# ---- bf16_pack ----
--- src/rtl/bf16_pack.sv ---
// bf16_pack: pipelined normalize, round-to-nearest-even and pack into a bf16 word.
// Four register ranks (capture, normalize, round, pack) move together under one global stall.
module bf16_pack #(
    parameter int NUM_WIDTH    = 16,
    parameter int EXP_WIDTH    = 8,
    parameter int SIG_WIDTH    = 7,
    parameter int FLAG_WIDTH   = 4,
    parameter int EXP_IN_WIDTH = 10,
    parameter int MAN_WIDTH    = 16
) (
    input  logic                           i_clk,
    input  logic                           i_rst,
    input  logic                           i_valid,
    output logic                           o_ready,
    input  logic                           i_sign,
    input  logic signed [EXP_IN_WIDTH-1:0] i_exp,
    input  logic [MAN_WIDTH-1:0]           i_man,
    input  logic [FLAG_WIDTH-1:0]          i_flag,
    output logic                           o_valid,
    input  logic                           i_ready,
    output logic [NUM_WIDTH-1:0]           o_data,
    output logic                           o_inexact
);
    localparam int EW   = EXP_IN_WIDTH + 2;
    localparam int LZ_W = $clog2(MAN_WIDTH + 1);
    localparam int BIAS = (1 << (EXP_WIDTH - 1)) - 1;
    localparam int GRD  = MAN_WIDTH - SIG_WIDTH - 2;
    localparam logic signed [EW-1:0] B_MAX = EW'((1 << EXP_WIDTH) - 1);

    typedef enum logic [1:0] {CLS_NORM, CLS_ZERO, CLS_INF, CLS_NAN} cls_e;

    logic adv;
    assign adv     = ~o_valid | i_ready;
    assign o_ready = adv;

    // Flag layout is {nan, zero, inf, norm}; an empty flag means norm.
    logic norm_req;
    cls_e cls0_d;
    always_comb begin
        norm_req = i_flag[0] | ~|i_flag;
        cls0_d   = CLS_ZERO;
        if (i_flag[3])                    cls0_d = CLS_NAN;
        else if (i_flag[1])               cls0_d = CLS_INF;
        else if (norm_req && !i_flag[2])  cls0_d = CLS_NORM;
    end

    logic                           v0_q, sign0_q;
    logic signed [EXP_IN_WIDTH-1:0] exp0_q;
    logic [MAN_WIDTH-1:0]           man0_q;
    cls_e                           cls0_q;

    always_ff @(posedge i_clk) begin
        if (i_rst) begin
            v0_q <= 1'b0;
        end else if (adv) begin
            v0_q    <= i_valid;
            sign0_q <= i_sign;
            exp0_q  <= i_exp;
            man0_q  <= i_man;
            cls0_q  <= cls0_d;
        end
    end

    function automatic logic [LZ_W-1:0] lead_zeros(input logic [MAN_WIDTH-1:0] v);
        logic [LZ_W-1:0] n;
        n = LZ_W'(MAN_WIDTH);
        for (int i = 0; i < MAN_WIDTH; i++)
            if (v[i]) n = LZ_W'(MAN_WIDTH - 1 - i);
        return n;
    endfunction

    logic [LZ_W-1:0]       lz1;
    logic [MAN_WIDTH-1:0]  man1_d;
    logic signed [EW-1:0]  exp1_d;
    always_comb begin
        lz1    = lead_zeros(man0_q);
        man1_d = man0_q << lz1;
        exp1_d = EW'(exp0_q) - EW'(lz1);
    end

    logic                  v1_q, sign1_q;
    logic signed [EW-1:0]  exp1_q;
    logic [MAN_WIDTH-1:0]  man1_q;
    cls_e                  cls1_q;

    always_ff @(posedge i_clk) begin
        if (i_rst) begin
            v1_q <= 1'b0;
        end else if (adv) begin
            v1_q    <= v0_q;
            sign1_q <= sign0_q;
            exp1_q  <= exp1_d;
            man1_q  <= man1_d;
            cls1_q  <= cls0_q;
        end
    end

    // A clear hidden bit after normalization can only mean a zero magnitude.
    logic                  guard2, sticky2, round_up2;
    logic [SIG_WIDTH:0]    frac_sum2;
    logic signed [EW-1:0]  exp2_d;
    cls_e                  cls2_d;
    always_comb begin
        guard2    = man1_q[GRD];
        sticky2   = |(man1_q << (SIG_WIDTH + 2));
        round_up2 = guard2 & (sticky2 | man1_q[GRD+1]);
        frac_sum2 = {1'b0, man1_q[MAN_WIDTH-2 -: SIG_WIDTH]} + (SIG_WIDTH+1)'(round_up2);
        exp2_d    = exp1_q + EW'(frac_sum2[SIG_WIDTH]);
        cls2_d    = (cls1_q == CLS_NORM && !man1_q[MAN_WIDTH-1]) ? CLS_ZERO : cls1_q;
    end

    logic                  v2_q, sign2_q, inx2_q;
    logic signed [EW-1:0]  exp2_q;
    logic [SIG_WIDTH-1:0]  frac2_q;
    cls_e                  cls2_q;

    always_ff @(posedge i_clk) begin
        if (i_rst) begin
            v2_q <= 1'b0;
        end else if (adv) begin
            v2_q    <= v1_q;
            sign2_q <= sign1_q;
            exp2_q  <= exp2_d;
            frac2_q <= frac_sum2[SIG_WIDTH-1:0];
            inx2_q  <= guard2 | sticky2;
            cls2_q  <= cls2_d;
        end
    end

    logic signed [EW-1:0]  be3;
    logic [NUM_WIDTH-1:0]  data3_d;
    logic                  inx3_d;
    always_comb begin
        be3     = exp2_q + EW'(BIAS);
        data3_d = '0;
        inx3_d  = 1'b0;
        case (cls2_q)
            CLS_NAN:  data3_d = {1'b0, {EXP_WIDTH{1'b1}}, 1'b1, {(SIG_WIDTH-1){1'b0}}};
            CLS_INF:  data3_d = {sign2_q, {EXP_WIDTH{1'b1}}, {SIG_WIDTH{1'b0}}};
            CLS_ZERO: data3_d = {sign2_q, {(NUM_WIDTH-1){1'b0}}};
            default: begin
                inx3_d = 1'b1;
                if (be3 >= B_MAX) begin
                    data3_d = {sign2_q, {EXP_WIDTH{1'b1}}, {SIG_WIDTH{1'b0}}};
                end else if (be3[EW-1] || be3 == '0) begin
                    data3_d = {sign2_q, {(NUM_WIDTH-1){1'b0}}};
                end else begin
                    data3_d = {sign2_q, be3[EXP_WIDTH-1:0], frac2_q};
                    inx3_d  = inx2_q;
                end
            end
        endcase
    end

    logic                  out_v_q, inx_q;
    logic [NUM_WIDTH-1:0]  data_q;

    always_ff @(posedge i_clk) begin
        if (i_rst) begin
            out_v_q <= 1'b0;
            data_q  <= '0;
            inx_q   <= 1'b0;
        end else if (adv) begin
            out_v_q <= v2_q;
            if (v2_q) begin
                data_q <= data3_d;
                inx_q  <= inx3_d;
            end
        end
    end

    assign o_valid   = out_v_q;
    assign o_data    = data_q;
    assign o_inexact = inx_q;
endmodule

--- config.mk ---
export PLATFORM = sky130hd
export DESIGN_NAME = bf16_pack
export DESIGN_NICKNAME = d
export VERILOG_FILES = /design/src/rtl/bf16_pack.sv
export SDC_FILE = /design/constraint.sdc
export NUM_CORES = 1
export LEC_CHECK = 0
export CAP_MARGIN = 5
export CORE_MARGIN = 8
export CORE_UTILIZATION = 25
export CTS_CLUSTER_SIZE = 20
export DETAILED_ROUTE_END_ITERATION = 7
export SLEW_MARGIN = 20
export SYNTH_ARGS = -nofsm -noshare
export SYNTH_HDL_FRONTEND = slang
export SYNTH_SLANG_ARGS = --single-unit
export TNS_END_PERCENT = 10
--- constraint.sdc ---
create_clock -name i_clk -period 6 [get_ports i_clk]
set_input_delay 0.6 -clock i_clk [delete_from_list [all_inputs] [get_ports i_clk]]
set_output_delay 0.6 -clock i_clk [all_outputs]
set_load 0.005 [all_outputs]
==> bf16_pack/clock_map.png <==
Drawn at 3 px/um.
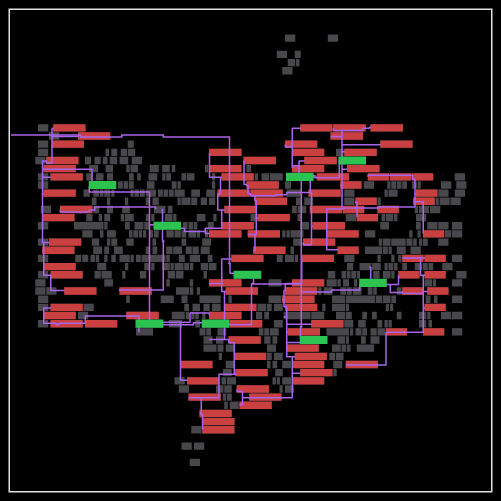
clock wires: shown in purple, length 1280 um. cells driving clock nets: shown in green, count 9. flip-flops: shown in red, count 103.
There are 10 routed clock nets.
clock share of power: 36.3%
Late-Pin Clk Latency: 0.35 ns
Clock Skew: 0.00924 ns
reported clock group power: 604 uW

==> Slide: Implementation Results <==
Implementation Results

Floorplan
  • Die Wd: 160 um

GRT
  • Met1 Resource Use GR: 10.7%
  • Met3 usage: 2.74%
  • Layer carrying the most global-route usage: met2
  • Number of global-route vias before repair: 3563

Status
  • Status: complete, no violations

STA
  • Crit share post-route: 62.8%

Setup path
  • Critical Path End Type: flop
  • Critical path arrival: 3.87 ns

Yosys
  • Primary FF master, synth: edfxtp_1
  • Post-Syn Area: 5210 um2

CTS
  • Max clock buf depth: 2

Job
  • Log Warnings: 29

Hold path
  • Hold crit path type: flop to flop
  • Min-Delay Path Depth: 0

Drt
  • Post-route ant nets: 0

Placed design
  • DP Cell Count: 785
==> bf16_pack/final_clocks.png <==
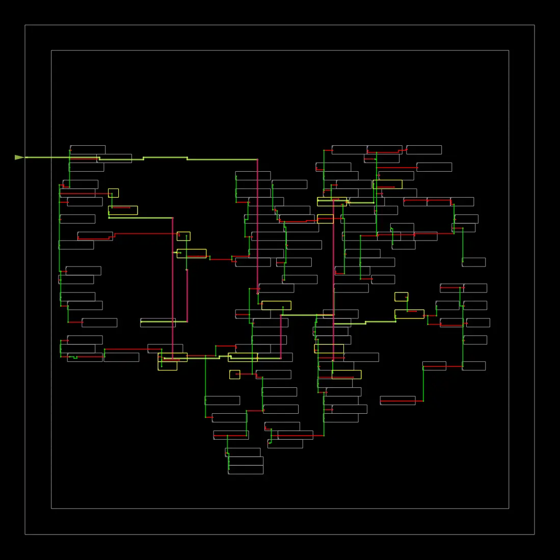
Clock Sinks: 103
clkbuf count: 11

[synth_stat cells, types with 10 or more instances]
cell and instances:
a21oi_1 14, nor3_1 14, dfxtp_1 21, nand3_1 19, nor2_1 55, o21ai_0 21
ha_1 12, edfxtp_1 82, xnor2_1 14, xor2_1 10, inv_1 21, nand2_1 31
[cell type report]
type                            instances  area share, %
Sequential cell                       103           45.3
Multi-Input combinational cell        332           34.5
Timing Repair Buffer                   54           8.42
Tap cell                              275           5.41
Clock buffer                           11           4.15
Inverter                               21           1.24
Clock inverter                          5          0.886

# ---- serial_subtractor_flat ----
<file path="src/rtl/serial_subtractor_if.sv">
`default_nettype none
// ============================================================================
//  Module      : serial_subtractor_if
//  Description : Handshake and operand/result bundle for serial_subtractor.
//                The master side issues a request (start, a, b); the slave
//                side reports progress (busy, done) and the held result
//                (diff, borrow_out, overflow).
//  Ports       : start      - request, sampled by the slave only when idle
//                a, b       - minuend / subtrahend, N bits
//                busy       - slave is shifting bits
//                done       - one-cycle pulse, result valid
//                diff       - A - B modulo 2^N, held until the next run ends
//                borrow_out - unsigned A < B
//                overflow   - signed overflow of A - B
//  Revision    : 1.0 - initial release
// ============================================================================
interface serial_subtractor_if #(
    parameter int N = 8
);
    logic         start;
    logic [N-1:0] a;
    logic [N-1:0] b;
    logic         busy;
    logic         done;
    logic [N-1:0] diff;
    logic         borrow_out;
    logic         overflow;

    modport master (
        output start,
        output a,
        output b,
        input  busy,
        input  done,
        input  diff,
        input  borrow_out,
        input  overflow
    );

    modport slave (
        input  start,
        input  a,
        input  b,
        output busy,
        output done,
        output diff,
        output borrow_out,
        output overflow
    );
endinterface
`default_nettype wire

</file>
<file path="src/rtl/serial_subtractor.sv">
`default_nettype none
// ============================================================================
//  Module      : serial_subtractor
//  Description : Bit-serial N-bit two's-complement subtractor, DIFF = A - B,
//                evaluated LSB-first as A + ~B + 1 through a single full-adder
//                cell with a registered carry. One result every N+2 cycles
//                when requests are issued back to back.
//  Ports       : clk    - rising-edge clock
//                reset  - synchronous, active-high
//                bus    - serial_subtractor_if.slave (start/a/b in,
//                         busy/done/diff/borrow_out/overflow out)
//  Revision    : 1.0 - initial release
// ============================================================================
module serial_subtractor #(
    parameter int N = 8
) (
    input  wire                  clk,
    input  wire                  reset,
    serial_subtractor_if.slave   bus
);

    localparam int CW = $clog2(N);

    localparam logic [1:0] S_IDLE = 2'd0;
    localparam logic [1:0] S_RUN  = 2'd1;
    localparam logic [1:0] S_DONE = 2'd2;

    localparam logic [CW-1:0] C_LAST_BIT = CW'(N - 1);

    // ------------------------------------------------------------------
    // State
    // ------------------------------------------------------------------
    logic [1:0]    state_q, state_d;
    logic [N-1:0]  a_sh_q, a_sh_d;
    logic [N-1:0]  b_sh_q, b_sh_d;
    // Only N-1 partial bits are ever kept: the final sum bit goes straight
    // into diff on the last edge together with these.
    logic [N-2:0]  res_q, res_d;
    logic [CW-1:0] cnt_q, cnt_d;
    logic          carry_q, carry_d;
    logic [N-1:0]  diff_q, diff_d;
    logic          borrow_q, borrow_d;
    logic          ovf_q, ovf_d;

    // ------------------------------------------------------------------
    // Full-adder cell on the current LSBs: a + ~b + carry
    // ------------------------------------------------------------------
    logic         w_b_inv;
    logic         w_sum;
    logic         w_cout;
    logic         w_last;
    logic [N-1:0] w_res_full;

    assign w_b_inv    = ~b_sh_q[0];
    assign w_sum      = a_sh_q[0] ^ w_b_inv ^ carry_q;
    assign w_cout     = (a_sh_q[0] & w_b_inv) | (a_sh_q[0] & carry_q) | (w_b_inv & carry_q);
    assign w_last     = (cnt_q == C_LAST_BIT);
    // New sum bit enters at the top; after the last bit this is the full result.
    assign w_res_full = {w_sum, res_q};

    // ------------------------------------------------------------------
    // State register (also holds the datapath flops)
    // ------------------------------------------------------------------
    always_ff @(posedge clk) begin
        if (reset) begin
            state_q  <= S_IDLE;
            a_sh_q   <= '0;
            b_sh_q   <= '0;
            res_q    <= '0;
            cnt_q    <= '0;
            carry_q  <= 1'b0;
            diff_q   <= '0;
            borrow_q <= 1'b0;
            ovf_q    <= 1'b0;
        end else begin
            state_q  <= state_d;
            a_sh_q   <= a_sh_d;
            b_sh_q   <= b_sh_d;
            res_q    <= res_d;
            cnt_q    <= cnt_d;
            carry_q  <= carry_d;
            diff_q   <= diff_d;
            borrow_q <= borrow_d;
            ovf_q    <= ovf_d;
        end
    end

    // ------------------------------------------------------------------
    // Next-state logic
    // ------------------------------------------------------------------
    always_comb begin
        state_d = state_q;
        case (state_q)
            S_IDLE: begin
                if (bus.start) begin
                    state_d = S_RUN;
                end
            end
            S_RUN: begin
                if (w_last) begin
                    state_d = S_DONE;
                end
            end
            S_DONE: begin
                // Always return to idle; a start seen here is dropped.
                state_d = S_IDLE;
            end
            default: begin
                state_d = S_IDLE;
            end
        endcase
    end

    // ------------------------------------------------------------------
    // Datapath next values
    // ------------------------------------------------------------------
    always_comb begin
        a_sh_d   = a_sh_q;
        b_sh_d   = b_sh_q;
        res_d    = res_q;
        cnt_d    = cnt_q;
        carry_d  = carry_q;
        diff_d   = diff_q;
        borrow_d = borrow_q;
        ovf_d    = ovf_q;

        case (state_q)
            S_IDLE: begin
                if (bus.start) begin
                    a_sh_d  = bus.a;
                    b_sh_d  = bus.b;
                    res_d   = '0;
                    cnt_d   = '0;
                    // Carry-in of 1 supplies the "+1" of the two's complement.
                    carry_d = 1'b1;
                end
            end
            S_RUN: begin
                a_sh_d  = {1'b0, a_sh_q[N-1:1]};
                b_sh_d  = {1'b0, b_sh_q[N-1:1]};
                res_d   = w_res_full[N-1:1];
                cnt_d   = cnt_q + CW'(1);
                carry_d = w_cout;
                if (w_last) begin
                    diff_d   = w_res_full;
                    // No carry out of A + ~B + 1 means A < B unsigned.
                    borrow_d = ~w_cout;
                    // Carry into the MSB differs from carry out: signed overflow.
                    ovf_d    = carry_q ^ w_cout;
                end
            end
            default: begin
            end
        endcase
    end

    // ------------------------------------------------------------------
    // Outputs
    // ------------------------------------------------------------------
    logic w_busy;
    logic w_done;

    always_comb begin
        w_busy = 1'b0;
        w_done = 1'b0;
        case (state_q)
            S_RUN:   w_busy = 1'b1;
            S_DONE:  w_done = 1'b1;
            default: begin
            end
        endcase
    end

    assign bus.busy       = w_busy;
    assign bus.done       = w_done;
    assign bus.diff       = diff_q;
    assign bus.borrow_out = borrow_q;
    assign bus.overflow   = ovf_q;

endmodule
`default_nettype wire

</file>
<file path="src/flat_wrapper.sv">
// flat-port wrapper written by rule: the top's interface ports become plain ports
module serial_subtractor_flat 
#(
    parameter int N = 8
)
  (clk, reset, bus_start, bus_a, bus_b, bus_busy, bus_done, bus_diff, bus_borrow_out, bus_overflow);
  serial_subtractor_if #(.N(N)) bus_i ();
  input  wire clk;
  input  wire reset;
  input wire logic [$bits(bus_i.start)-1:0] bus_start;
  input wire logic [$bits(bus_i.a)-1:0] bus_a;
  input wire logic [$bits(bus_i.b)-1:0] bus_b;
  output wire logic [$bits(bus_i.busy)-1:0] bus_busy;
  output wire logic [$bits(bus_i.done)-1:0] bus_done;
  output wire logic [$bits(bus_i.diff)-1:0] bus_diff;
  output wire logic [$bits(bus_i.borrow_out)-1:0] bus_borrow_out;
  output wire logic [$bits(bus_i.overflow)-1:0] bus_overflow;
  assign bus_i.start = bus_start;
  assign bus_i.a = bus_a;
  assign bus_i.b = bus_b;
  assign bus_busy = bus_i.busy;
  assign bus_done = bus_i.done;
  assign bus_diff = bus_i.diff;
  assign bus_borrow_out = bus_i.borrow_out;
  assign bus_overflow = bus_i.overflow;
  serial_subtractor #(.N(N)) u_core (.clk(clk), .reset(reset), .bus(bus_i));
endmodule
</file>
<file path="config.mk">
export PLATFORM = sky130hd
export DESIGN_NAME = serial_subtractor_flat
export DESIGN_NICKNAME = d
export VERILOG_FILES = /design/src/rtl/serial_subtractor_if.sv /design/src/rtl/serial_subtractor.sv /design/src/flat_wrapper.sv
export SDC_FILE = /design/constraint.sdc
export NUM_CORES = 1
export LEC_CHECK = 0
export CAP_MARGIN = 20
export CORE_AREA = 2 2 98 81
export CTS_BUF_LIST = sky130_fd_sc_hd__clkbuf_16
export DETAILED_ROUTE_END_ITERATION = 10
export DIE_AREA = 0 0 100 83
export PLACE_DENSITY_LB_ADDON = 0.2
export SLEW_MARGIN = 20
export SYNTH_ARGS = -nofsm -noshare
export SYNTH_HDL_FRONTEND = slang
export SYNTH_SLANG_ARGS = --single-unit
</file>
<file path="constraint.sdc">
create_clock -name clk -period 2.5 [get_ports clk]
set_input_delay 0.5 -clock clk [delete_from_list [all_inputs] [get_ports clk]]
set_output_delay 0.5 -clock clk [all_outputs]
set_load 0.03 [all_outputs]
</file>
==> serial_subtractor_flat/cell_classes.png <==
Drawn at 3 px/um.
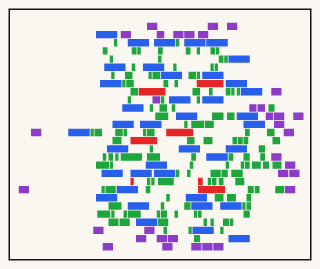
clock drivers and dummy loads: shown in red, cells 7, share of their area 6.6%. flip-flops: shown in blue, cells 39, share of their area 39%. other buffers and delay cells: shown in purple, cells 34, share of their area 16%. all other logic: shown in green, cells 130, share of their area 38%.
Core Util, Final: 29.3%
row cnt: 28
fraction of area in registers: 36.6%
Design Area, Final: 2130 um2
core area: 7290 um2

==> serial_subtractor_flat/clock_map.png <==
Drawn at 4 px/um.
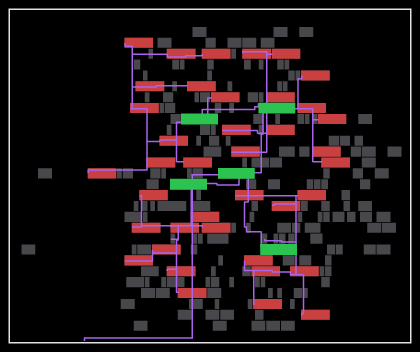
cells driving clock nets: shown in green, count 5. flip-flops: shown in red, count 39. clock wires: shown in purple, length 535 um.
There are 6 routed clock nets.
Late-Pin Clk Latency: 0.28 ns
reported clock group power: 588 uW
Clock Skew: 0.00673 ns
clock share of power: 41.6%

==> serial_subtractor_flat/port_nets.png <==
Drawn at 4 px/um.
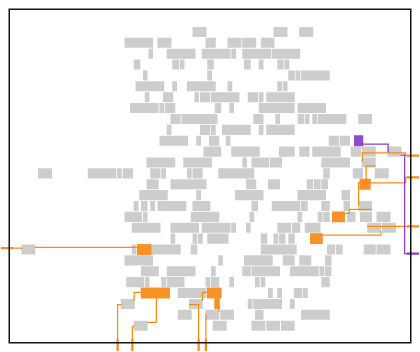
bus_a: shown in orange, direction input, end cells 8, buffers 8, wire 156 um. bus_done: shown in purple, direction output, end cells 1, buffers 1, wire 35.2 um.
I/O pins: 31
PortBufs: 30

[state kept, by name, summed over array words and instances (netlist names)]
signal and cells:
u_core.a_sh_q 8, u_core.b_sh_q 8, u_core.bus.borrow_out 1, u_core.bus.diff 8
u_core.bus.overflow 1, u_core.carry_q 1, u_core.cnt_q 3, u_core.res_q 7
u_core.state_q 2
[cells by family after synthesis]
kind of cell,Yosys count
XOR/XNOR,1
AND/OR/NAND/NOR,83
flip-flops,39
multiplexers,4
adder cells (fa/ha/maj),3
buffers and inverters,15
AND-OR/OR-AND,37
==> Slide: Implementation Results <==
Implementation Results

Drt
  • Post-route ant nets: 0
  • Routed WL per cell: 12.4 um
  • Vias after detailed routing: 1297
  • Pre-Repair DR Iteration Count: 5
  • DRC Markers: 0
  • M1 WL: 1970 um

Placed design
  • Hpwl dp: 2450 um
  • GP Congestion: 0.689

Setup path
  • Critical Path End Type: output pin
  • CP max-delay cell: clkdlybuf4s50_1
  • Critical path arrival: 1.42 ns
  • CP cell instances: nor2b_1 -> clkdlybuf4s50_1
  • CP top delay family: buffers and inverters

Pwr
  • P per Cell Area: 664 nW/um2
  • Max power group: registers
  • Max VDD drop: 0.211 mV

Yosys
  • Avg Cell Area, Syn: 9.09 um2
  • Simple-gate share of the synthesized area: 24.3%
  • Post-synth EDFFs: 0

Final layout
  • Nets: 232
  • Comb gates: 128
  • Final cell count without fillers: 300
  • Fillcell total: 789
  • Leading cell kind: flip-flops and latches
  • Buffering overhead: 15.4%
  • Inverters excl. clock: 2

CTS
  • Clock-pin slew on the worst setup and hold paths: 0.06 ns

Floorplan
  • Chip Area: 8300 um2
  • Die Wd: 100 um

Hold path
  • Hold_sp: u_core.res_q[0]$_SDFFE_PP0P_

STA
  • Post-route setup slack: 0.580 ns

Status
  • Status: complete, no violations

GRT
  • Met2 Use GR: 13.1%

Job
  • Log Warnings: 26

# ---- branch_redirect_ctrl ----
## src/rtl/riscv_ctrl_pkg.sv

```systemverilog
// Shared control-flow types and constants for the EX-stage redirect logic.
package riscv_ctrl_pkg;

   typedef enum logic {
      RD_IDLE,
      RD_REDIRECT
   } redir_state_e;

   localparam int PC_INC = 4;

endpackage

```

## src/rtl/sat_counter.sv

```systemverilog
// Saturating up-counter with synchronous clear; clear beats increment.
module sat_counter #(
   parameter int W = 32
) (
   input  logic         clk_i,
   input  logic         rst_ni,
   input  logic         clr_i,
   input  logic         inc_i,
   output logic [W-1:0] cnt_o
);

   always_ff @(posedge clk_i or negedge rst_ni) begin
      if (!rst_ni) begin
         cnt_o <= '0;
      end else if (clr_i) begin
         cnt_o <= '0;
      end else if (inc_i && (cnt_o != {W{1'b1}})) begin
         cnt_o <= cnt_o + W'(1);
      end
   end

endmodule

```

## src/rtl/branch_redirect_ctrl.sv

```systemverilog
// Resolves branches/jumps in EX, holds a PC redirect to fetch until accepted,
// flushes wrong-path stages and keeps saturating perf counters.
module branch_redirect_ctrl
   import riscv_ctrl_pkg::*;
#(
   parameter int XLEN  = 32,
   parameter int CNT_W = 32
) (
   input  logic             clk_i,
   input  logic             rst_ni,
   input  logic             ex_valid_i,
   input  logic             ex_branch_i,
   input  logic             ex_jal_i,
   input  logic             ex_jalr_i,
   input  logic             br_taken_i,
   input  logic             pred_taken_i,
   input  logic [XLEN-1:0]  ex_pc_i,
   input  logic [XLEN-1:0]  target_i,
   input  logic             stall_i,
   input  logic             redirect_ready_i,
   input  logic             cnt_clr_i,
   output logic             redirect_valid_o,
   output logic [XLEN-1:0]  redirect_pc_o,
   output logic             flush_o,
   output logic             misalign_o,
   output logic [CNT_W-1:0] branch_cnt_o,
   output logic [CNT_W-1:0] mispred_cnt_o
);

   redir_state_e    state;
   logic            resolve;
   logic            actual_taken;
   logic            is_ctl;
   logic            mispredict;
   logic [XLEN-1:0] fix_pc;

   // Resolution is blocked while a redirect is outstanding; the flush keeps EX empty then.
   assign resolve      = ex_valid_i && !stall_i && (state == RD_IDLE);
   assign actual_taken = ex_jal_i || ex_jalr_i || (ex_branch_i && br_taken_i);
   assign is_ctl       = ex_branch_i || ex_jal_i || ex_jalr_i;
   // JALR is never predicted correctly since its target is unknown in ID.
   assign mispredict   = resolve && is_ctl && (ex_jalr_i || (actual_taken != pred_taken_i));
   assign fix_pc       = actual_taken ? {target_i[XLEN-1:1], 1'b0}
                                      : ex_pc_i + XLEN'(PC_INC);

   always_ff @(posedge clk_i or negedge rst_ni) begin
      if (!rst_ni) begin
         state            <= RD_IDLE;
         redirect_valid_o <= 1'b0;
         flush_o          <= 1'b0;
         redirect_pc_o    <= '0;
         misalign_o       <= 1'b0;
      end else begin
         misalign_o <= resolve && actual_taken && fix_pc[1];
         case (state)
            RD_IDLE: begin
               if (mispredict) begin
                  state            <= RD_REDIRECT;
                  redirect_valid_o <= 1'b1;
                  flush_o          <= 1'b1;
                  redirect_pc_o    <= fix_pc;
               end
            end
            RD_REDIRECT: begin
               if (redirect_ready_i) begin
                  state            <= RD_IDLE;
                  redirect_valid_o <= 1'b0;
                  flush_o          <= 1'b0;
               end
            end
            default: begin
               state            <= RD_IDLE;
               redirect_valid_o <= 1'b0;
               flush_o          <= 1'b0;
            end
         endcase
      end
   end

   sat_counter #(.W(CNT_W)) u_branch_cnt (
      .clk_i  (clk_i),
      .rst_ni (rst_ni),
      .clr_i  (cnt_clr_i),
      .inc_i  (resolve && ex_branch_i),
      .cnt_o  (branch_cnt_o)
   );

   sat_counter #(.W(CNT_W)) u_mispred_cnt (
      .clk_i  (clk_i),
      .rst_ni (rst_ni),
      .clr_i  (cnt_clr_i),
      .inc_i  (mispredict),
      .cnt_o  (mispred_cnt_o)
   );

endmodule

```

## config.mk

```make
export PLATFORM = sky130hd
export DESIGN_NAME = branch_redirect_ctrl
export DESIGN_NICKNAME = d
export VERILOG_FILES = /design/src/rtl/riscv_ctrl_pkg.sv /design/src/rtl/sat_counter.sv /design/src/rtl/branch_redirect_ctrl.sv
export SDC_FILE = /design/constraint.sdc
export NUM_CORES = 1
export LEC_CHECK = 0
export ABC_AREA = 1
export CAP_MARGIN = 20
export CORE_MARGIN = 3
export CORE_UTILIZATION = 40
export DETAILED_ROUTE_END_ITERATION = 8
export PLACE_DENSITY = 0.7
export SETUP_SLACK_MARGIN = 0.4
export SKIP_CTS_REPAIR_TIMING = 1
export SYNTH_ARGS = -nofsm -noshare
export SYNTH_HDL_FRONTEND = slang
export SYNTH_HIERARCHICAL = 1
export SYNTH_SLANG_ARGS = --single-unit
export TNS_END_PERCENT = 1
```

## constraint.sdc

```tcl
create_clock -name clk_i -period 4.71 [get_ports clk_i]
set_clock_uncertainty 0.1 [all_clocks]
set_input_delay 0.471 -clock clk_i [delete_from_list [all_inputs] [get_ports clk_i]]
set_output_delay 0.471 -clock clk_i [all_outputs]
set_load 0.03 [all_outputs]
```

==> branch_redirect_ctrl/met3.png <==
Drawn at 3 px/um.
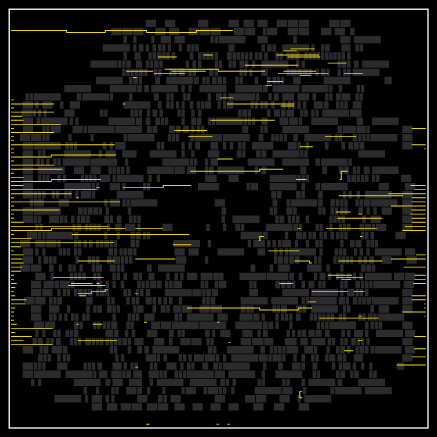
The longest straight run is 38.9 um. The layer carries 1420 um of wire.
vias after detailed routing: 7504
final WL: 21300 um
met3 usage: 5.45%

==> Slide: Implementation Results <==
Implementation Results

Status
  • Status: complete, no violations

Setup path
  • Reg2reg start: u_branch_cnt/cnt_o[1]$_DFFE_PN0P_
  • FF-to-FF setup slack: 2.43 ns
  • Reg2reg end: u_branch_cnt/cnt_o[14]$_DFFE_PN0P_
  • CP Class: input port to flop
  • Critical Path End: u_mispred_cnt/cnt_o[24]$_DFFE_PN0P_

Drt
  • DRC Markers: 0
  • M1 WL: 9540 um

Final layout
  • Fillcell total: 1748
  • Area Growth Syn to Fin: 30.1%
  • Design Area, Final: 9220 um2
  • Most frequent cells in the layout: 458 x nand2_1, 196 x nor2_1, 171 x clkdlybuf4s50_1, 104 x nand3_1, 99 x dfrtp_1
  • Commonest Layout Cell: nand2_1

Pwr
  • Reported clock group power: 731 uW
  • P per Cell Area: 249 nW/um2
  • Combinational power share: 25.9%
  • Sw frac: 31.9%
  • Clock share of power: 31.9%
  • Power Sequential: 968 uW

STA
  • Final hold vios: 0
  • Min Tclk post-route: 2.87 ns
  • Crit share post-route: 60.9%

Yosys
  • Yosys synthesis chip area: 7090 um2
  • Avg Cell Area, Syn: 6.26 um2
  • Primary FF master, synth: dfrtp_1
  • Comb area leader: simple AND/OR/NAND/NOR gates
  • Adder Share, Synth: 0.530%
  • Yosys Instances: 1132

Floorplan
  • Core area: 17300 um2
  • Chip Area: 19300 um2

CTS
  • Inserted Clock Buffers: 9
  • Clock Sinks: 99
  • H-tree depth: 3
  • Root Buffer: clkbuf_16
  • Late-Pin Clk Latency: 0.34 ns

Hold path
  • Hold crit path type: input port to async pin

GRT
  • Global router's overall resource usage: 21.8%
  • First-pass GRT wire length: 35000 um
==> final cells by class <==
| type | count | area (um2) | area share [%] |
|---|---|---|---|
| clock buffers | 12 | 267 | 2.89 |
| repair buffers | 179 | 1770 | 19.2 |
| inverters | 96 | 365 | 3.96 |
| clock inverters | 3 | 21.3 | 0.231 |
| flip-flops and latches | 99 | 2480 | 26.9 |
| well taps | 225 | 282 | 3.05 |
| multi-input cells | 907 | 4040 | 43.8 |
==> logic make-up after synthesis <==
logic type,count (synthesis)
simple gates,822
buf+inv,126
flops,99
compound gates,59
xor+xnor,23
fa+ha+maj,3

# ---- apbif_mc ----
==> apbif_mc/final_clocks.png <==
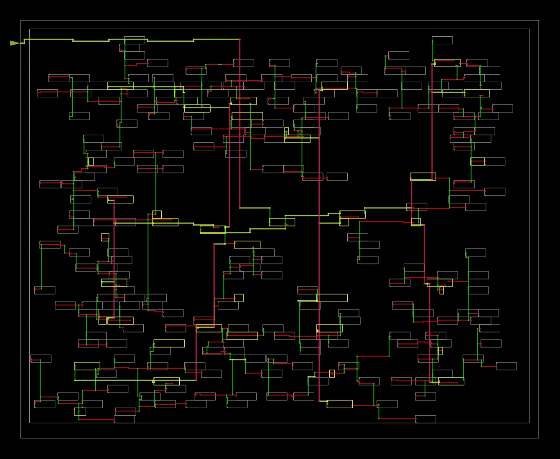
==> apbif_mc/cell_classes.png <==
Drawn at 1.5 px/um.
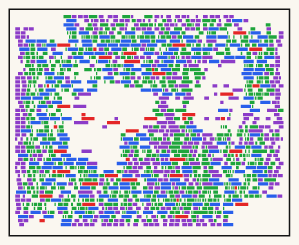
$ cat config.mk
export PLATFORM = sky130hd
export DESIGN_NAME = apbif_mc
export DESIGN_NICKNAME = d
export VERILOG_FILES = /design/src/rtl/apbif_pkg.sv /design/src/rtl/apbif_chregs.sv /design/src/rtl/apbif_mc.sv
export SDC_FILE = /design/constraint.sdc
export NUM_CORES = 1
export LEC_CHECK = 0
export CAP_MARGIN = 25
export CORE_ASPECT_RATIO = 0.8
export CORE_MARGIN = 3
export CORE_UTILIZATION = 40
export DETAILED_ROUTE_END_ITERATION = 12
export GPL_ROUTABILITY_DRIVEN = 1
export PLACE_DENSITY = 0.87
export SYNTH_ARGS = -nofsm -noshare
export SYNTH_HDL_FRONTEND = slang
export SYNTH_SLANG_ARGS = --single-unit
$ cat constraint.sdc
create_clock -name I_APBIF_PCLK -period 3.2 [get_ports I_APBIF_PCLK]
set_input_delay 0.96 -clock I_APBIF_PCLK [delete_from_list [all_inputs] [get_ports I_APBIF_PCLK]]
set_output_delay 0.96 -clock I_APBIF_PCLK [all_outputs]
set_load 0.01 [all_outputs]
$ cat src/rtl/apbif_pkg.sv
// Shared register map, FSM encoding and byte-strobe helpers for the multi-channel
// APB register interface of the rotate engine.
package apbif_pkg;

   localparam logic [31:0] CHAN_STRIDE = 32'h20;
   localparam logic [7:0]  VERSION_DEF = 8'h02;

   // Per-channel register word offsets (byte offset / 4)
   localparam logic [2:0] OFF_SRC   = 3'd0;
   localparam logic [2:0] OFF_DST   = 3'd1;
   localparam logic [2:0] OFF_H     = 3'd2;
   localparam logic [2:0] OFF_W     = 3'd3;
   localparam logic [2:0] OFF_NEW_H = 3'd4;
   localparam logic [2:0] OFF_NEW_W = 3'd5;
   localparam logic [2:0] OFF_CFG   = 3'd6;
   localparam logic [2:0] OFF_CTRL  = 3'd7;

   typedef enum logic [1:0] {
      StIdle,
      StSetup,
      StAccess
   } apb_state_e;

   function automatic logic [31:0] apply_strb(input logic [31:0] old_v,
                                              input logic [31:0] new_v,
                                              input logic [3:0]  strb);
      logic [31:0] res;
      for (int i = 0; i < 4; i++) begin
         res[8*i+:8] = strb[i] ? new_v[8*i+:8] : old_v[8*i+:8];
      end
      return res;
   endfunction

   function automatic logic [15:0] apply_strb16(input logic [15:0] old_v,
                                                input logic [15:0] new_v,
                                                input logic [1:0]  strb);
      logic [15:0] res;
      for (int i = 0; i < 2; i++) begin
         res[8*i+:8] = strb[i] ? new_v[8*i+:8] : old_v[8*i+:8];
      end
      return res;
   endfunction

endpackage

$ cat src/rtl/apbif_chregs.sv
// One rotate/DMA channel's register file: byte-strobed writes, read-back mux and
// the self-clearing start pulse.
module apbif_chregs
   import apbif_pkg::*;
(
   input  logic        clk_i,
   input  logic        rst_i,
   input  logic        we_i,
   input  logic [2:0]  off_i,
   input  logic [31:0] wdata_i,
   input  logic [3:0]  strb_i,
   input  logic [15:0] new_h_i,
   input  logic [15:0] new_w_i,
   output logic [31:0] src_o,
   output logic [31:0] dst_o,
   output logic [15:0] h_o,
   output logic [15:0] w_o,
   output logic [1:0]  mode_o,
   output logic        dir_o,
   output logic        start_o,
   output logic        soft_rst_o,
   output logic [31:0] rdata_o
);

   logic [31:0] src_q, dst_q;
   logic [15:0] h_q, w_q;
   logic [2:0]  cfg_q;
   logic        soft_rst_q, start_q;

   always_ff @(posedge clk_i) begin
      if (rst_i) begin
         src_q      <= '0;
         dst_q      <= '0;
         h_q        <= '0;
         w_q        <= '0;
         cfg_q      <= '0;
         soft_rst_q <= 1'b0;
         start_q    <= 1'b0;
      end else begin
         start_q <= we_i && (off_i == OFF_CTRL) && strb_i[0] && wdata_i[0];
         if (we_i) begin
            case (off_i)
               OFF_SRC:  src_q <= apply_strb(src_q, wdata_i, strb_i);
               OFF_DST:  dst_q <= apply_strb(dst_q, wdata_i, strb_i);
               OFF_H:    h_q   <= apply_strb16(h_q, wdata_i[15:0], strb_i[1:0]);
               OFF_W:    w_q   <= apply_strb16(w_q, wdata_i[15:0], strb_i[1:0]);
               OFF_CFG:  if (strb_i[0]) cfg_q <= wdata_i[2:0];
               OFF_CTRL: if (strb_i[0]) soft_rst_q <= wdata_i[1];
               default:  ;
            endcase
         end
      end
   end

   always_comb begin
      rdata_o = '0;
      case (off_i)
         OFF_SRC:   rdata_o = src_q;
         OFF_DST:   rdata_o = dst_q;
         OFF_H:     rdata_o = {16'h0, h_q};
         OFF_W:     rdata_o = {16'h0, w_q};
         OFF_NEW_H: rdata_o = {16'h0, new_h_i};
         OFF_NEW_W: rdata_o = {16'h0, new_w_i};
         OFF_CFG:   rdata_o = {29'h0, cfg_q};
         OFF_CTRL:  rdata_o = {30'h0, soft_rst_q, 1'b0};
         default:   rdata_o = '0;
      endcase
   end

   assign src_o      = src_q;
   assign dst_o      = dst_q;
   assign h_o        = h_q;
   assign w_o        = w_q;
   assign mode_o     = cfg_q[1:0];
   assign dir_o      = cfg_q[2];
   assign start_o    = start_q;
   assign soft_rst_o = soft_rst_q;

endmodule

$ cat src/rtl/apbif_mc.sv
// Multi-channel APB4 slave for the rotate engine: transfer FSM with wait states,
// address decode, read mux, error decode and the masked W1C interrupt block.
module apbif_mc
   import apbif_pkg::*;
#(
   parameter int unsigned NCH         = 2,
   parameter int unsigned ADDR_W      = 12,
   parameter int unsigned WAIT_STATES = 0,
   parameter logic [7:0]  VERSION     = VERSION_DEF
) (
   input  logic                I_APBIF_PCLK,
   input  logic                I_APBIF_PRESET,
   input  logic [ADDR_W-1:0]   I_APBIF_PADDR,
   input  logic                I_APBIF_PSEL,
   input  logic                I_APBIF_PENABLE,
   input  logic                I_APBIF_PWRITE,
   input  logic [31:0]         I_APBIF_PWDATA,
   input  logic [3:0]          I_APBIF_PSTRB,
   output logic [31:0]         O_APBIF_PRDATA,
   output logic                O_APBIF_PREADY,
   output logic                O_APBIF_PSLVERR,
   input  logic [NCH*16-1:0]   I_APBIF_ROT_IMG_NEW_H,
   input  logic [NCH*16-1:0]   I_APBIF_ROT_IMG_NEW_W,
   input  logic [NCH-1:0]      I_APBIF_DONE,
   output logic [NCH*32-1:0]   O_APBIF_DMA_SRC_IMG,
   output logic [NCH*32-1:0]   O_APBIF_DMA_DST_IMG,
   output logic [NCH*16-1:0]   O_APBIF_ROT_IMG_H,
   output logic [NCH*16-1:0]   O_APBIF_ROT_IMG_W,
   output logic [NCH*2-1:0]    O_APBIF_ROT_IMG_MODE,
   output logic [NCH-1:0]      O_APBIF_ROT_IMG_DIR,
   output logic [NCH-1:0]      O_APBIF_CTRL_START,
   output logic [NCH-1:0]      O_APBIF_CTRL_RESET,
   output logic                O_APBIF_IRQ
);

   localparam int unsigned    WA_W     = ADDR_W - 2;
   localparam int unsigned    CH_W     = WA_W - 3;
   localparam logic [WA_W-1:0] G_STAT  = WA_W'(NCH * CHAN_STRIDE / 4);
   localparam logic [WA_W-1:0] G_MASK  = G_STAT + WA_W'(1);
   localparam logic [WA_W-1:0] G_ID    = G_STAT + WA_W'(2);

   apb_state_e      state_q, state_d;
   logic [2:0]      cnt_q, cnt_d;
   logic            pready, err, wr_commit;
   logic [WA_W-1:0] waddr;
   logic [CH_W-1:0] ch_idx;
   logic [2:0]      ch_off;
   logic            in_chan, sel_stat, sel_mask, sel_id;
   logic [NCH-1:0]  ch_we, status_q, status_d, mask_q, w1c;
   logic            irq_q;
   logic [31:0]     ch_rdata [NCH];
   logic [31:0]     rdata;
   logic            unused_paddr;

   assign unused_paddr = ^I_APBIF_PADDR[1:0];

   always_ff @(posedge I_APBIF_PCLK) begin
      if (I_APBIF_PRESET) begin
         state_q <= StIdle;
         cnt_q   <= '0;
      end else begin
         state_q <= state_d;
         cnt_q   <= cnt_d;
      end
   end

   always_comb begin
      state_d = state_q;
      cnt_d   = cnt_q;
      unique case (state_q)
         StIdle:   if (I_APBIF_PSEL && !I_APBIF_PENABLE) state_d = StSetup;
         StSetup: begin
            state_d = StAccess;
            cnt_d   = 3'(WAIT_STATES);
         end
         StAccess: begin
            if (pready) begin
               state_d = (I_APBIF_PSEL && !I_APBIF_PENABLE) ? StSetup : StIdle;
            end else if (!I_APBIF_PSEL) begin
               state_d = StIdle;
            end else begin
               cnt_d = cnt_q - 3'd1;
            end
         end
         default:  state_d = StIdle;
      endcase
   end

   assign pready = (state_q == StAccess) && (cnt_q == 3'd0);

   assign waddr    = I_APBIF_PADDR[ADDR_W-1:2];
   assign ch_idx   = waddr[WA_W-1:3];
   assign ch_off   = waddr[2:0];
   assign in_chan  = waddr < G_STAT;
   assign sel_stat = waddr == G_STAT;
   assign sel_mask = waddr == G_MASK;
   assign sel_id   = waddr == G_ID;

   always_comb begin
      err = 1'b1;
      if (in_chan) begin
         err = I_APBIF_PWRITE && ((ch_off == OFF_NEW_H) || (ch_off == OFF_NEW_W));
      end else if (sel_stat || sel_mask) begin
         err = 1'b0;
      end else if (sel_id) begin
         err = I_APBIF_PWRITE;
      end
   end

   assign wr_commit = pready && I_APBIF_PSEL && I_APBIF_PENABLE && I_APBIF_PWRITE && !err;

   always_comb begin
      rdata = '0;
      if (in_chan) begin
         for (int n = 0; n < NCH; n++) begin
            if (ch_idx == CH_W'(n)) rdata = ch_rdata[n];
         end
      end else if (sel_stat) begin
         rdata = 32'(status_q);
      end else if (sel_mask) begin
         rdata = 32'(mask_q);
      end else if (sel_id) begin
         rdata = {16'h0, 8'(NCH), VERSION};
      end
   end

   assign O_APBIF_PREADY  = pready;
   assign O_APBIF_PRDATA  = (pready && !err) ? rdata : '0;
   assign O_APBIF_PSLVERR = pready && err;

   // A DONE arriving in the same cycle as a W1C of that bit wins
   assign w1c      = (wr_commit && sel_stat && I_APBIF_PSTRB[0]) ? I_APBIF_PWDATA[NCH-1:0] : '0;
   assign status_d = (status_q & ~w1c) | I_APBIF_DONE;

   always_ff @(posedge I_APBIF_PCLK) begin
      if (I_APBIF_PRESET) begin
         status_q <= '0;
         mask_q   <= '0;
         irq_q    <= 1'b0;
      end else begin
         status_q <= status_d;
         if (wr_commit && sel_mask && I_APBIF_PSTRB[0]) mask_q <= I_APBIF_PWDATA[NCH-1:0];
         irq_q    <= |(status_q & ~mask_q);
      end
   end

   assign O_APBIF_IRQ = irq_q;

   for (genvar n = 0; n < NCH; n++) begin : g_ch
      assign ch_we[n] = wr_commit && in_chan && (ch_idx == CH_W'(n));

      apbif_chregs u_chregs (
         .clk_i      (I_APBIF_PCLK),
         .rst_i      (I_APBIF_PRESET),
         .we_i       (ch_we[n]),
         .off_i      (ch_off),
         .wdata_i    (I_APBIF_PWDATA),
         .strb_i     (I_APBIF_PSTRB),
         .new_h_i    (I_APBIF_ROT_IMG_NEW_H[16*n+:16]),
         .new_w_i    (I_APBIF_ROT_IMG_NEW_W[16*n+:16]),
         .src_o      (O_APBIF_DMA_SRC_IMG[32*n+:32]),
         .dst_o      (O_APBIF_DMA_DST_IMG[32*n+:32]),
         .h_o        (O_APBIF_ROT_IMG_H[16*n+:16]),
         .w_o        (O_APBIF_ROT_IMG_W[16*n+:16]),
         .mode_o     (O_APBIF_ROT_IMG_MODE[2*n+:2]),
         .dir_o      (O_APBIF_ROT_IMG_DIR[n]),
         .start_o    (O_APBIF_CTRL_START[n]),
         .soft_rst_o (O_APBIF_CTRL_RESET[n]),
         .rdata_o    (ch_rdata[n])
      );
   end

endmodule

==> Slide: Implementation Results <==
Implementation Results

Status
  • Status: complete, but fails checks
  • Failing checks: setup timing

GRT
  • First-pass GRT wire length: 64000 um

Drt
  • Pre-Repair DR Iteration Count: 6
  • Post-route ant nets: 0

Placed design
  • PortBufs: 353
  • Hpwl dp: 29600 um

CTS
  • CTS tree: done

STA
  • Final setup violation count: 32
  • Post-route setup slack: -0.224 ns
  • Final Max Tran Viols: 0

Yosys
  • Cell Type Count: 52
  • Avg Cell Area, Syn: 9.33 um2

Setup path
  • Crit Path Max Fanout: 4

Pwr
  • Max power group: clock
  • Flop pwr share: 42.5%
  • P per Cell Area: 374 nW/um2
## Picture notes: apbif_mc/final_clocks.png
Late-Pin Clk Latency: 0.52 ns
reported clock group power: 2.86 mW
clkbuf count: 27
Clock Skew: 0.00862 ns
FFs & Latches: 212

## Picture notes: apbif_mc/cell_classes.png
clock drivers and dummy loads: shown in red, cells 41, share of their area 4.9%. all other logic: shown in green, cells 795, share of their area 38%. flip-flops: shown in blue, cells 212, share of their area 26%. other buffers and delay cells: shown in purple, cells 480, share of their area 31%.
Design Area, Final: 16600 um2
core area: 25400 um2
fraction of area in registers: 25.5%
row cnt: 52

==> repair_timing <==
item                                    CTS  global route
resized                                 257            40
cloned                                    7             2
endpoints found under the setup margin   33            33
buffers inserted                         19             2
hold endpoints to repair                  0             0
pin swaps                                33            15
==> final cells by class <==
type | instances | area [um2] | area share [%]
Multi-Input combinational cell | 785 | 6160 | 37.1
Timing Repair Buffer | 480 | 4970 | 29.9
Sequential cell | 212 | 4240 | 25.5
Clock buffer | 27 | 601 | 3.62
Tap cell | 324 | 405 | 2.44
Clock inverter | 14 | 199 | 1.20
Inverter | 10 | 37.5 | 0.226
Antenna cell | 1 | 2.50 | 0.0151

# ---- serial_add_sub_flat ----
==> serial_add_sub_flat/cell_classes.png <==
Drawn at 3 px/um.
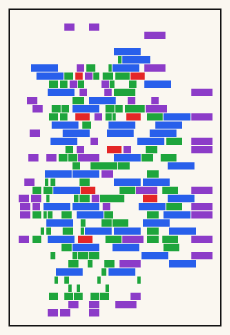
==> serial_add_sub_flat/port_nets.png <==
Drawn at 4 px/um.
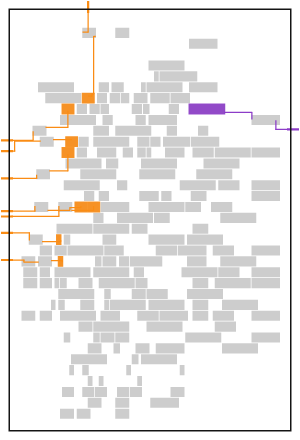
==> serial_add_sub_flat/clock_map.png <==
Drawn at 4 px/um.
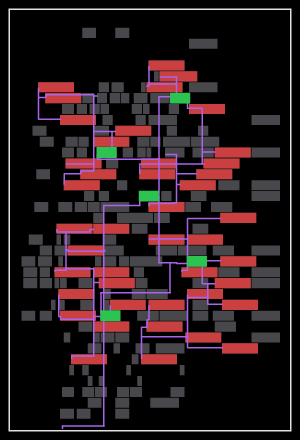
--- config.mk ---
export PLATFORM = sky130hd
export DESIGN_NAME = serial_add_sub_flat
export DESIGN_NICKNAME = d
export VERILOG_FILES = /design/src/rtl/serial_add_sub_if.sv /design/src/rtl/serial_add_sub.sv /design/src/flat_wrapper.sv
export SDC_FILE = /design/constraint.sdc
export NUM_CORES = 1
export LEC_CHECK = 0
export CAP_MARGIN = 40
export CORE_AREA = 2 2 68 103
export CTS_CLUSTER_SIZE = 20
export DETAILED_ROUTE_END_ITERATION = 12
export DIE_AREA = 0 0 70 105
export PLACE_DENSITY = 0.59
export SYNTH_ARGS = -nofsm -noshare
export SYNTH_HDL_FRONTEND = slang
export SYNTH_SLANG_ARGS = --single-unit
--- constraint.sdc ---
create_clock -name clk -period 1.4 [get_ports clk]
set_input_delay 0.28 -clock clk [delete_from_list [all_inputs] [get_ports clk]]
set_output_delay 0.28 -clock clk [all_outputs]
set_load 0.05 [all_outputs]
--- src/rtl/serial_add_sub_if.sv ---
// Handshake and operand/result bundle for the bit-serial adder/subtractor.
// The master drives the request side, and the slave (the arithmetic unit) drives
// the status and result side.
interface serial_add_sub_if #(
    parameter int WIDTH = 8
);
    logic             start;
    logic             mode;
    logic [WIDTH-1:0] a;
    logic [WIDTH-1:0] b;
    logic             ready;
    logic             busy;
    logic             done;
    logic [WIDTH-1:0] sum;
    logic             cout;
    logic             overflow;

    modport master (
        output start, mode, a, b,
        input  ready, busy, done, sum, cout, overflow
    );

    modport slave (
        input  start, mode, a, b,
        output ready, busy, done, sum, cout, overflow
    );
endinterface

--- src/rtl/serial_add_sub.sv ---
// Bit-serial adder/subtractor. It processes the operands LSB-first, one bit per
// clock, through a single full adder and a registered carry. Subtraction is
// a + ~b + 1: the block inverts b at load time and presets the carry to 1.
module serial_add_sub #(
    parameter int WIDTH = 8,
    parameter int CW    = $clog2(WIDTH + 1)
) (
    input  logic               clk,
    input  logic               rst,
    serial_add_sub_if.slave    bus
);

    typedef enum logic [1:0] {
        IDLE = 2'd0,
        RUN  = 2'd1,
        DONE = 2'd2
    } state_t;

    state_t           state_r;
    state_t           state_s;
    logic             load_s;
    logic             step_s;
    logic             last_s;

    logic [WIDTH-1:0] opa_r;
    logic [WIDTH-1:0] opb_r;
    logic [WIDTH-1:0] res_r;
    logic             carry_r;
    logic [CW-1:0]    cnt_r;

    logic             bit_s;
    logic             carry_s;
    logic [WIDTH-1:0] res_s;

    logic             ready_r;
    logic             busy_r;
    logic             done_r;
    logic [WIDTH-1:0] sum_r;
    logic             cout_r;
    logic             ovf_r;

    // Full-adder sum/carry on the current LSBs.
    function automatic logic fa_sum(input logic x, input logic y, input logic c);
        return x ^ y ^ c;
    endfunction

    function automatic logic fa_carry(input logic x, input logic y, input logic c);
        return (x & y) | (x & c) | (y & c);
    endfunction

    assign bit_s   = fa_sum(opa_r[0], opb_r[0], carry_r);
    assign carry_s = fa_carry(opa_r[0], opb_r[0], carry_r);

    // Result register with the new sum bit entering at the MSB; on the last
    // step this value is the completed result.
    generate
        if (WIDTH == 1) begin : g_res_w1
            assign res_s = bit_s;
        end else begin : g_res_wn
            assign res_s = {bit_s, res_r[WIDTH-1:1]};
        end
    endgenerate

    // State register.
    always_ff @(posedge clk or posedge rst) begin
        if (rst) begin
            state_r <= IDLE;
        end else begin
            state_r <= state_s;
        end
    end

    // Next-state logic and datapath strobes; start is only honoured when the block can accept.
    always_comb begin
        state_s = state_r;
        load_s  = 1'b0;
        step_s  = 1'b0;
        last_s  = 1'b0;
        case (state_r)
            IDLE: begin
                if (bus.start) begin
                    load_s  = 1'b1;
                    state_s = RUN;
                end else begin
                    state_s = IDLE;
                end
            end
            RUN: begin
                step_s = 1'b1;
                if (cnt_r == CW'(WIDTH - 1)) begin
                    last_s  = 1'b1;
                    state_s = DONE;
                end else begin
                    state_s = RUN;
                end
            end
            DONE: begin
                if (bus.start) begin
                    load_s  = 1'b1;
                    state_s = RUN;
                end else begin
                    state_s = IDLE;
                end
            end
            default: begin
                state_s = IDLE;
            end
        endcase
    end

    // Operand shift registers, running carry, partial result and bit counter.
    always_ff @(posedge clk or posedge rst) begin
        if (rst) begin
            opa_r   <= '0;
            opb_r   <= '0;
            res_r   <= '0;
            carry_r <= 1'b0;
            cnt_r   <= '0;
        end else if (load_s) begin
            opa_r   <= bus.a;
            opb_r   <= bus.mode ? ~bus.b : bus.b;
            carry_r <= bus.mode;
            cnt_r   <= '0;
        end else if (step_s) begin
            opa_r   <= opa_r >> 1;
            opb_r   <= opb_r >> 1;
            res_r   <= res_s;
            carry_r <= carry_s;
            cnt_r   <= cnt_r + CW'(1);
        end
    end

    // Result outputs load only on the final step. carry_r there is the carry into the MSB.
    always_ff @(posedge clk or posedge rst) begin
        if (rst) begin
            sum_r  <= '0;
            cout_r <= 1'b0;
            ovf_r  <= 1'b0;
        end else if (last_s) begin
            sum_r  <= res_s;
            cout_r <= carry_s;
            ovf_r  <= carry_r ^ carry_s;
        end
    end

    // Handshake status flags are registered from the next state.
    always_ff @(posedge clk or posedge rst) begin
        if (rst) begin
            ready_r <= 1'b1;
            busy_r  <= 1'b0;
            done_r  <= 1'b0;
        end else begin
            ready_r <= (state_s != RUN);
            busy_r  <= (state_s == RUN);
            done_r  <= (state_s == DONE);
        end
    end

    assign bus.ready    = ready_r;
    assign bus.busy     = busy_r;
    assign bus.done     = done_r;
    assign bus.sum      = sum_r;
    assign bus.cout     = cout_r;
    assign bus.overflow = ovf_r;

endmodule
--- src/flat_wrapper.sv ---
// flat-port wrapper written by rule: the top's interface ports become plain ports
module serial_add_sub_flat 
#(
    parameter int WIDTH = 8,
    parameter int CW    = $clog2(WIDTH + 1)
)
  (clk, rst, bus_start, bus_mode, bus_a, bus_b, bus_ready, bus_busy, bus_done, bus_sum, bus_cout, bus_overflow);
  serial_add_sub_if #(.WIDTH(WIDTH)) bus_i ();
  input  logic clk;
  input  logic rst;
  input wire logic [$bits(bus_i.start)-1:0] bus_start;
  input wire logic [$bits(bus_i.mode)-1:0] bus_mode;
  input wire logic [$bits(bus_i.a)-1:0] bus_a;
  input wire logic [$bits(bus_i.b)-1:0] bus_b;
  output wire logic [$bits(bus_i.ready)-1:0] bus_ready;
  output wire logic [$bits(bus_i.busy)-1:0] bus_busy;
  output wire logic [$bits(bus_i.done)-1:0] bus_done;
  output wire logic [$bits(bus_i.sum)-1:0] bus_sum;
  output wire logic [$bits(bus_i.cout)-1:0] bus_cout;
  output wire logic [$bits(bus_i.overflow)-1:0] bus_overflow;
  assign bus_i.start = bus_start;
  assign bus_i.mode = bus_mode;
  assign bus_i.a = bus_a;
  assign bus_i.b = bus_b;
  assign bus_ready = bus_i.ready;
  assign bus_busy = bus_i.busy;
  assign bus_done = bus_i.done;
  assign bus_sum = bus_i.sum;
  assign bus_cout = bus_i.cout;
  assign bus_overflow = bus_i.overflow;
  serial_add_sub #(.WIDTH(WIDTH), .CW(CW)) u_core (.clk(clk), .rst(rst), .bus(bus_i));
endmodule
==> Slide: Implementation Results <==
Implementation Results

Final layout
  • Final cell count without fillers: 267
  • Layout cells sized above 1: 31.9%
  • Ant. Diodes: 0
  • Leading cell kind: flip-flops and latches
  • Inverters excl. clock: 3

STA
  • Slew headroom: 68.7%
  • Final setup violation count: 10
  • Post-route setup slack: -0.0437 ns
  • Setup TNS: -0.389 ns
  • Min Tclk post-route: 1.44 ns
  • Slew of the pin with the lowest slew margin: 0.466 ns

Setup path
  • CP Class: flop to flop

Pwr
  • Internal power: 4.09 mW
  • NetSw: 2.28 mW
  • Flop pwr share: 35.7%

Drt
  • Routed WL per cell: 12.3 um
  • Pre-Repair DR Iteration Count: 2

Status
  • Status: complete, but fails checks
  • Failing checks: setup timing

GRT
  • Global router's overall resource usage: 10.3%

Yosys
  • Post-Syn Area: 1890 um2
  • Primary FF master, synth: dfrtp_1
  • Post-synthesis register bit count: 43
  • Mapped Cells: 139
  • Avg Cell Area, Syn: 13.6 um2

CTS
  • Clock Sinks: 43
  • Post-CTS Hold Buffers: 0

Floorplan
  • Die Wd: 70 um
Notes on serial_add_sub_flat/cell_classes.png above:
all other logic: shown in green, cells 88, share of their area 30%. clock drivers and dummy loads: shown in red, cells 8, share of their area 3.9%. other buffers and delay cells: shown in purple, cells 52, share of their area 25%. flip-flops: shown in blue, cells 43, share of their area 41%.
row cnt: 36
Design Area, Final: 2730 um2

Notes on serial_add_sub_flat/port_nets.png above:
bus_a: shown in orange, direction input, end cells 8, buffers 8, wire 129 um. bus_done: shown in purple, direction output, end cells 1, buffers 1, wire 13.8 um.
PortBufs: 32
I/O pins: 33

Notes on serial_add_sub_flat/clock_map.png above:
flip-flops: shown in red, count 43. clock wires: shown in purple, length 555 um. cells driving clock nets: shown in green, count 5.
There are 6 routed clock nets.
Late-Pin Clk Latency: 0.30 ns
reported clock group power: 869 uW
Clock Skew: 0.00580 ns
clock share of power: 13.6%

[kinds of logic after synthesis]
logic type	after synthesis	share of synthesized area, %
XOR/XNOR	10	4.62
buffers and inverters	11	3.57
adder cells (fa/ha/maj)	2	1.72
multiplexers	29	18.3
AND-OR/OR-AND	24	8.59
AND/OR/NAND/NOR	20	6.34
flip-flops	43	56.9
[repair_timing]
item,4_1_cts,5_1_grt
resized,2,3
endpoints found under the setup margin,27,29
setup buffers,1,0
[worst max-delay path, stage by stage, from the launching register on]
cell and delay, ns:
dfrtp_1 0.40, ha_4 0.17, nand3b_4 0.08, nor3b_4 0.21, buf_12 0.17, mux2_4 0.30

# ---- maxpool_engine ----
==> maxpool_engine/met3.png <==
Drawn at 3 px/um.
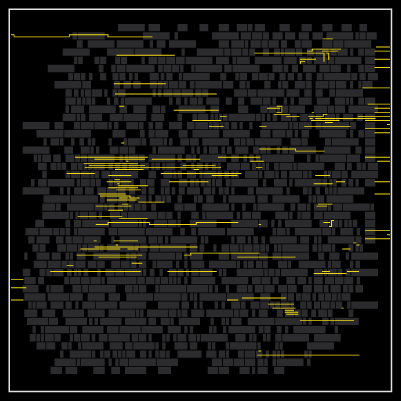
$ cat src/rtl/maxpool_engine.sv
// ============================================================================
// maxpool_engine : streams FP16 KxK windows from the data FIFO, writes the
//                  per-window maximum to the output FIFO, one pulse per batch.
// Revision 1.0 - initial release
// ============================================================================
`default_nettype none

module maxpool_engine #(
   parameter int N_PAR = 16,
   parameter int DW    = 16
) (
   input  logic          clk,
   input  logic          rst_n,
   input  logic          maxpool_ready,
   output logic          maxpool_valid,
   input  logic [15:0]   op_num,
   input  logic [7:0]    kernel_size,
   input  logic [DW-1:0] din,
   input  logic          din_empty,
   output logic          din_rd_en,
   output logic [DW-1:0] dout,
   output logic          dout_we,
   input  logic          dout_full,
   output logic          busy
);

   localparam int CW = (N_PAR > 1) ? $clog2(N_PAR) : 1;

   typedef enum logic [1:0] {
      S_IDLE  = 2'd0,
      S_FETCH = 2'd1,
      S_EMIT  = 2'd2,
      S_DONE  = 2'd3
   } state_t;

   state_t          state_q, state_d;
   logic [15:0]     op_num_q, op_num_d;
   logic [15:0]     win_len_q, win_len_d;
   logic [15:0]     rd_cnt_q, rd_cnt_d;
   logic [15:0]     elem_cnt_q, elem_cnt_d;
   logic [CW-1:0]   ch_cnt_q, ch_cnt_d;
   logic [15:0]     pix_cnt_q, pix_cnt_d;
   logic [DW-1:0]   acc_q, acc_d;
   logic            rd_pend_q, rd_pend_d;

   logic [7:0]      k_eff;
   logic [15:0]     win_len_new;
   logic            last_ch;
   logic            last_pix;
   logic            start;

   // Sign-magnitude compare on raw FP16 bits; ties (including +0 vs -0) keep a.
   function automatic logic [DW-1:0] fmax(input logic [DW-1:0] a, input logic [DW-1:0] b);
      logic [DW-1:0] r;
      r = a;
      if (a[DW-1] != b[DW-1]) begin
         if ((a[DW-2:0] != '0) || (b[DW-2:0] != '0))
            r = a[DW-1] ? b : a;
      end else if (!a[DW-1]) begin
         if (b[DW-2:0] > a[DW-2:0])
            r = b;
      end else begin
         if (b[DW-2:0] < a[DW-2:0])
            r = b;
      end
      return r;
   endfunction

   assign k_eff       = (kernel_size == 8'd0) ? 8'd1 : kernel_size;
   assign win_len_new = {8'd0, k_eff} * {8'd0, k_eff};
   assign last_ch     = (ch_cnt_q == CW'(N_PAR - 1));
   assign last_pix    = (pix_cnt_q == (op_num_q - 16'd1));
   assign busy        = (state_q != S_IDLE);

   always_comb begin
      state_d       = state_q;
      op_num_d      = op_num_q;
      win_len_d     = win_len_q;
      rd_cnt_d      = rd_cnt_q;
      elem_cnt_d    = elem_cnt_q;
      ch_cnt_d      = ch_cnt_q;
      pix_cnt_d     = pix_cnt_q;
      acc_d         = acc_q;
      din_rd_en     = 1'b0;
      dout_we       = 1'b0;
      dout          = '0;
      maxpool_valid = 1'b0;
      start         = 1'b0;

      case (state_q)
         S_IDLE: begin
            if (maxpool_ready)
               start = 1'b1;
         end
         S_FETCH: begin
            din_rd_en = !din_empty && (rd_cnt_q < win_len_q);
            if (din_rd_en)
               rd_cnt_d = rd_cnt_q + 16'd1;
            // rd_pend_q marks that din now holds the element strobed last cycle.
            if (rd_pend_q) begin
               acc_d      = (elem_cnt_q == 16'd0) ? din : fmax(acc_q, din);
               elem_cnt_d = elem_cnt_q + 16'd1;
               if (elem_cnt_q == (win_len_q - 16'd1))
                  state_d = S_EMIT;
            end
         end
         S_EMIT: begin
            dout = acc_q;
            if (!dout_full) begin
               dout_we    = 1'b1;
               rd_cnt_d   = 16'd0;
               elem_cnt_d = 16'd0;
               if (last_ch) begin
                  ch_cnt_d  = '0;
                  pix_cnt_d = pix_cnt_q + 16'd1;
               end else begin
                  ch_cnt_d  = ch_cnt_q + CW'(1);
               end
               state_d = (last_ch && last_pix) ? S_DONE : S_FETCH;
            end
         end
         S_DONE: begin
            maxpool_valid = 1'b1;
            if (maxpool_ready)
               start = 1'b1;
            else
               state_d = S_IDLE;
         end
         default: state_d = S_IDLE;
      endcase

      if (start) begin
         op_num_d   = op_num;
         win_len_d  = win_len_new;
         rd_cnt_d   = 16'd0;
         elem_cnt_d = 16'd0;
         ch_cnt_d   = '0;
         pix_cnt_d  = 16'd0;
         acc_d      = '0;
         state_d    = (op_num == 16'd0) ? S_DONE : S_FETCH;
      end

      rd_pend_d = din_rd_en;
   end

   always_ff @(posedge clk or negedge rst_n) begin
      if (!rst_n) begin
         state_q    <= S_IDLE;
         op_num_q   <= 16'd0;
         win_len_q  <= 16'd0;
         rd_cnt_q   <= 16'd0;
         elem_cnt_q <= 16'd0;
         ch_cnt_q   <= '0;
         pix_cnt_q  <= 16'd0;
         acc_q      <= '0;
         rd_pend_q  <= 1'b0;
      end else begin
         state_q    <= state_d;
         op_num_q   <= op_num_d;
         win_len_q  <= win_len_d;
         rd_cnt_q   <= rd_cnt_d;
         elem_cnt_q <= elem_cnt_d;
         ch_cnt_q   <= ch_cnt_d;
         pix_cnt_q  <= pix_cnt_d;
         acc_q      <= acc_d;
         rd_pend_q  <= rd_pend_d;
      end
   end

endmodule

`default_nettype wire

$ cat config.mk
export PLATFORM = sky130hd
export DESIGN_NAME = maxpool_engine
export DESIGN_NICKNAME = d
export VERILOG_FILES = /design/src/rtl/maxpool_engine.sv
export SDC_FILE = /design/constraint.sdc
export NUM_CORES = 1
export LEC_CHECK = 0
export CORE_MARGIN = 4
export CORE_UTILIZATION = 60
export DETAILED_ROUTE_END_ITERATION = 8
export GPL_TIMING_DRIVEN = 0
export PLACE_DENSITY = 0.82
export SYNTH_ARGS = -nofsm -noshare
export SYNTH_HDL_FRONTEND = slang
export SYNTH_SLANG_ARGS = --single-unit
export TNS_END_PERCENT = 20
$ cat constraint.sdc
create_clock -name clk -period 3.7 [get_ports clk]
set_clock_uncertainty 0.15 [all_clocks]
set_input_delay 0.74 -clock clk [delete_from_list [all_inputs] [get_ports clk]]
set_output_delay 0.74 -clock clk [all_outputs]
set_load 0.01 [all_outputs]
==> Slide: Implementation Results <==
Implementation Results

Drt
  • Routed WL per cell: 17.1 um
  • WL met3: 1180 um
  • Met2 WL: 10900 um
  • DRC Markers: 0
  • M1 WL: 9040 um
  • Vias per cell: 5.98

GRT
  • Global route overflow: 0
  • First-pass GRT wire length: 35500 um

Pwr
  • Max VDD drop: 0.386 mV
  • Sw frac: 46.0%
  • Comb. pwr: 3.96 mW
  • Flop pwr share: 25.3%
  • Max power group: combinational cells

Final layout
  • Fillcell total: 1070
  • Design Area, Final: 10100 um2
  • Buffering overhead: 9.31%
  • Area Growth Syn to Fin: 18.8%
  • Final cell count without fillers: 1260

Yosys
  • MUX area fraction: 3.33%
  • Post-synth EDFFs: 0
  • Simple-gate share of the synthesized area: 23.5%
  • Post-synth seq share: 30.1%
  • Adder Share, Synth: 16.1%

Floorplan
  • Die Wd: 127 um
  • Chip Area: 16100 um2
  • Row cnt: 43
  • N_taps: 180

Placed design
  • Worst slack, placed: -1.67 ns
  • PortBufs: 61

Setup path
  • Critical Path End: win_len_q[14]$_DFFE_PN0P_

STA
  • RSZ-0062 raised after global routing: true
  • Final hold slack: 0.161 ns
  • Final Max Tran Viols: 0
  • Post-route setup slack: -0.600 ns
  • Crit share post-route: 116%
  • Final setup violation count: 8
  • Slew of the pin with the lowest slew margin: 0.868 ns

Status
  • Failing checks: setup timing
  • Status: complete, but fails checks
## Picture notes: maxpool_engine/met3.png
The layer carries 1180 um of wire. 103 nets have wire on it.
final WL: 21500 um
vias after detailed routing: 7538
met3 usage: 5.18%

## placed cells by master, fill, tap and decap left out, drive strengths merged, types with 32 or more instances in the layout
cell / instances
and2: 39
nor2: 65
a21oi: 33
xor2: 41
inv: 93
o21ai: 54
nand4: 39
clkbuf: 46
clkdlybuf4s50: 54
dfrtp: 102
nand2: 106
xnor2: 43
nand3: 32
ha: 69
## registers in the layout, indices dropped and copies added, names as in the netlist
name and cells:
rd_pend_q 1, acc_q 16, win_len_q 15, op_num_q 16, rd_cnt_q 16, ch_cnt_q 4, elem_cnt_q 16, state_q 2
pix_cnt_q 16

# ---- mouse_position_tracker ----
## src/rtl/mouse_position_tracker.sv

```systemverilog
// mouse_position_tracker: turns PS/2 movement packets into a clamped or wrapped cursor position,
// a saturating wheel count, button edge masks and a sticky IRQ, through a 2-stage pipeline.
module mouse_position_tracker #(
    parameter int COORD_WIDTH = 10,
    parameter int LIMIT_X = 640,
    parameter int LIMIT_Y = 480,
    parameter int HAS_WHEEL = 1,
    parameter int WHEEL_WIDTH = 8
) (
    input  logic                   CLK,
    input  logic                   RESET,
    input  logic                   PKT_VALID,
    input  logic [7:0]             STATUS,
    input  logic [7:0]             DX,
    input  logic [7:0]             DY,
    input  logic [3:0]             DZ,
    input  logic [1:0]             SPEED,
    input  logic                   WRAP_MODE,
    input  logic                   CENTRE,
    input  logic                   IRQ_ACK,
    output logic [COORD_WIDTH-1:0] POS_X,
    output logic [COORD_WIDTH-1:0] POS_Y,
    output logic [WHEEL_WIDTH-1:0] POS_Z,
    output logic [2:0]             BUTTONS,
    output logic [2:0]             BTN_PRESS,
    output logic [2:0]             BTN_RELEASE,
    output logic                   UPDATE,
    output logic                   IRQ
);
    localparam int NW = (COORD_WIDTH + 2 > 12) ? COORD_WIDTH + 2 : 12;
    localparam logic [COORD_WIDTH-1:0] CX = COORD_WIDTH'(LIMIT_X / 2);
    localparam logic [COORD_WIDTH-1:0] CY = COORD_WIDTH'(LIMIT_Y / 2);
    localparam logic signed [NW-1:0] LXN = NW'(LIMIT_X);
    localparam logic signed [NW-1:0] LXM = NW'(LIMIT_X - 1);
    localparam logic signed [NW-1:0] LYN = NW'(LIMIT_Y);
    localparam logic signed [NW-1:0] LYM = NW'(LIMIT_Y - 1);
    localparam logic [WHEEL_WIDTH-1:0] ZMAX = {1'b0, {(WHEEL_WIDTH-1){1'b1}}};
    localparam logic [WHEEL_WIDTH-1:0] ZMIN = {1'b1, {(WHEEL_WIDTH-1){1'b0}}};

    logic                   s1Valid, s1Wrap;
    logic signed [10:0]     s1Dx, s1Dy, scX, scY;
    logic [3:0]             s1Dz;
    logic [2:0]             s1Btn;
    logic [COORD_WIDTH-1:0] nextX, nextY;
    logic [WHEEL_WIDTH-1:0] nextZ;
    logic [WHEEL_WIDTH:0]   zSum;
    logic                   changed, unusedStatus;

    function automatic logic signed [10:0] scale(input logic ovf, input logic sign,
                                                 input logic [7:0] mag, input logic [1:0] spd);
        logic signed [10:0] v;
        v = ovf ? (sign ? -11'sd256 : 11'sd255) : {{3{sign}}, mag};
        return spd == 2'd0 ? v >>> 1 : spd == 2'd1 ? v : spd == 2'd2 ? v <<< 1 : v <<< 2;
    endfunction

    // Wrap mode pre-saturates the delta so a single +/-limit correction always lands in range.
    function automatic logic [COORD_WIDTH-1:0] step(input logic [COORD_WIDTH-1:0] pos,
                                                    input logic signed [10:0] d, input logic wrap,
                                                    input logic signed [NW-1:0] top,
                                                    input logic signed [NW-1:0] lim);
        logic signed [NW-1:0] dl, s;
        dl = {{(NW-11){d[10]}}, d};
        if (wrap) dl = dl > top ? top : dl < -top ? -top : dl;
        s = $signed({{(NW-COORD_WIDTH){1'b0}}, pos}) + dl;
        if (wrap) s = s[NW-1] ? s + lim : s >= lim ? s - lim : s;
        else s = s[NW-1] ? '0 : s > top ? top : s;
        return s[COORD_WIDTH-1:0];
    endfunction

    always_comb begin
        unusedStatus = STATUS[3];
        scX = scale(STATUS[6], STATUS[4], DX, SPEED);
        scY = scale(STATUS[7], STATUS[5], DY, SPEED);
        nextX = step(POS_X, s1Dx, s1Wrap, LXM, LXN);
        nextY = step(POS_Y, s1Dy, s1Wrap, LYM, LYN);
        zSum = {POS_Z[WHEEL_WIDTH-1], POS_Z} + {{(WHEEL_WIDTH-3){s1Dz[3]}}, s1Dz};
        nextZ = HAS_WHEEL == 0 ? '0 :
                zSum[WHEEL_WIDTH] != zSum[WHEEL_WIDTH-1] ? (zSum[WHEEL_WIDTH] ? ZMIN : ZMAX) :
                zSum[WHEEL_WIDTH-1:0];
        changed = nextX != POS_X || nextY != POS_Y || nextZ != POS_Z || s1Btn != BUTTONS;
    end

    always_ff @(posedge CLK) begin
        if (RESET) begin
            s1Valid <= 1'b0;
            s1Wrap <= 1'b0;
            s1Dx <= '0;
            s1Dy <= '0;
            s1Dz <= '0;
            s1Btn <= '0;
            POS_X <= CX;
            POS_Y <= CY;
            POS_Z <= '0;
            BUTTONS <= '0;
            BTN_PRESS <= '0;
            BTN_RELEASE <= '0;
            UPDATE <= 1'b0;
            IRQ <= 1'b0;
        end else begin
            s1Valid <= PKT_VALID;
            if (PKT_VALID) begin
                s1Wrap <= WRAP_MODE;
                s1Dx <= scX;
                s1Dy <= scY;
                s1Dz <= DZ;
                s1Btn <= STATUS[2:0];
            end
            UPDATE <= s1Valid;
            BTN_PRESS <= s1Valid ? s1Btn & ~BUTTONS : 3'b0;
            BTN_RELEASE <= s1Valid ? ~s1Btn & BUTTONS : 3'b0;
            if (s1Valid) BUTTONS <= s1Btn;
            POS_X <= CENTRE ? CX : s1Valid ? nextX : POS_X;
            POS_Y <= CENTRE ? CY : s1Valid ? nextY : POS_Y;
            POS_Z <= CENTRE ? '0 : s1Valid ? nextZ : POS_Z;
            IRQ <= CENTRE | (s1Valid & changed) | (IRQ & ~IRQ_ACK);
        end
    end
endmodule

```

## config.mk

```make
export PLATFORM = sky130hd
export DESIGN_NAME = mouse_position_tracker
export DESIGN_NICKNAME = d
export VERILOG_FILES = /design/src/rtl/mouse_position_tracker.sv
export SDC_FILE = /design/constraint.sdc
export NUM_CORES = 1
export LEC_CHECK = 0
export CELL_PAD_IN_SITES_DETAIL_PLACEMENT = 1
export CELL_PAD_IN_SITES_GLOBAL_PLACEMENT = 2
export CORE_ASPECT_RATIO = 1.2
export CORE_UTILIZATION = 31
export DETAILED_ROUTE_END_ITERATION = 10
export MAX_ROUTING_LAYER = met4
export PLACE_DENSITY_LB_ADDON = 0.1
export SYNTH_ARGS = -nofsm -noshare
export SYNTH_HDL_FRONTEND = slang
export SYNTH_SLANG_ARGS = --single-unit
```

## constraint.sdc

```tcl
create_clock -name CLK -period 5 [get_ports CLK]
set_input_delay 1.25 -clock CLK [delete_from_list [all_inputs] [get_ports CLK]]
set_output_delay 1.25 -clock CLK [all_outputs]
set_load 0.03 [all_outputs]
```

==> Slide: Implementation Results <==
Implementation Results

Status
  • Status: complete, no violations

Final layout
  • Fraction of area in registers: 16.8%
  • Nets: 1013

Pwr
  • Reported clock group power: 672 uW
  • Final Power: 2.26 mW
  • P per Cell Area: 271 nW/um2
  • Internal power: 1.42 mW

GRT
  • Number of global-route vias before repair: 6690

Floorplan
  • N_taps: 265

Hold path
  • Hold crit path type: flop to flop
  • WHS Endpoint: s1Dz[2]$_SDFFE_PP0P_

Drt
  • DRC Markers: 0

Yosys
  • Post-synth seq share: 21.9%
  • Dominant cell type by area after synthesis: dfxtp_1
  • Most frequent cell after synthesis: nor2_1
  • Mapped Cells: 813

STA
  • Slew of the pin with the lowest slew margin: 0.994 ns

CTS
  • CTS tree: done
  • H-tree depth: 3
  • Post-CTS Hold Buffers: 0

Setup path
  • CP top delay family: AND-OR/OR-AND gates
## sequential cells by signal (all words and copies together), names as in the netlist
name / flops
s1Dy: 11
s1Dx: 11
POS_Z: 8
s1Valid: 1
IRQ: 1
POS_X: 10
BTN_RELEASE: 3
BUTTONS: 3
UPDATE: 1
BTN_PRESS: 3
s1Wrap: 1
s1Dz: 4
s1Btn: 3
POS_Y: 10
## layer usage
metal  up-vias  part of all wire [%]  GRT usage (%)
met5         -                     0              -
met4         0                   1.6           5.48
met3        23                   2.3           2.83
met2        97                    50           37.5
met1      3149                    47           27.0
li1       3250                     -              -
==> mouse_position_tracker/port_nets.png <==
Drawn at 3 px/um.
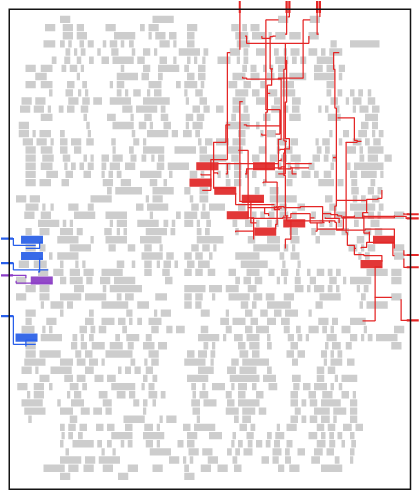
BTN_RELEASE: shown in blue, direction output, end cells 3, buffers 3, wire 61.1 um. POS_X: shown in red, direction output, end cells 10, buffers 10, wire 1080 um. UPDATE: shown in purple, direction output, end cells 1, buffers 1, wire 18.3 um.
PortBufs: 73
I/O pins: 75


# ---- mem_stage_hs ----
==> src/rtl/mem_stage_hs.sv <==
// Memory stage with a req/ack data-memory handshake, lane alignment and trap detection.
// Drives the MEM/WB register; stalls upstream via o_rdy while a transaction is outstanding.
module mem_stage_hs #(
    parameter int unsigned XLEN     = 32,
    parameter int unsigned ADDR_W   = 32,
    parameter int unsigned MAX_WAIT = 15
) (
    input  logic                i_clk,
    input  logic                i_rst,
    input  logic                i_vld,
    output logic                o_rdy,
    input  logic [2:0]          i_opsel,
    input  logic                i_ren,
    input  logic                i_wen,
    input  logic [ADDR_W-1:0]   i_addr,
    input  logic [XLEN-1:0]     i_wdata,
    input  logic [XLEN-1:0]     i_res,
    input  logic [4:0]          i_rd_waddr,
    input  logic                i_rd_wen,
    input  logic [ADDR_W-1:0]   i_pc,
    output logic                o_dmem_req,
    output logic [ADDR_W-1:0]   o_dmem_addr,
    output logic                o_dmem_wen,
    output logic [XLEN/8-1:0]   o_dmem_mask,
    output logic [XLEN-1:0]     o_dmem_wdata,
    input  logic                i_dmem_ack,
    input  logic [XLEN-1:0]     i_dmem_rdata,
    output logic                o_vld,
    output logic [XLEN-1:0]     o_wb_data,
    output logic [4:0]          o_rd_waddr,
    output logic                o_rd_wen,
    output logic [ADDR_W-1:0]   o_pc,
    output logic                o_trap,
    output logic [1:0]          o_trap_cause
);

    localparam int unsigned BYTES = XLEN / 8;
    localparam int unsigned OFFW  = $clog2(BYTES);

    typedef enum logic [0:0] {StIdle, StWait} state_e;

    state_e          state;
    logic [7:0]      wait_cnt;
    logic [OFFW-1:0] lat_off;
    logic [1:0]      lat_size;
    logic            lat_uns;

    logic [OFFW-1:0]  off;
    logic [1:0]       size;
    logic [2:0]       off3;
    logic [2:0]       align_mask;
    logic [BYTES-1:0] lane_base;
    logic             illegal;
    logic             misaligned;
    logic             mem_op;
    logic [BYTES-1:0] req_mask;
    logic [XLEN-1:0]  req_wdata;

    assign o_rdy = (state == StIdle);

    // Request-side lane math on the incoming instruction.
    always_comb begin
        off        = i_addr[OFFW-1:0];
        size       = i_opsel[1:0];
        off3       = 3'(off);
        align_mask = 3'b000;
        lane_base  = '0;
        unique case (size)
            2'd0: begin align_mask = 3'b000; lane_base = BYTES'(8'h01); end
            2'd1: begin align_mask = 3'b001; lane_base = BYTES'(8'h03); end
            2'd2: begin align_mask = 3'b011; lane_base = BYTES'(8'h0F); end
            2'd3: begin align_mask = 3'b111; lane_base = BYTES'(8'hFF); end
        endcase
        illegal    = (size == 2'd3) && (XLEN == 32);
        misaligned = (off3 & align_mask) != 3'b000;
        mem_op     = i_ren | i_wen;
        req_mask   = lane_base << off;
        req_wdata  = i_wdata << {off, 3'b000};
    end

    logic [XLEN-1:0] ld_shift;
    logic [XLEN-1:0] ld_keep;
    logic            ld_sbit;
    logic [XLEN-1:0] ld_data;

    // Response-side alignment uses the offset/size latched at request time.
    always_comb begin
        ld_shift = i_dmem_rdata >> {lat_off, 3'b000};
        ld_keep  = '1;
        ld_sbit  = 1'b0;
        unique case (lat_size)
            2'd0: begin ld_keep = XLEN'(8'hFF);         ld_sbit = ld_shift[7];  end
            2'd1: begin ld_keep = XLEN'(16'hFFFF);      ld_sbit = ld_shift[15]; end
            2'd2: begin ld_keep = XLEN'(32'hFFFF_FFFF); ld_sbit = ld_shift[31]; end
            2'd3: begin ld_keep = '1;                   ld_sbit = 1'b0;         end
        endcase
        ld_data = (ld_shift & ld_keep) | ({XLEN{ld_sbit & ~lat_uns}} & ~ld_keep);
    end

    always_ff @(posedge i_clk) begin
        if (i_rst) begin
            state        <= StIdle;
            wait_cnt     <= '0;
            lat_off      <= '0;
            lat_size     <= '0;
            lat_uns      <= 1'b0;
            o_dmem_req   <= 1'b0;
            o_dmem_addr  <= '0;
            o_dmem_wen   <= 1'b0;
            o_dmem_mask  <= '0;
            o_dmem_wdata <= '0;
            o_vld        <= 1'b0;
            o_wb_data    <= '0;
            o_rd_waddr   <= '0;
            o_rd_wen     <= 1'b0;
            o_pc         <= '0;
            o_trap       <= 1'b0;
            o_trap_cause <= '0;
        end else begin
            o_vld <= 1'b0;
            unique case (state)
                StIdle: begin
                    if (i_vld) begin
                        o_rd_waddr <= i_rd_waddr;
                        o_pc       <= i_pc;
                        o_wb_data  <= i_res;
                        o_rd_wen   <= i_rd_wen;
                        o_trap     <= 1'b0;
                        if (mem_op && (illegal || misaligned)) begin
                            o_vld        <= 1'b1;
                            o_trap       <= 1'b1;
                            o_rd_wen     <= 1'b0;
                            o_trap_cause <= illegal ? 2'd3 : (i_wen ? 2'd1 : 2'd0);
                        end else if (mem_op) begin
                            state        <= StWait;
                            wait_cnt     <= '0;
                            o_dmem_req   <= 1'b1;
                            o_dmem_addr  <= {i_addr[ADDR_W-1:OFFW], {OFFW{1'b0}}};
                            o_dmem_wen   <= i_wen;
                            o_dmem_mask  <= req_mask;
                            o_dmem_wdata <= req_wdata;
                            lat_off      <= off;
                            lat_size     <= size;
                            lat_uns      <= i_opsel[2];
                        end else begin
                            o_vld <= 1'b1;
                        end
                    end
                end
                StWait: begin
                    // Ack is checked first so it wins over a simultaneous timeout.
                    if (i_dmem_ack) begin
                        state      <= StIdle;
                        o_dmem_req <= 1'b0;
                        o_vld      <= 1'b1;
                        if (!o_dmem_wen) o_wb_data <= ld_data;
                    end else if (wait_cnt == 8'(MAX_WAIT - 1)) begin
                        state        <= StIdle;
                        o_dmem_req   <= 1'b0;
                        o_vld        <= 1'b1;
                        o_trap       <= 1'b1;
                        o_trap_cause <= 2'd2;
                        o_rd_wen     <= 1'b0;
                    end else begin
                        wait_cnt <= wait_cnt + 8'd1;
                    end
                end
            endcase
        end
    end

endmodule

==> config.mk <==
export PLATFORM = sky130hd
export DESIGN_NAME = mem_stage_hs
export DESIGN_NICKNAME = d
export VERILOG_FILES = /design/src/rtl/mem_stage_hs.sv
export SDC_FILE = /design/constraint.sdc
export NUM_CORES = 1
export LEC_CHECK = 0
export CORE_AREA = 2 2 135 137
export CTS_CLUSTER_DIAMETER = 40
export DETAILED_ROUTE_END_ITERATION = 10
export DIE_AREA = 0 0 137 139
export PLACE_DENSITY_LB_ADDON = 0.3
export SLEW_MARGIN = 20
export SYNTH_ARGS = -nofsm -noshare
export SYNTH_HDL_FRONTEND = slang
export SYNTH_SLANG_ARGS = --single-unit
==> constraint.sdc <==
create_clock -name i_clk -period 2.1 [get_ports i_clk]
set_clock_uncertainty 0.2 [all_clocks]
set_input_delay 0.63 -clock i_clk [delete_from_list [all_inputs] [get_ports i_clk]]
set_output_delay 0.63 -clock i_clk [all_outputs]
set_load 0.02 [all_outputs]
==> mem_stage_hs/port_nets.png <==
Drawn at 3 px/um.
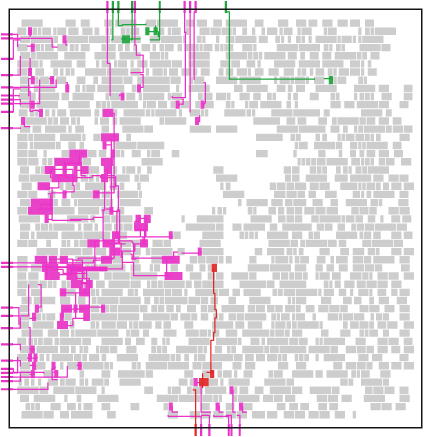
i_wen: shown in red, direction input, end cells 3, buffers 2, wire 58.8 um. i_rd_waddr: shown in green, direction input, end cells 5, buffers 5, wire 117 um. i_addr: shown in magenta, direction input, end cells 97, buffers 45, wire 1170 um.
I/O pins: 320
PortBufs: 317

==> mem_stage_hs/met3.png <==
Drawn at 3 px/um.
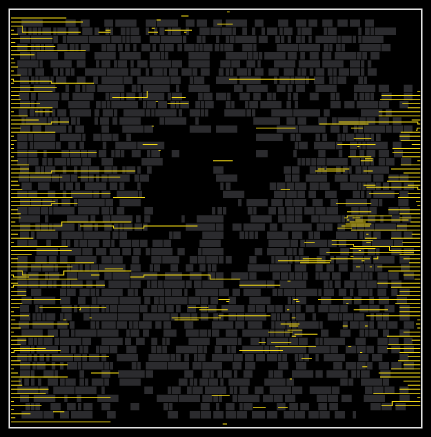
The longest straight run is 33.8 um. The layer holds 9.2% of the routed length. 246 nets have wire on it. The wires run mostly horizontal. The layer carries 2420 um of wire.
met3 usage: 8.88%
vias after detailed routing: 8105
final WL: 26200 um

==> mem_stage_hs/final_clocks.png <==
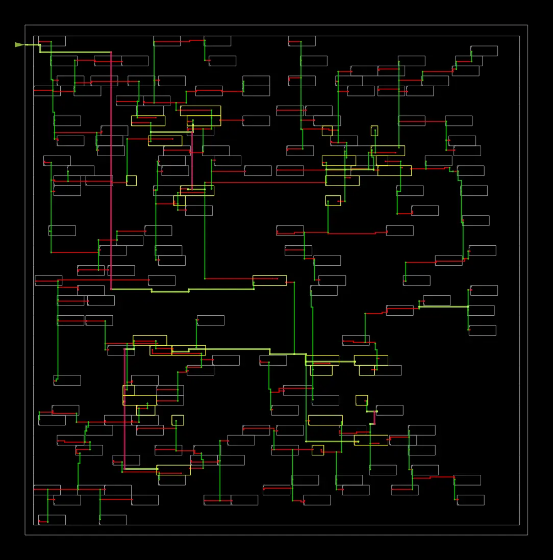
Inserted Clock Buffers: 17
FFs & Latches: 156

timing repair:
action / CTS / global route
cloned: 1 / 6
endpoints found under the setup margin: 191 / 64
pin swaps: 2 / 6
buffers inserted: 1 / 8
gates resized: 151 / 20
sequential cells by signal, indices dropped and copies added (netlist names), 2 cells and up:
| signal | flops |
|---|---|
| o_wb_data | 32 |
| o_dmem_mask | 4 |
| wait_cnt | 8 |
| o_dmem_addr | 30 |
| o_trap_cause | 2 |
| o_rd_waddr | 5 |
| o_pc | 32 |
| lat_off | 2 |
| lat_size | 2 |
| o_dmem_wdata | 32 |
==> Slide: Implementation Results <==
Implementation Results

CTS
  • Root Buffer: clkbuf_16
  • Post-CTS Hold Buffers: 0
  • Max clock buf depth: 2

Drt
  • Pre-Repair DR Iteration Count: 5
  • DRC Markers: 0
  • Routed WL per cell: 17.2 um
  • WL met3: 2420 um

Final layout
  • Ant. Diodes: 0
  • Buffers, non-clock: 419
  • Design Area, Final: 12000 um2
  • Layout cells sized above 1: 13.9%
  • Comb gates: 677

Pwr
  • Pleak: 5.14 nW
  • Flop pwr share: 39.9%
  • P per Cell Area: 673 nW/um2
  • Sw frac: 29.3%

Yosys
  • Top cells, area: dfxtp_1 42%, nand2_1 12%, a21oi_1 9.4%, mux2i_1 6.3%, buf_2 2.6%
  • XOR Share, Synth: 0%
  • Most frequent cell after synthesis: nand2_1
  • Yosys Instances: 915
  • Mapped Cells: 915
  • Post-synth top cells: 232 x nand2_1, 156 x dfxtp_1, 139 x a21oi_1

Status
  • Status: complete, no violations

GRT
  • First-pass GRT wire length: 39800 um
  • Met2 Use GR: 42.9%
  • Met1 Resource Use GR: 31.0%

Setup path
  • Critical Path End Type: flop
  • Reg2reg end: o_wb_data[9]$_SDFFE_PP0P_

Floorplan
  • Die H: 139 um

Job
  • Max-Cap Viols: 0

# ---- fetch_stage ----
## src/rtl/fetch_stage_pkg.sv

```systemverilog
// Shared processor types: datapath widths, the fetch-buffer entry and the fetch FSM states.
package fetch_stage_pkg;

  localparam int PC_W    = 8;
  localparam int INSTR_W = 16;

  typedef struct packed {
    logic [PC_W-1:0]    pc;
    logic [INSTR_W-1:0] instr;
  } fetch_entry_t;

  typedef enum logic {
    RUN  = 1'b0,
    DONE = 1'b1
  } fetch_state_t;

endpackage

```

## src/rtl/fetch_buffer.sv

```systemverilog
// Two-entry circular FIFO between fetch and decode; head is a register mux, no bypass.
// Flush wins over push/pop; push while full is accepted only together with a pop.
module fetch_buffer #(
  parameter type entry_t = fetch_stage_pkg::fetch_entry_t
) (
  input  logic       clk,
  input  logic       rst,
  input  logic       push,
  input  entry_t     push_data,
  input  logic       pop,
  input  logic       flush,
  output entry_t     head,
  output logic [1:0] count,
  output logic       full,
  output logic       empty
);

  entry_t     mem [2];
  logic       rd_ptr;
  logic       wr_ptr;
  logic       push_ok;
  logic       pop_ok;

  assign full    = (count == 2'd2);
  assign empty   = (count == 2'd0);
  assign pop_ok  = pop && !empty;
  // A push into a full buffer only lands when the head leaves in the same cycle.
  assign push_ok = push && (!full || pop_ok);
  assign head    = mem[rd_ptr];

  always_ff @(posedge clk) begin
    if (rst) begin
      mem[0] <= '0;
      mem[1] <= '0;
      rd_ptr <= 1'b0;
      wr_ptr <= 1'b0;
      count  <= 2'd0;
    end else if (flush) begin
      rd_ptr <= 1'b0;
      wr_ptr <= 1'b0;
      count  <= 2'd0;
    end else begin
      if (push_ok) begin
        mem[wr_ptr] <= push_data;
        wr_ptr      <= ~wr_ptr;
      end
      if (pop_ok) begin
        rd_ptr <= ~rd_ptr;
      end
      case ({push_ok, pop_ok})
        2'b10:   count <= count + 2'd1;
        2'b01:   count <= count - 2'd1;
        default: count <= count;
      endcase
    end
  end

endmodule

```

## src/rtl/fetch_stage.sv

```systemverilog
// Instruction fetch: PC register, RUN/DONE FSM, redirect handling, 2-entry output buffer.
// One cycle memory-to-output latency, one instr/cycle; stalls (PC holds) when the buffer is full.
module fetch_stage #(
  parameter int                               PC_W     = fetch_stage_pkg::PC_W,
  parameter int                               INSTR_W  = fetch_stage_pkg::INSTR_W,
  parameter logic [PC_W-1:0]                  RESET_PC = '0,
  parameter int                               PC_LIMIT = 32
) (
  input  logic               clk,
  input  logic               rst,
  output logic [PC_W-1:0]    imem_pc,
  input  logic [INSTR_W-1:0] imem_instr,
  input  logic               redirect_valid,
  input  logic [PC_W-1:0]    redirect_pc,
  output logic               out_valid,
  input  logic               out_ready,
  output logic [INSTR_W-1:0] out_instr,
  output logic [PC_W-1:0]    out_pc,
  output logic               fetch_done
);

  import fetch_stage_pkg::*;

  typedef struct packed {
    logic [PC_W-1:0]    pc;
    logic [INSTR_W-1:0] instr;
  } entry_t;

  // A limit covering the whole address space means the PC simply wraps.
  localparam bit          WRAP  = (PC_LIMIT >= (1 << PC_W));
  localparam logic [PC_W:0] LIMIT = (PC_W + 1)'(PC_LIMIT);

  fetch_state_t    state_q, state_d;
  logic [PC_W-1:0] pc_q, pc_d;
  logic [PC_W:0]   pc_inc;
  logic            push;
  logic            pop;
  entry_t          push_data;
  entry_t          head;
  logic [1:0]      count;
  logic            full;
  logic            empty;

  assign pc_inc    = {1'b0, pc_q} + {{PC_W{1'b0}}, 1'b1};
  assign pop       = (count != 2'd0) && out_ready && !redirect_valid;
  assign push_data = '{pc: pc_q, instr: imem_instr};

  always_ff @(posedge clk) begin
    if (rst) begin
      state_q <= RUN;
      pc_q    <= RESET_PC;
    end else begin
      state_q <= state_d;
      pc_q    <= pc_d;
    end
  end

  always_comb begin
    state_d = state_q;
    pc_d    = pc_q;
    push    = 1'b0;
    if (redirect_valid) begin
      pc_d    = redirect_pc;
      state_d = (WRAP || ({1'b0, redirect_pc} < LIMIT)) ? RUN : DONE;
    end else if (state_q == RUN && (!full || pop)) begin
      push = 1'b1;
      pc_d = pc_inc[PC_W-1:0];
      if (!WRAP && pc_inc == LIMIT) begin
        state_d = DONE;
      end
    end
  end

  fetch_buffer #(
    .entry_t (entry_t)
  ) u_buf (
    .clk       (clk),
    .rst       (rst),
    .push      (push),
    .push_data (push_data),
    .pop       (pop),
    .flush     (redirect_valid),
    .head      (head),
    .count     (count),
    .full      (full),
    .empty     (empty)
  );

  assign imem_pc    = pc_q;
  assign out_valid  = !empty;
  assign out_instr  = head.instr;
  assign out_pc     = head.pc;
  assign fetch_done = (state_q == DONE);

endmodule

```

## config.mk

```make
export PLATFORM = sky130hd
export DESIGN_NAME = fetch_stage
export DESIGN_NICKNAME = d
export VERILOG_FILES = /design/src/rtl/fetch_stage_pkg.sv /design/src/rtl/fetch_buffer.sv /design/src/rtl/fetch_stage.sv
export SDC_FILE = /design/constraint.sdc
export NUM_CORES = 1
export LEC_CHECK = 0
export CORE_ASPECT_RATIO = 1.5
export CORE_MARGIN = 5
export CORE_UTILIZATION = 51
export CTS_BUF_LIST = sky130_fd_sc_hd__clkbuf_8 sky130_fd_sc_hd__clkbuf_16
export DETAILED_ROUTE_END_ITERATION = 10
export GPL_ROUTABILITY_DRIVEN = 0
export GPL_TIMING_DRIVEN = 0
export PLACE_DENSITY_LB_ADDON = 0.12
export SLEW_MARGIN = 20
export SYNTH_ARGS = -nofsm -noshare
export SYNTH_HDL_FRONTEND = slang
export SYNTH_SLANG_ARGS = --single-unit
```

## constraint.sdc

```tcl
create_clock -name clk -period 2.24 [get_ports clk]
set_input_delay 0.448 -clock clk [delete_from_list [all_inputs] [get_ports clk]]
set_output_delay 0.448 -clock clk [all_outputs]
set_load 0.005 [all_outputs]
```

==> Slide: Implementation Results <==
Implementation Results

Status
  • Status: complete, no violations

Hold path
  • Min-Delay Path Depth: 3
  • Hold_sp: rst
  • WHS Endpoint: imem_pc[7]$_SDFFE_PP0P_

STA
  • RSZ-0062 raised after global routing: false
  • Post-route setup slack: 0.0849 ns
  • Final hold slack: 0.491 ns
  • Setup TNS: 0 ns

Setup path
  • FF-to-FF setup slack: 0.35 ns
  • Critical Path End Type: output pin
  • Worst Path Required: 1.79 ns
  • Critical path arrival: 1.71 ns
  • Reg2reg start: u_buf.count[0]$_SDFFE_PP0P_
  • Crit path launch type: flop

GRT
  • Number of global-route vias before repair: 2055
  • Antenna violations before repair: 0

Final layout
  • Fillcell total: 466
  • Layout cells sized above 1: 21.9%
  • Core Util, Final: 67.1%
  • Fraction of area in registers: 44.4%

Yosys
  • Top-area cell share: 48.0%
  • Yosys synthesis chip area: 3010 um2
  • Primary FF master, synth: edfxtp_1
  • Post-synth seq share: 57.3%
  • Top cells, area: edfxtp_1 48%, dfxtp_1 9.3%, mux2_2 9.0%, and2_1 7.3%, and2_2 3.2%
  • Adder Share, Synth: 1.25%
  • Yosys aoi share: 5.29%
  • Post-synthesis register bit count: 62
  • Async S/R FF share, synth: 0%

Drt
  • Routed WL per cell: 15.7 um
  • Pre-Repair DR Iteration Count: 5
  • DRC Markers: 0
  • Vias per cell: 5.25

Placed design
  • Hpwl dp: 4230 um
  • DP Cell Count: 369

Job
  • Log Warnings: 27

CTS
  • Clock-pin slew on the worst setup and hold paths: 0.06 ns
  • Buffer count from post-CTS setup fixing: 0
  • CTS tree: done

Floorplan
  • Core area: 5790 um2
  • Die H: 104 um
  • Chip Area: 7560 um2

Pwr
  • Final Power: 2.62 mW
==> metal layers <==
layer  wire length, um  track usage (%)  vias up
met3               345             5.80       14
li1                  -                -      975
met5                 0                0        -
met1              2180             17.5      957
met4               160             8.18        0
met2              3330             30.0       64
==> power breakdown <==
| part | internal, mW | leakage (nW) | switching (mW) |
|---|---|---|---|
| Sequential | 1.32 | 0.619 | 0.0377 |
| Clock | 0.493 | 0.0876 | 0.406 |
| Combinational | 0.216 | 0.789 | 0.154 |
==> fetch_stage/final_clocks.png <==
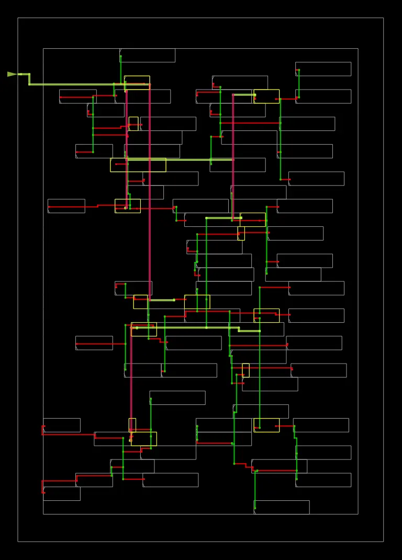
FFs & Latches: 62
clkbuf count: 9
Late-Pin Clk Latency: 0.34 ns
reported clock group power: 899 uW

==> fetch_stage/port_nets.png <==
Drawn at 4 px/um.
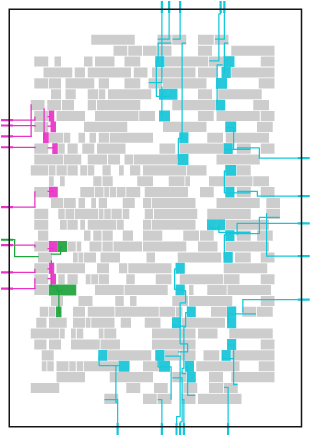
out_ready: shown in green, direction input, end cells 3, buffers 1, wire 31.5 um. imem_instr: shown in cyan, direction input, end cells 32, buffers 16, wire 481 um. redirect_pc: shown in magenta, direction input, end cells 8, buffers 8, wire 77.8 um.
I/O pins: 62
PortBufs: 59

==> fetch_stage/clock_map.png <==
Drawn at 4 px/um.
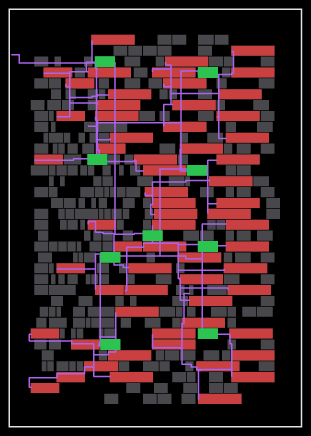
clock wires: shown in purple, length 774 um. cells driving clock nets: shown in green, count 9. flip-flops: shown in red, count 62.
There are 10 routed clock nets.
clock share of power: 34.3%
Clock Skew: 0.00776 ns


# ---- replay_sampler ----
`config.mk`:
```
export PLATFORM = sky130hd
export DESIGN_NAME = replay_sampler
export DESIGN_NICKNAME = d
export VERILOG_FILES = /design/src/rtl/replay_pkg.sv /design/src/rtl/replay_sampler.sv
export SDC_FILE = /design/constraint.sdc
export NUM_CORES = 1
export LEC_CHECK = 0
export CELL_PAD_IN_SITES_DETAIL_PLACEMENT = 0
export CELL_PAD_IN_SITES_GLOBAL_PLACEMENT = 1
export CORE_MARGIN = 3
export CORE_UTILIZATION = 35
export DETAILED_ROUTE_END_ITERATION = 7
export GPL_TIMING_DRIVEN = 0
export PLACE_DENSITY = 0.86
export SLEW_MARGIN = 20
export SYNTH_ARGS = -nofsm -noshare
export SYNTH_HDL_FRONTEND = slang
export SYNTH_SLANG_ARGS = --single-unit
export TNS_END_PERCENT = 5
```
`constraint.sdc`:
```
create_clock -name clk -period 3.6 [get_ports clk]
set_clock_uncertainty 0.1 [all_clocks]
set_input_delay 0.36 -clock clk [delete_from_list [all_inputs] [get_ports clk]]
set_output_delay 0.36 -clock clk [all_outputs]
set_load 0.005 [all_outputs]
```
`src/rtl/replay_pkg.sv`:
```
// Shared definitions for the replay buffer sampling path.
package replay_pkg;

    // Default widths for the LFSR and the replay memory address.
    localparam int NBITS_DEF  = 16;
    localparam int ADDR_W_DEF = 10;

    // An all-zero LFSR state locks up, so a zero seed is replaced by this value.
    localparam int LFSR_NONZERO_SEED = 1;

    // Sampler FSM states.
    typedef enum logic [2:0] {
        S_IDLE  = 3'd0,
        S_SEED  = 3'd1,
        S_DRAW  = 3'd2,
        S_OFFER = 3'd3,
        S_DONE  = 3'd4
    } state_t;

endpackage

```
`src/rtl/replay_sampler.sv`:
```
// Replay sampler: seeds the external LFSR, rejection-maps its state into
// [0, fill) and issues batch_len read addresses over a valid/ready handshake.
// After too many consecutive rejects, a round-robin fallback index is used instead.
module replay_sampler
    import replay_pkg::*;
#(
    parameter int NBITS     = NBITS_DEF,
    parameter int ADDR_W    = ADDR_W_DEF,
    parameter int REJ_LIMIT = 8
) (
    input  logic              clk,
    input  logic              rst,
    input  logic              start,
    input  logic              reseed,
    input  logic [NBITS-1:0]  seed,
    input  logic [7:0]        batch_len,
    input  logic [ADDR_W:0]   fill_count,
    output logic              lfsr_we,
    output logic [NBITS-1:0]  lfsr_data,
    input  logic [NBITS-2:0]  lfsr_q,
    input  logic              lfsr_fin,
    output logic              rd_valid,
    input  logic              rd_ready,
    output logic [ADDR_W-1:0] rd_addr,
    output logic              busy,
    output logic              done,
    output logic              err_empty,
    output logic              fallback,
    output logic [7:0]        wraps
);

    localparam int REJ_W = $clog2(REJ_LIMIT) + 1;

    state_t              state_q, state_d;
    logic [ADDR_W:0]     fill_q, fill_d;
    logic [7:0]          len_q, len_d;
    logic [7:0]          sent_q, sent_d;
    logic [NBITS-1:0]    seed_q, seed_d;
    logic [REJ_W-1:0]    rej_q, rej_d;
    logic [ADDR_W-1:0]   addr_q, addr_d;
    logic [ADDR_W-1:0]   fb_q, fb_d;
    logic                err_q, err_d;
    logic                fallback_q, fallback_d;
    logic [7:0]          wraps_q, wraps_d;
    logic                fin_prev_q, fin_prev_d;

    logic [ADDR_W:0]     cand;
    logic [ADDR_W-1:0]   fb_base;
    logic [ADDR_W:0]     fb_inc;
    logic [ADDR_W-1:0]   fb_next;
    logic [8:0]          sent_inc;

    // Only the low ADDR_W bits of the LFSR state form a candidate index.
    generate
        if (ADDR_W < NBITS - 1) begin : g_upper
            logic unused_upper;
            assign unused_upper = ^lfsr_q[NBITS-2:ADDR_W];
        end
    endgenerate

    // Next-state logic: FSM transitions, rejection mapping, fallback pointer and wrap counting.
    always_comb begin
        state_d    = state_q;
        fill_d     = fill_q;
        len_d      = len_q;
        sent_d     = sent_q;
        seed_d     = seed_q;
        rej_d      = rej_q;
        addr_d     = addr_q;
        fb_d       = fb_q;
        err_d      = 1'b0;
        fallback_d = 1'b0;
        wraps_d    = wraps_q;
        fin_prev_d = lfsr_fin;

        cand     = {1'b0, lfsr_q[ADDR_W-1:0]};
        // A pointer left over from a larger earlier fill restarts at 0 so it stays in range.
        fb_base  = ({1'b0, fb_q} < fill_q) ? fb_q : '0;
        fb_inc   = {1'b0, fb_base} + {{ADDR_W{1'b0}}, 1'b1};
        fb_next  = (fb_inc == fill_q) ? '0 : fb_inc[ADDR_W-1:0];
        sent_inc = {1'b0, sent_q} + 9'd1;

        unique case (state_q)
            S_IDLE: begin
                if (start) begin
                    if (fill_count == '0) begin
                        err_d = 1'b1;
                    end else begin
                        fill_d = fill_count;
                        len_d  = batch_len;
                        seed_d = seed;
                        rej_d  = '0;
                        sent_d = '0;
                        if (batch_len == 8'd0) begin
                            state_d = S_DONE;
                        end else if (reseed) begin
                            state_d = S_SEED;
                        end else begin
                            state_d = S_DRAW;
                        end
                    end
                end
            end
            S_SEED: begin
                state_d = S_DRAW;
            end
            S_DRAW: begin
                if (cand < fill_q) begin
                    addr_d  = cand[ADDR_W-1:0];
                    rej_d   = '0;
                    state_d = S_OFFER;
                end else if (rej_q == REJ_W'(REJ_LIMIT - 1)) begin
                    addr_d     = fb_base;
                    fb_d       = fb_next;
                    fallback_d = 1'b1;
                    rej_d      = '0;
                    state_d    = S_OFFER;
                end else begin
                    rej_d = rej_q + REJ_W'(1);
                end
            end
            S_OFFER: begin
                if (rd_ready) begin
                    sent_d = sent_inc[7:0];
                    if (sent_inc == {1'b0, len_q}) begin
                        state_d = S_DONE;
                    end else begin
                        state_d = S_DRAW;
                    end
                end
            end
            S_DONE: begin
                state_d = S_IDLE;
            end
            default: begin
                state_d = S_IDLE;
            end
        endcase

        if ((state_q != S_IDLE) && lfsr_fin && !fin_prev_q && (wraps_q != 8'hFF)) begin
            wraps_d = wraps_q + 8'd1;
        end
    end

    // State and datapath registers; async reset returns everything to a clean idle.
    always_ff @(posedge clk or negedge rst) begin
        if (!rst) begin
            state_q    <= S_IDLE;
            fill_q     <= '0;
            len_q      <= '0;
            sent_q     <= '0;
            seed_q     <= '0;
            rej_q      <= '0;
            addr_q     <= '0;
            fb_q       <= '0;
            err_q      <= 1'b0;
            fallback_q <= 1'b0;
            wraps_q    <= '0;
            fin_prev_q <= 1'b0;
        end else begin
            state_q    <= state_d;
            fill_q     <= fill_d;
            len_q      <= len_d;
            sent_q     <= sent_d;
            seed_q     <= seed_d;
            rej_q      <= rej_d;
            addr_q     <= addr_d;
            fb_q       <= fb_d;
            err_q      <= err_d;
            fallback_q <= fallback_d;
            wraps_q    <= wraps_d;
            fin_prev_q <= fin_prev_d;
        end
    end

    // Outputs decode directly from the state register so reset clears them immediately.
    always_comb begin
        busy      = (state_q != S_IDLE);
        rd_valid  = (state_q == S_OFFER);
        done      = (state_q == S_DONE);
        lfsr_we   = (state_q == S_SEED);
        lfsr_data = '0;
        if (state_q == S_SEED) begin
            lfsr_data = (seed_q == '0) ? NBITS'(LFSR_NONZERO_SEED) : seed_q;
        end
        rd_addr   = addr_q;
        err_empty = err_q;
        fallback  = fallback_q;
        wraps     = wraps_q;
    end

endmodule

```
==> replay_sampler/port_nets.png <==
Drawn at 4 px/um.
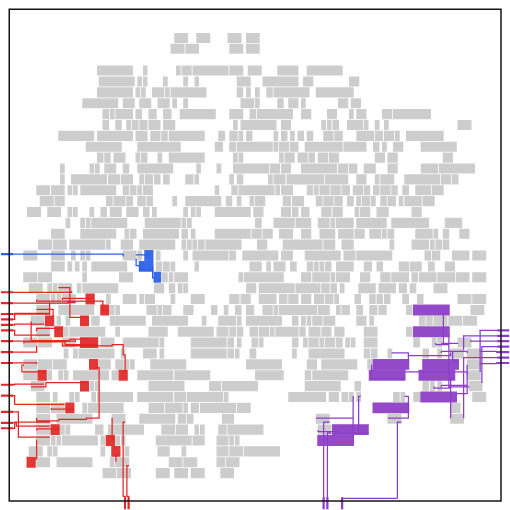
rd_ready: shown in blue, direction input, end cells 4, buffers 1, wire 41.9 um. rd_addr: shown in purple, direction output, end cells 10, buffers 10, wire 328 um. lfsr_data: shown in red, direction output, end cells 16, buffers 16, wire 393 um.
PortBufs: 90
I/O pins: 96

==> replay_sampler/cell_classes.png <==
Drawn at 2 px/um.
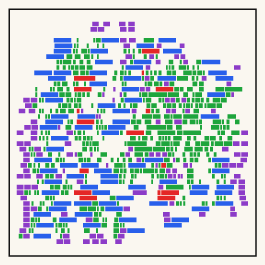
clock drivers and dummy loads: shown in red, cells 16, share of their area 4.6%. all other logic: shown in green, cells 447, share of their area 44%. flip-flops: shown in blue, cells 81, share of their area 32%. other buffers and delay cells: shown in purple, cells 147, share of their area 20%.
Design Area, Final: 6640 um2
Core Util, Final: 51.4%
core area: 12900 um2
row cnt: 41

==> replay_sampler/final_clocks.png <==
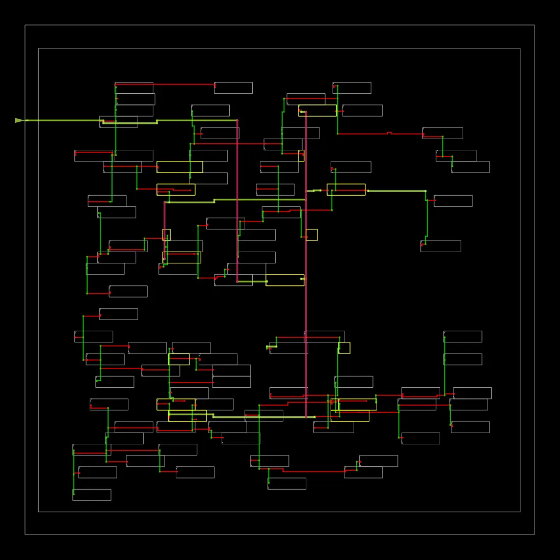
Inserted Clock Buffers: 9
clkbuf count: 11
reported clock group power: 929 uW
Clock Sinks: 81
Late-Pin Clk Latency: 0.33 ns

==> Slide: Implementation Results <==
Implementation Results

Status
  • Status: complete, but fails checks
  • Failing checks: setup timing

Pwr
  • NetSw: 1.82 mW
  • Sw frac: 39.6%
  • Combinational power share: 48.0%
  • Flop pwr share: 31.8%
  • Power Sequential: 1.46 mW
  • Comb. pwr: 2.20 mW

GRT
  • Global route overflow: 0
  • Number of global-route vias before repair: 4561

Hold path
  • Min-Delay Path Depth: 2

Drt
  • Vias after detailed routing: 4589
  • Routed WL per cell: 16.5 um
  • DRC Markers: 0
  • Pre-Repair DR Iteration Count: 4

STA
  • Setup TNS: -0.260 ns
  • Post-route setup slack: -0.0803 ns
  • Final hold slack: 0.384 ns
  • Final setup violation count: 5
  • Slew of the pin with the lowest slew margin: 0.919 ns
  • Min Tclk post-route: 3.68 ns

CTS
  • Root Buffer: clkbuf_16
  • CTS tree: done

Yosys
  • Post-synth EDFFs: 0
  • Comb area leader: simple AND/OR/NAND/NOR gates
  • Primary FF master, synth: dfrtp_1
  • Post-Synthesis Net Count: 628
  • Most frequent cell after synthesis: nand2_1

Setup path
  • Reg2reg end: fb_q[5]$_DFFE_PN0P_
  • Critical Path End Type: flop

Final layout
  • Register name with the most flops: seed_q

Floorplan
  • Die Wd: 123 um
  • Chip Area: 15000 um2

Job
  • Log Warnings: 33
  • Max-Cap Viols: 0

Placed design
  • DP Cell Count: 813
final cells by class:
class                   count  share of cell area, %
flip-flops and latches     81                   30.7
plain buffers              21                   1.39
clock buffers              11                   3.66
repair buffers            126                   17.8
inverters                  17                  0.961
clock inverters             5                  0.829
multi-input cells         430                   41.4
well taps                 172                   3.24
routing by layer:
layer  GRT usage (%)  vias to the layer above  wire, um
li1                -                     2198         -
met1            25.2                     2186      6190
met2            30.8                      169      6570
met3            4.84                       36      1070
met4            7.70                        0       440
met5               0                        -         0

# ---- issue_ctrl ----
==> issue_ctrl/met3.png <==
Drawn at 6 px/um.
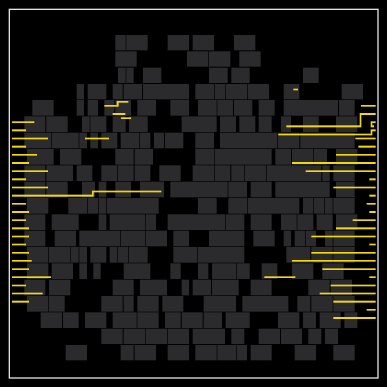
==> issue_ctrl/port_nets.png <==
Drawn at 8 px/um.
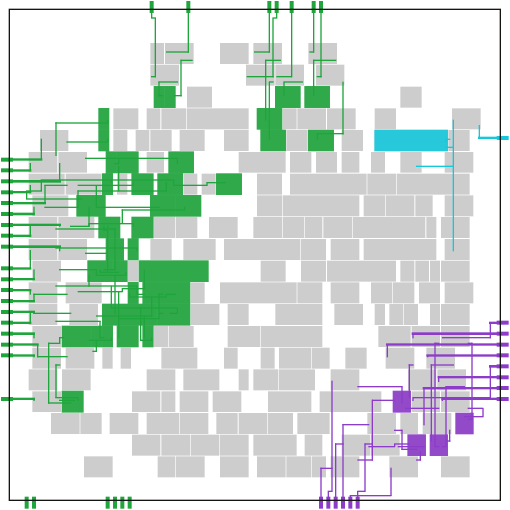
### src/rtl/issue_pkg.sv
// issue_pkg: MIPS decode helpers shared by the dual-issue scheduler.
//   Opcode/funct constants, scheduler state enum, and decode functions
//   dest_reg / src_regs / is_branch / is_mem / is_single_only.
package issue_pkg;

  localparam logic [5:0] OP_SPECIAL = 6'h00;
  localparam logic [5:0] OP_REGIMM  = 6'h01;
  localparam logic [5:0] OP_J       = 6'h02;
  localparam logic [5:0] OP_JAL     = 6'h03;
  localparam logic [5:0] OP_BEQ     = 6'h04;
  localparam logic [5:0] OP_BGTZ    = 6'h07;
  localparam logic [5:0] OP_ADDI    = 6'h08;
  localparam logic [5:0] OP_LUI     = 6'h0f;
  localparam logic [5:0] OP_COP0    = 6'h10;
  localparam logic [5:0] OP_LB      = 6'h20;
  localparam logic [5:0] OP_LWR     = 6'h26;

  localparam logic [5:0] FN_JR      = 6'h08;
  localparam logic [5:0] FN_JALR    = 6'h09;
  localparam logic [5:0] FN_SYSCALL = 6'h0c;
  localparam logic [5:0] FN_BREAK   = 6'h0d;
  localparam logic [5:0] FN_MFHI    = 6'h10;
  localparam logic [5:0] FN_MTLO    = 6'h13;
  localparam logic [5:0] FN_MULT    = 6'h18;
  localparam logic [5:0] FN_DIVU    = 6'h1b;

  // REGIMM rt codes for the linking variants (BLTZAL/BGEZAL)
  localparam logic [4:0] RT_BLTZAL  = 5'h10;
  localparam logic [4:0] RT_BGEZAL  = 5'h11;

  localparam logic [4:0] REG_RA     = 5'd31;

  typedef enum logic [1:0] {RUN, DS_WAIT, FLUSH} state_e;

  function automatic logic [5:0] op_of(input logic [31:0] inst);
    return inst[31:26];
  endfunction

  // Architectural register written by inst (0 = none).
  function automatic logic [4:0] dest_reg(input logic [31:0] inst);
    logic [5:0] op;
    op = inst[31:26];
    if (op == OP_SPECIAL)                       return inst[15:11];
    if (op >= OP_ADDI && op <= OP_LUI)          return inst[20:16];
    if (op >= OP_LB   && op <= OP_LWR)          return inst[20:16];
    if (op == OP_JAL)                           return REG_RA;
    if (op == OP_REGIMM &&
        (inst[20:16] == RT_BLTZAL || inst[20:16] == RT_BGEZAL))
                                                return REG_RA;
    return 5'd0;
  endfunction

  // {rs, rt}; compared unconditionally, which is conservative for I-type.
  function automatic logic [9:0] src_regs(input logic [31:0] inst);
    return inst[25:16];
  endfunction

  function automatic logic is_branch(input logic [31:0] inst);
    logic [5:0] op;
    op = inst[31:26];
    if (op == OP_SPECIAL) return (inst[5:0] == FN_JR) || (inst[5:0] == FN_JALR);
    return (op == OP_REGIMM) || (op >= OP_J && op <= OP_BGTZ);
  endfunction

  // Loads and stores occupy opcodes 0x20-0x2f.
  function automatic logic is_mem(input logic [31:0] inst);
    return inst[31:30] == 2'b10;
  endfunction

  // HI/LO, mult/div, traps and COP0 (incl. ERET) never pair.
  function automatic logic is_single_only(input logic [31:0] inst);
    logic [5:0] op;
    logic [5:0] fn;
    op = inst[31:26];
    fn = inst[5:0];
    if (op == OP_COP0) return 1'b1;
    if (op != OP_SPECIAL) return 1'b0;
    return (fn == FN_SYSCALL) || (fn == FN_BREAK) ||
           (fn >= FN_MFHI && fn <= FN_MTLO) ||
           (fn >= FN_MULT && fn <= FN_DIVU);
  endfunction

endpackage

### src/rtl/issue_pair_check.sv
// issue_pair_check: combinational pairing check for the two FIFO head entries.
//   inst1_i/inst2_i  head / head+1 instruction words
//   exp1_i/exp2_i    exception codes (0 = none)
//   one_left_i       only the head entry is present
//   can_dual_o       both entries may issue together this cycle
module issue_pair_check
  import issue_pkg::*;
#(
  parameter int EXP_W = 14
) (
  input  logic [31:0]      inst1_i,
  input  logic [31:0]      inst2_i,
  input  logic [EXP_W-1:0] exp1_i,
  input  logic [EXP_W-1:0] exp2_i,
  input  logic             one_left_i,
  output logic             can_dual_o
);

  logic [4:0] dst1, dst2, rs2, rt2;
  logic       raw, waw, hazard;

  always_comb begin
    dst1 = dest_reg(inst1_i);
    dst2 = dest_reg(inst2_i);
    {rs2, rt2} = src_regs(inst2_i);
    raw = (dst1 != 5'd0) && ((dst1 == rs2) || (dst1 == rt2));
    waw = (dst1 != 5'd0) && (dst1 == dst2);
    hazard = (exp1_i != '0) || (exp2_i != '0) || is_branch(inst2_i) || raw || waw ||
             (is_mem(inst1_i) && is_mem(inst2_i)) ||
             is_single_only(inst1_i) || is_single_only(inst2_i);

    can_dual_o = 1'b0;
    if (!one_left_i) begin
      // Branch + delay slot go together; only a faulting branch or a
      // link-register dependency splits them.
      if (is_branch(inst1_i)) can_dual_o = (exp1_i == '0) && !raw;
      else                    can_dual_o = !hazard;
    end
  end

endmodule

### src/rtl/issue_ctrl.sv
// issue_ctrl: dual-issue scheduler between instruction FIFO and ID/EX.
//   Inputs : clk, resetn (async low), fifo_empty, fifo_1_left, inst1/inst2,
//            inst_exp1/inst_exp2, id_stall, flush_req (1-cycle pulse).
//   Outputs: read_en1/read_en2 (combinational pops), master_is_branch,
//            fifo_flush/busy_flush (registered, high in FLUSH state).
//   Optional macro ISSUE_PERF_CNT_EN adds perf_dual/perf_single/perf_stall.
module issue_ctrl
  import issue_pkg::*;
#(
  parameter int EXP_W = 14,
  parameter int CNT_W = 32
) (
  input  logic             clk,
  input  logic             resetn,
  input  logic             fifo_empty,
  input  logic             fifo_1_left,
  input  logic [31:0]      inst1,
  input  logic [31:0]      inst2,
  input  logic [EXP_W-1:0] inst_exp1,
  input  logic [EXP_W-1:0] inst_exp2,
  input  logic             id_stall,
  input  logic             flush_req,
  output logic             read_en1,
  output logic             read_en2,
  output logic             master_is_branch,
  output logic             fifo_flush,
  output logic             busy_flush
`ifdef ISSUE_PERF_CNT_EN
  ,
  output logic [CNT_W-1:0] perf_dual,
  output logic [CNT_W-1:0] perf_single,
  output logic [CNT_W-1:0] perf_stall
`endif
);

  state_e state_q;
  logic   flush_pending_q, fifo_flush_q, busy_flush_q;
  logic   can_dual, pop_ok, br1;

  issue_pair_check #(.EXP_W(EXP_W)) u_pair (
    .inst1_i   (inst1),
    .inst2_i   (inst2),
    .exp1_i    (inst_exp1),
    .exp2_i    (inst_exp2),
    .one_left_i(fifo_1_left),
    .can_dual_o(can_dual)
  );

  // resetn in the gate makes pops drop asynchronously with reset.
  always_comb begin
    br1      = is_branch(inst1);
    pop_ok   = resetn && !fifo_empty && !id_stall &&
               (state_q != FLUSH) && !fifo_flush_q;
    read_en1 = pop_ok;
    read_en2 = pop_ok && (state_q == RUN) && can_dual;
  end

  assign master_is_branch = br1;
  assign fifo_flush       = fifo_flush_q;
  assign busy_flush       = busy_flush_q;

  always_ff @(posedge clk or negedge resetn) begin
    if (!resetn) begin
      state_q         <= RUN;
      flush_pending_q <= 1'b0;
      fifo_flush_q    <= 1'b0;
      busy_flush_q    <= 1'b0;
    end else begin
      case (state_q)
        RUN: begin
          // A redirect kills everything younger, including a branch popped now.
          if (flush_req) begin
            state_q      <= FLUSH;
            fifo_flush_q <= 1'b1;
            busy_flush_q <= 1'b1;
          end else if (read_en1 && !read_en2 && br1) begin
            state_q <= DS_WAIT;
          end
        end
        DS_WAIT: begin
          // Delay slot must issue before the flush may take effect.
          if (read_en1) begin
            if (flush_pending_q || flush_req) begin
              state_q      <= FLUSH;
              fifo_flush_q <= 1'b1;
              busy_flush_q <= 1'b1;
            end else begin
              state_q <= RUN;
            end
          end else if (flush_req) begin
            flush_pending_q <= 1'b1;
          end
        end
        FLUSH: begin
          state_q         <= RUN;
          flush_pending_q <= 1'b0;
          fifo_flush_q    <= 1'b0;
          busy_flush_q    <= 1'b0;
        end
        default: state_q <= RUN;
      endcase
    end
  end

`ifdef ISSUE_PERF_CNT_EN
  logic [CNT_W-1:0] perf_dual_q, perf_single_q, perf_stall_q;

  always_ff @(posedge clk or negedge resetn) begin
    if (!resetn) begin
      perf_dual_q   <= '0;
      perf_single_q <= '0;
      perf_stall_q  <= '0;
    end else begin
      if (read_en2)                 perf_dual_q   <= perf_dual_q + 1'b1;
      if (read_en1 && !read_en2)    perf_single_q <= perf_single_q + 1'b1;
      if (!fifo_empty && !read_en1) perf_stall_q  <= perf_stall_q + 1'b1;
    end
  end

  assign perf_dual   = perf_dual_q;
  assign perf_single = perf_single_q;
  assign perf_stall  = perf_stall_q;
`endif

endmodule

### config.mk
export PLATFORM = sky130hd
export DESIGN_NAME = issue_ctrl
export DESIGN_NICKNAME = d
export VERILOG_FILES = /design/src/rtl/issue_pkg.sv /design/src/rtl/issue_pair_check.sv /design/src/rtl/issue_ctrl.sv
export SDC_FILE = /design/constraint.sdc
export NUM_CORES = 1
export LEC_CHECK = 0
export CAP_MARGIN = 15
export CORE_MARGIN = 2
export CORE_UTILIZATION = 27
export DETAILED_ROUTE_END_ITERATION = 8
export GPL_TIMING_DRIVEN = 0
export PLACE_DENSITY = 0.81
export SLEW_MARGIN = 25
export SYNTH_ARGS = -nofsm -noshare
export SYNTH_HDL_FRONTEND = slang
export SYNTH_SLANG_ARGS = --single-unit
### constraint.sdc
create_clock -name clk -period 4.15 [get_ports clk]
set_input_delay 0.83 -clock clk [delete_from_list [all_inputs] [get_ports clk]]
set_output_delay 0.83 -clock clk [all_outputs]
set_load 0.01 [all_outputs]
==> Slide: Implementation Results <==
Implementation Results

Status
  • Status: complete, no violations

Setup path
  • Reg2reg end: state_q[0]$_DFFE_PN0P_
  • CP Class: input port to output pin
  • Critical Path End: read_en2
  • Critical Path End Type: output pin
  • Worst Path Required: 3.32 ns
  • Crit path launch type: input port

Hold path
  • Hold_sp: busy_flush$_DFFE_PN0P_
  • WHS Endpoint: busy_flush$_DFFE_PN0P_

GRT
  • First-pass GRT wire length: 5290 um
  • Antenna violations before repair: 0
  • Global route overflow: 0
  • Layer carrying the most global-route usage: met2
  • Largest net degree at the start of global routing: 11

Pwr
  • Max power group: combinational cells
  • Clock share of power: 18.4%
  • Combinational power share: 65.8%
  • NetSw: 86.0 uW

Yosys
  • Cell Type Count: 38
  • Yosys aoi share: 21.5%
  • Adder Share, Synth: 0%
  • Post-synth top cells: 8 x nand2_1, 8 x nor2_1, 8 x nor4_1

CTS
  • Late-Pin Clk Latency: 0.24 ns
  • Clock-pin slew on the worst setup and hold paths: 0.04 ns
  • H-tree depth: 1

Floorplan
  • Die H: 61.2 um
  • FP Core Util: 28.7%
  • Die Wd: 61.2 um
  • Row cnt: 20

Placed design
  • Hpwl dp: 2690 um
  • GP Congestion: 0.817
  • DP Cell Count: 249

Final layout
  • Layout cells sized above 1: 21.3%
  • Final cell count without fillers: 260

STA
  • Fmax: 0.246 GHz
  • Final Max Tran Viols: 0
  • Final hold slack: 0.534 ns
  • Post-route setup slack: 0.0808 ns

Drt
  • Pre-Repair DR Iteration Count: 4
  • Post-route ant nets: 0

Job
  • Log Warnings: 44
About issue_ctrl/met3.png:
The wires run mostly horizontal. The layer carries 282 um of wire. The layer holds 8.0% of the routed length. The longest straight run is 15.4 um.
vias after detailed routing: 1349
met3 usage: 2.73%
final WL: 3510 um

About issue_ctrl/port_nets.png:
busy_flush: shown in cyan, direction output, end cells 1, buffers 1, wire 26.3 um. inst2: shown in green, direction input, end cells 36, buffers 26, wire 488 um. inst_exp1: shown in purple, direction input, end cells 4, buffers 14, wire 241 um.
PortBufs: 85
I/O pins: 103

-- layout make-up --
| type | instances | share of cell area [%] |
|---|---|---|
| clock buffer | 3 | 1.07 |
| multi-input combinational | 110 | 46.7 |
| inverter | 4 | 0.715 |
| sequential | 4 | 4.77 |
| buffer | 1 | 0.358 |
| timing repair buffer | 94 | 43.8 |
| tap | 44 | 2.62 |
-- critical path: cells and delay by family --
family	cells	cell delay, ns
buf+inv	2	0.23
compound gates	2	0.35
simple gates	4	1.84
-- flip-flops by register name, summed over array words and instances, names as in the netlist --
signal           cells
state_q              2
busy_flush           1
flush_pending_q      1


## Gallery

Placement by cell class.
panel A
Drawn at 1.5 px/um.
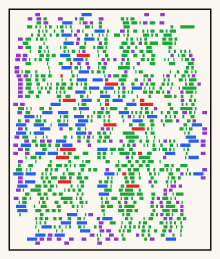
panel B
Drawn at 2 px/um.
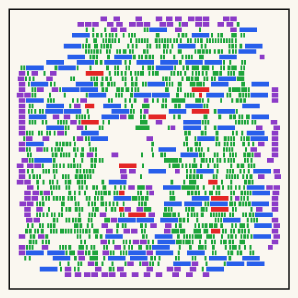
panel C
Drawn at 3 px/um.
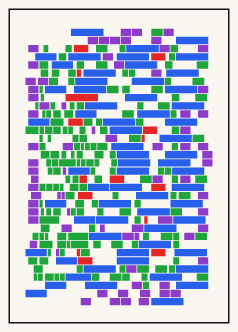
panel D
Drawn at 2 px/um.
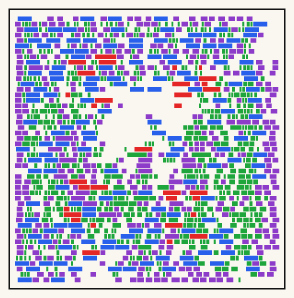
panel E
Drawn at 2 px/um.
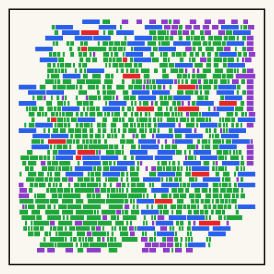
panel F
Drawn at 1.5 px/um.
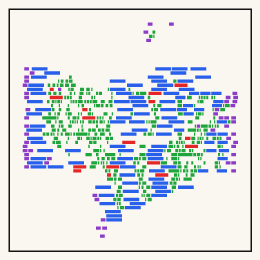
Of these, most sequential cells: panel D
Of these, smallest die: panel C
Panel A is mouse_position_tracker.
Panel E is maxpool_engine.
Panel D is mem_stage_hs.
Panel B is branch_redirect_ctrl.
Panel C is fetch_stage.
Panel F is bf16_pack.

Key to panel D:
clock drivers and dummy loads: shown in red, cells 32, share of their area 5.1%. all other logic: shown in green, cells 681, share of their area 34%. flip-flops: shown in blue, cells 156, share of their area 27%. other buffers and delay cells: shown in purple, cells 419, share of their area 34%.


==> screenshots <==
The metal 3 layer.
image #1
Drawn at 4 px/um.
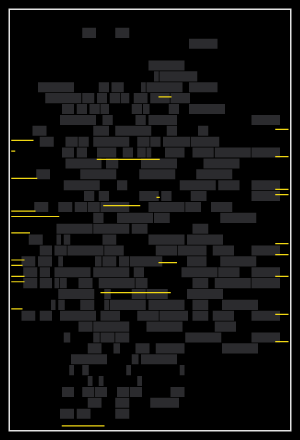
image #2
Drawn at 3 px/um.
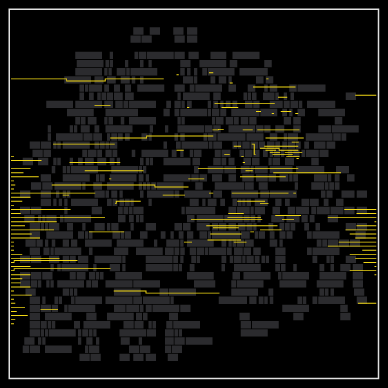
image #3
Drawn at 2 px/um.
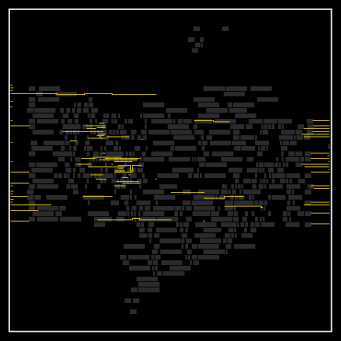
image #4
Drawn at 2 px/um.
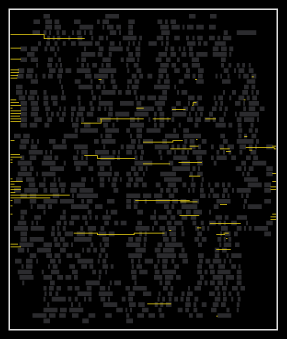
image #5
Drawn at 4 px/um.
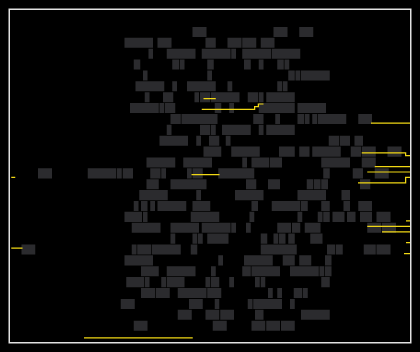
image #6
Drawn at 4 px/um.
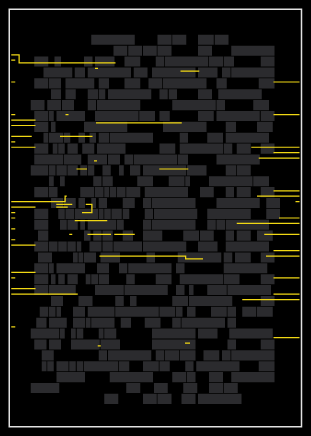
| from | picture |
|---|---|
| serial_add_sub_flat | image #1 |
| replay_sampler | image #2 |
| serial_subtractor_flat | image #5 |
| bf16_pack | image #3 |
| mouse_position_tracker | image #4 |
| fetch_stage | image #6 |

Power and IR drop assume default switching activity.
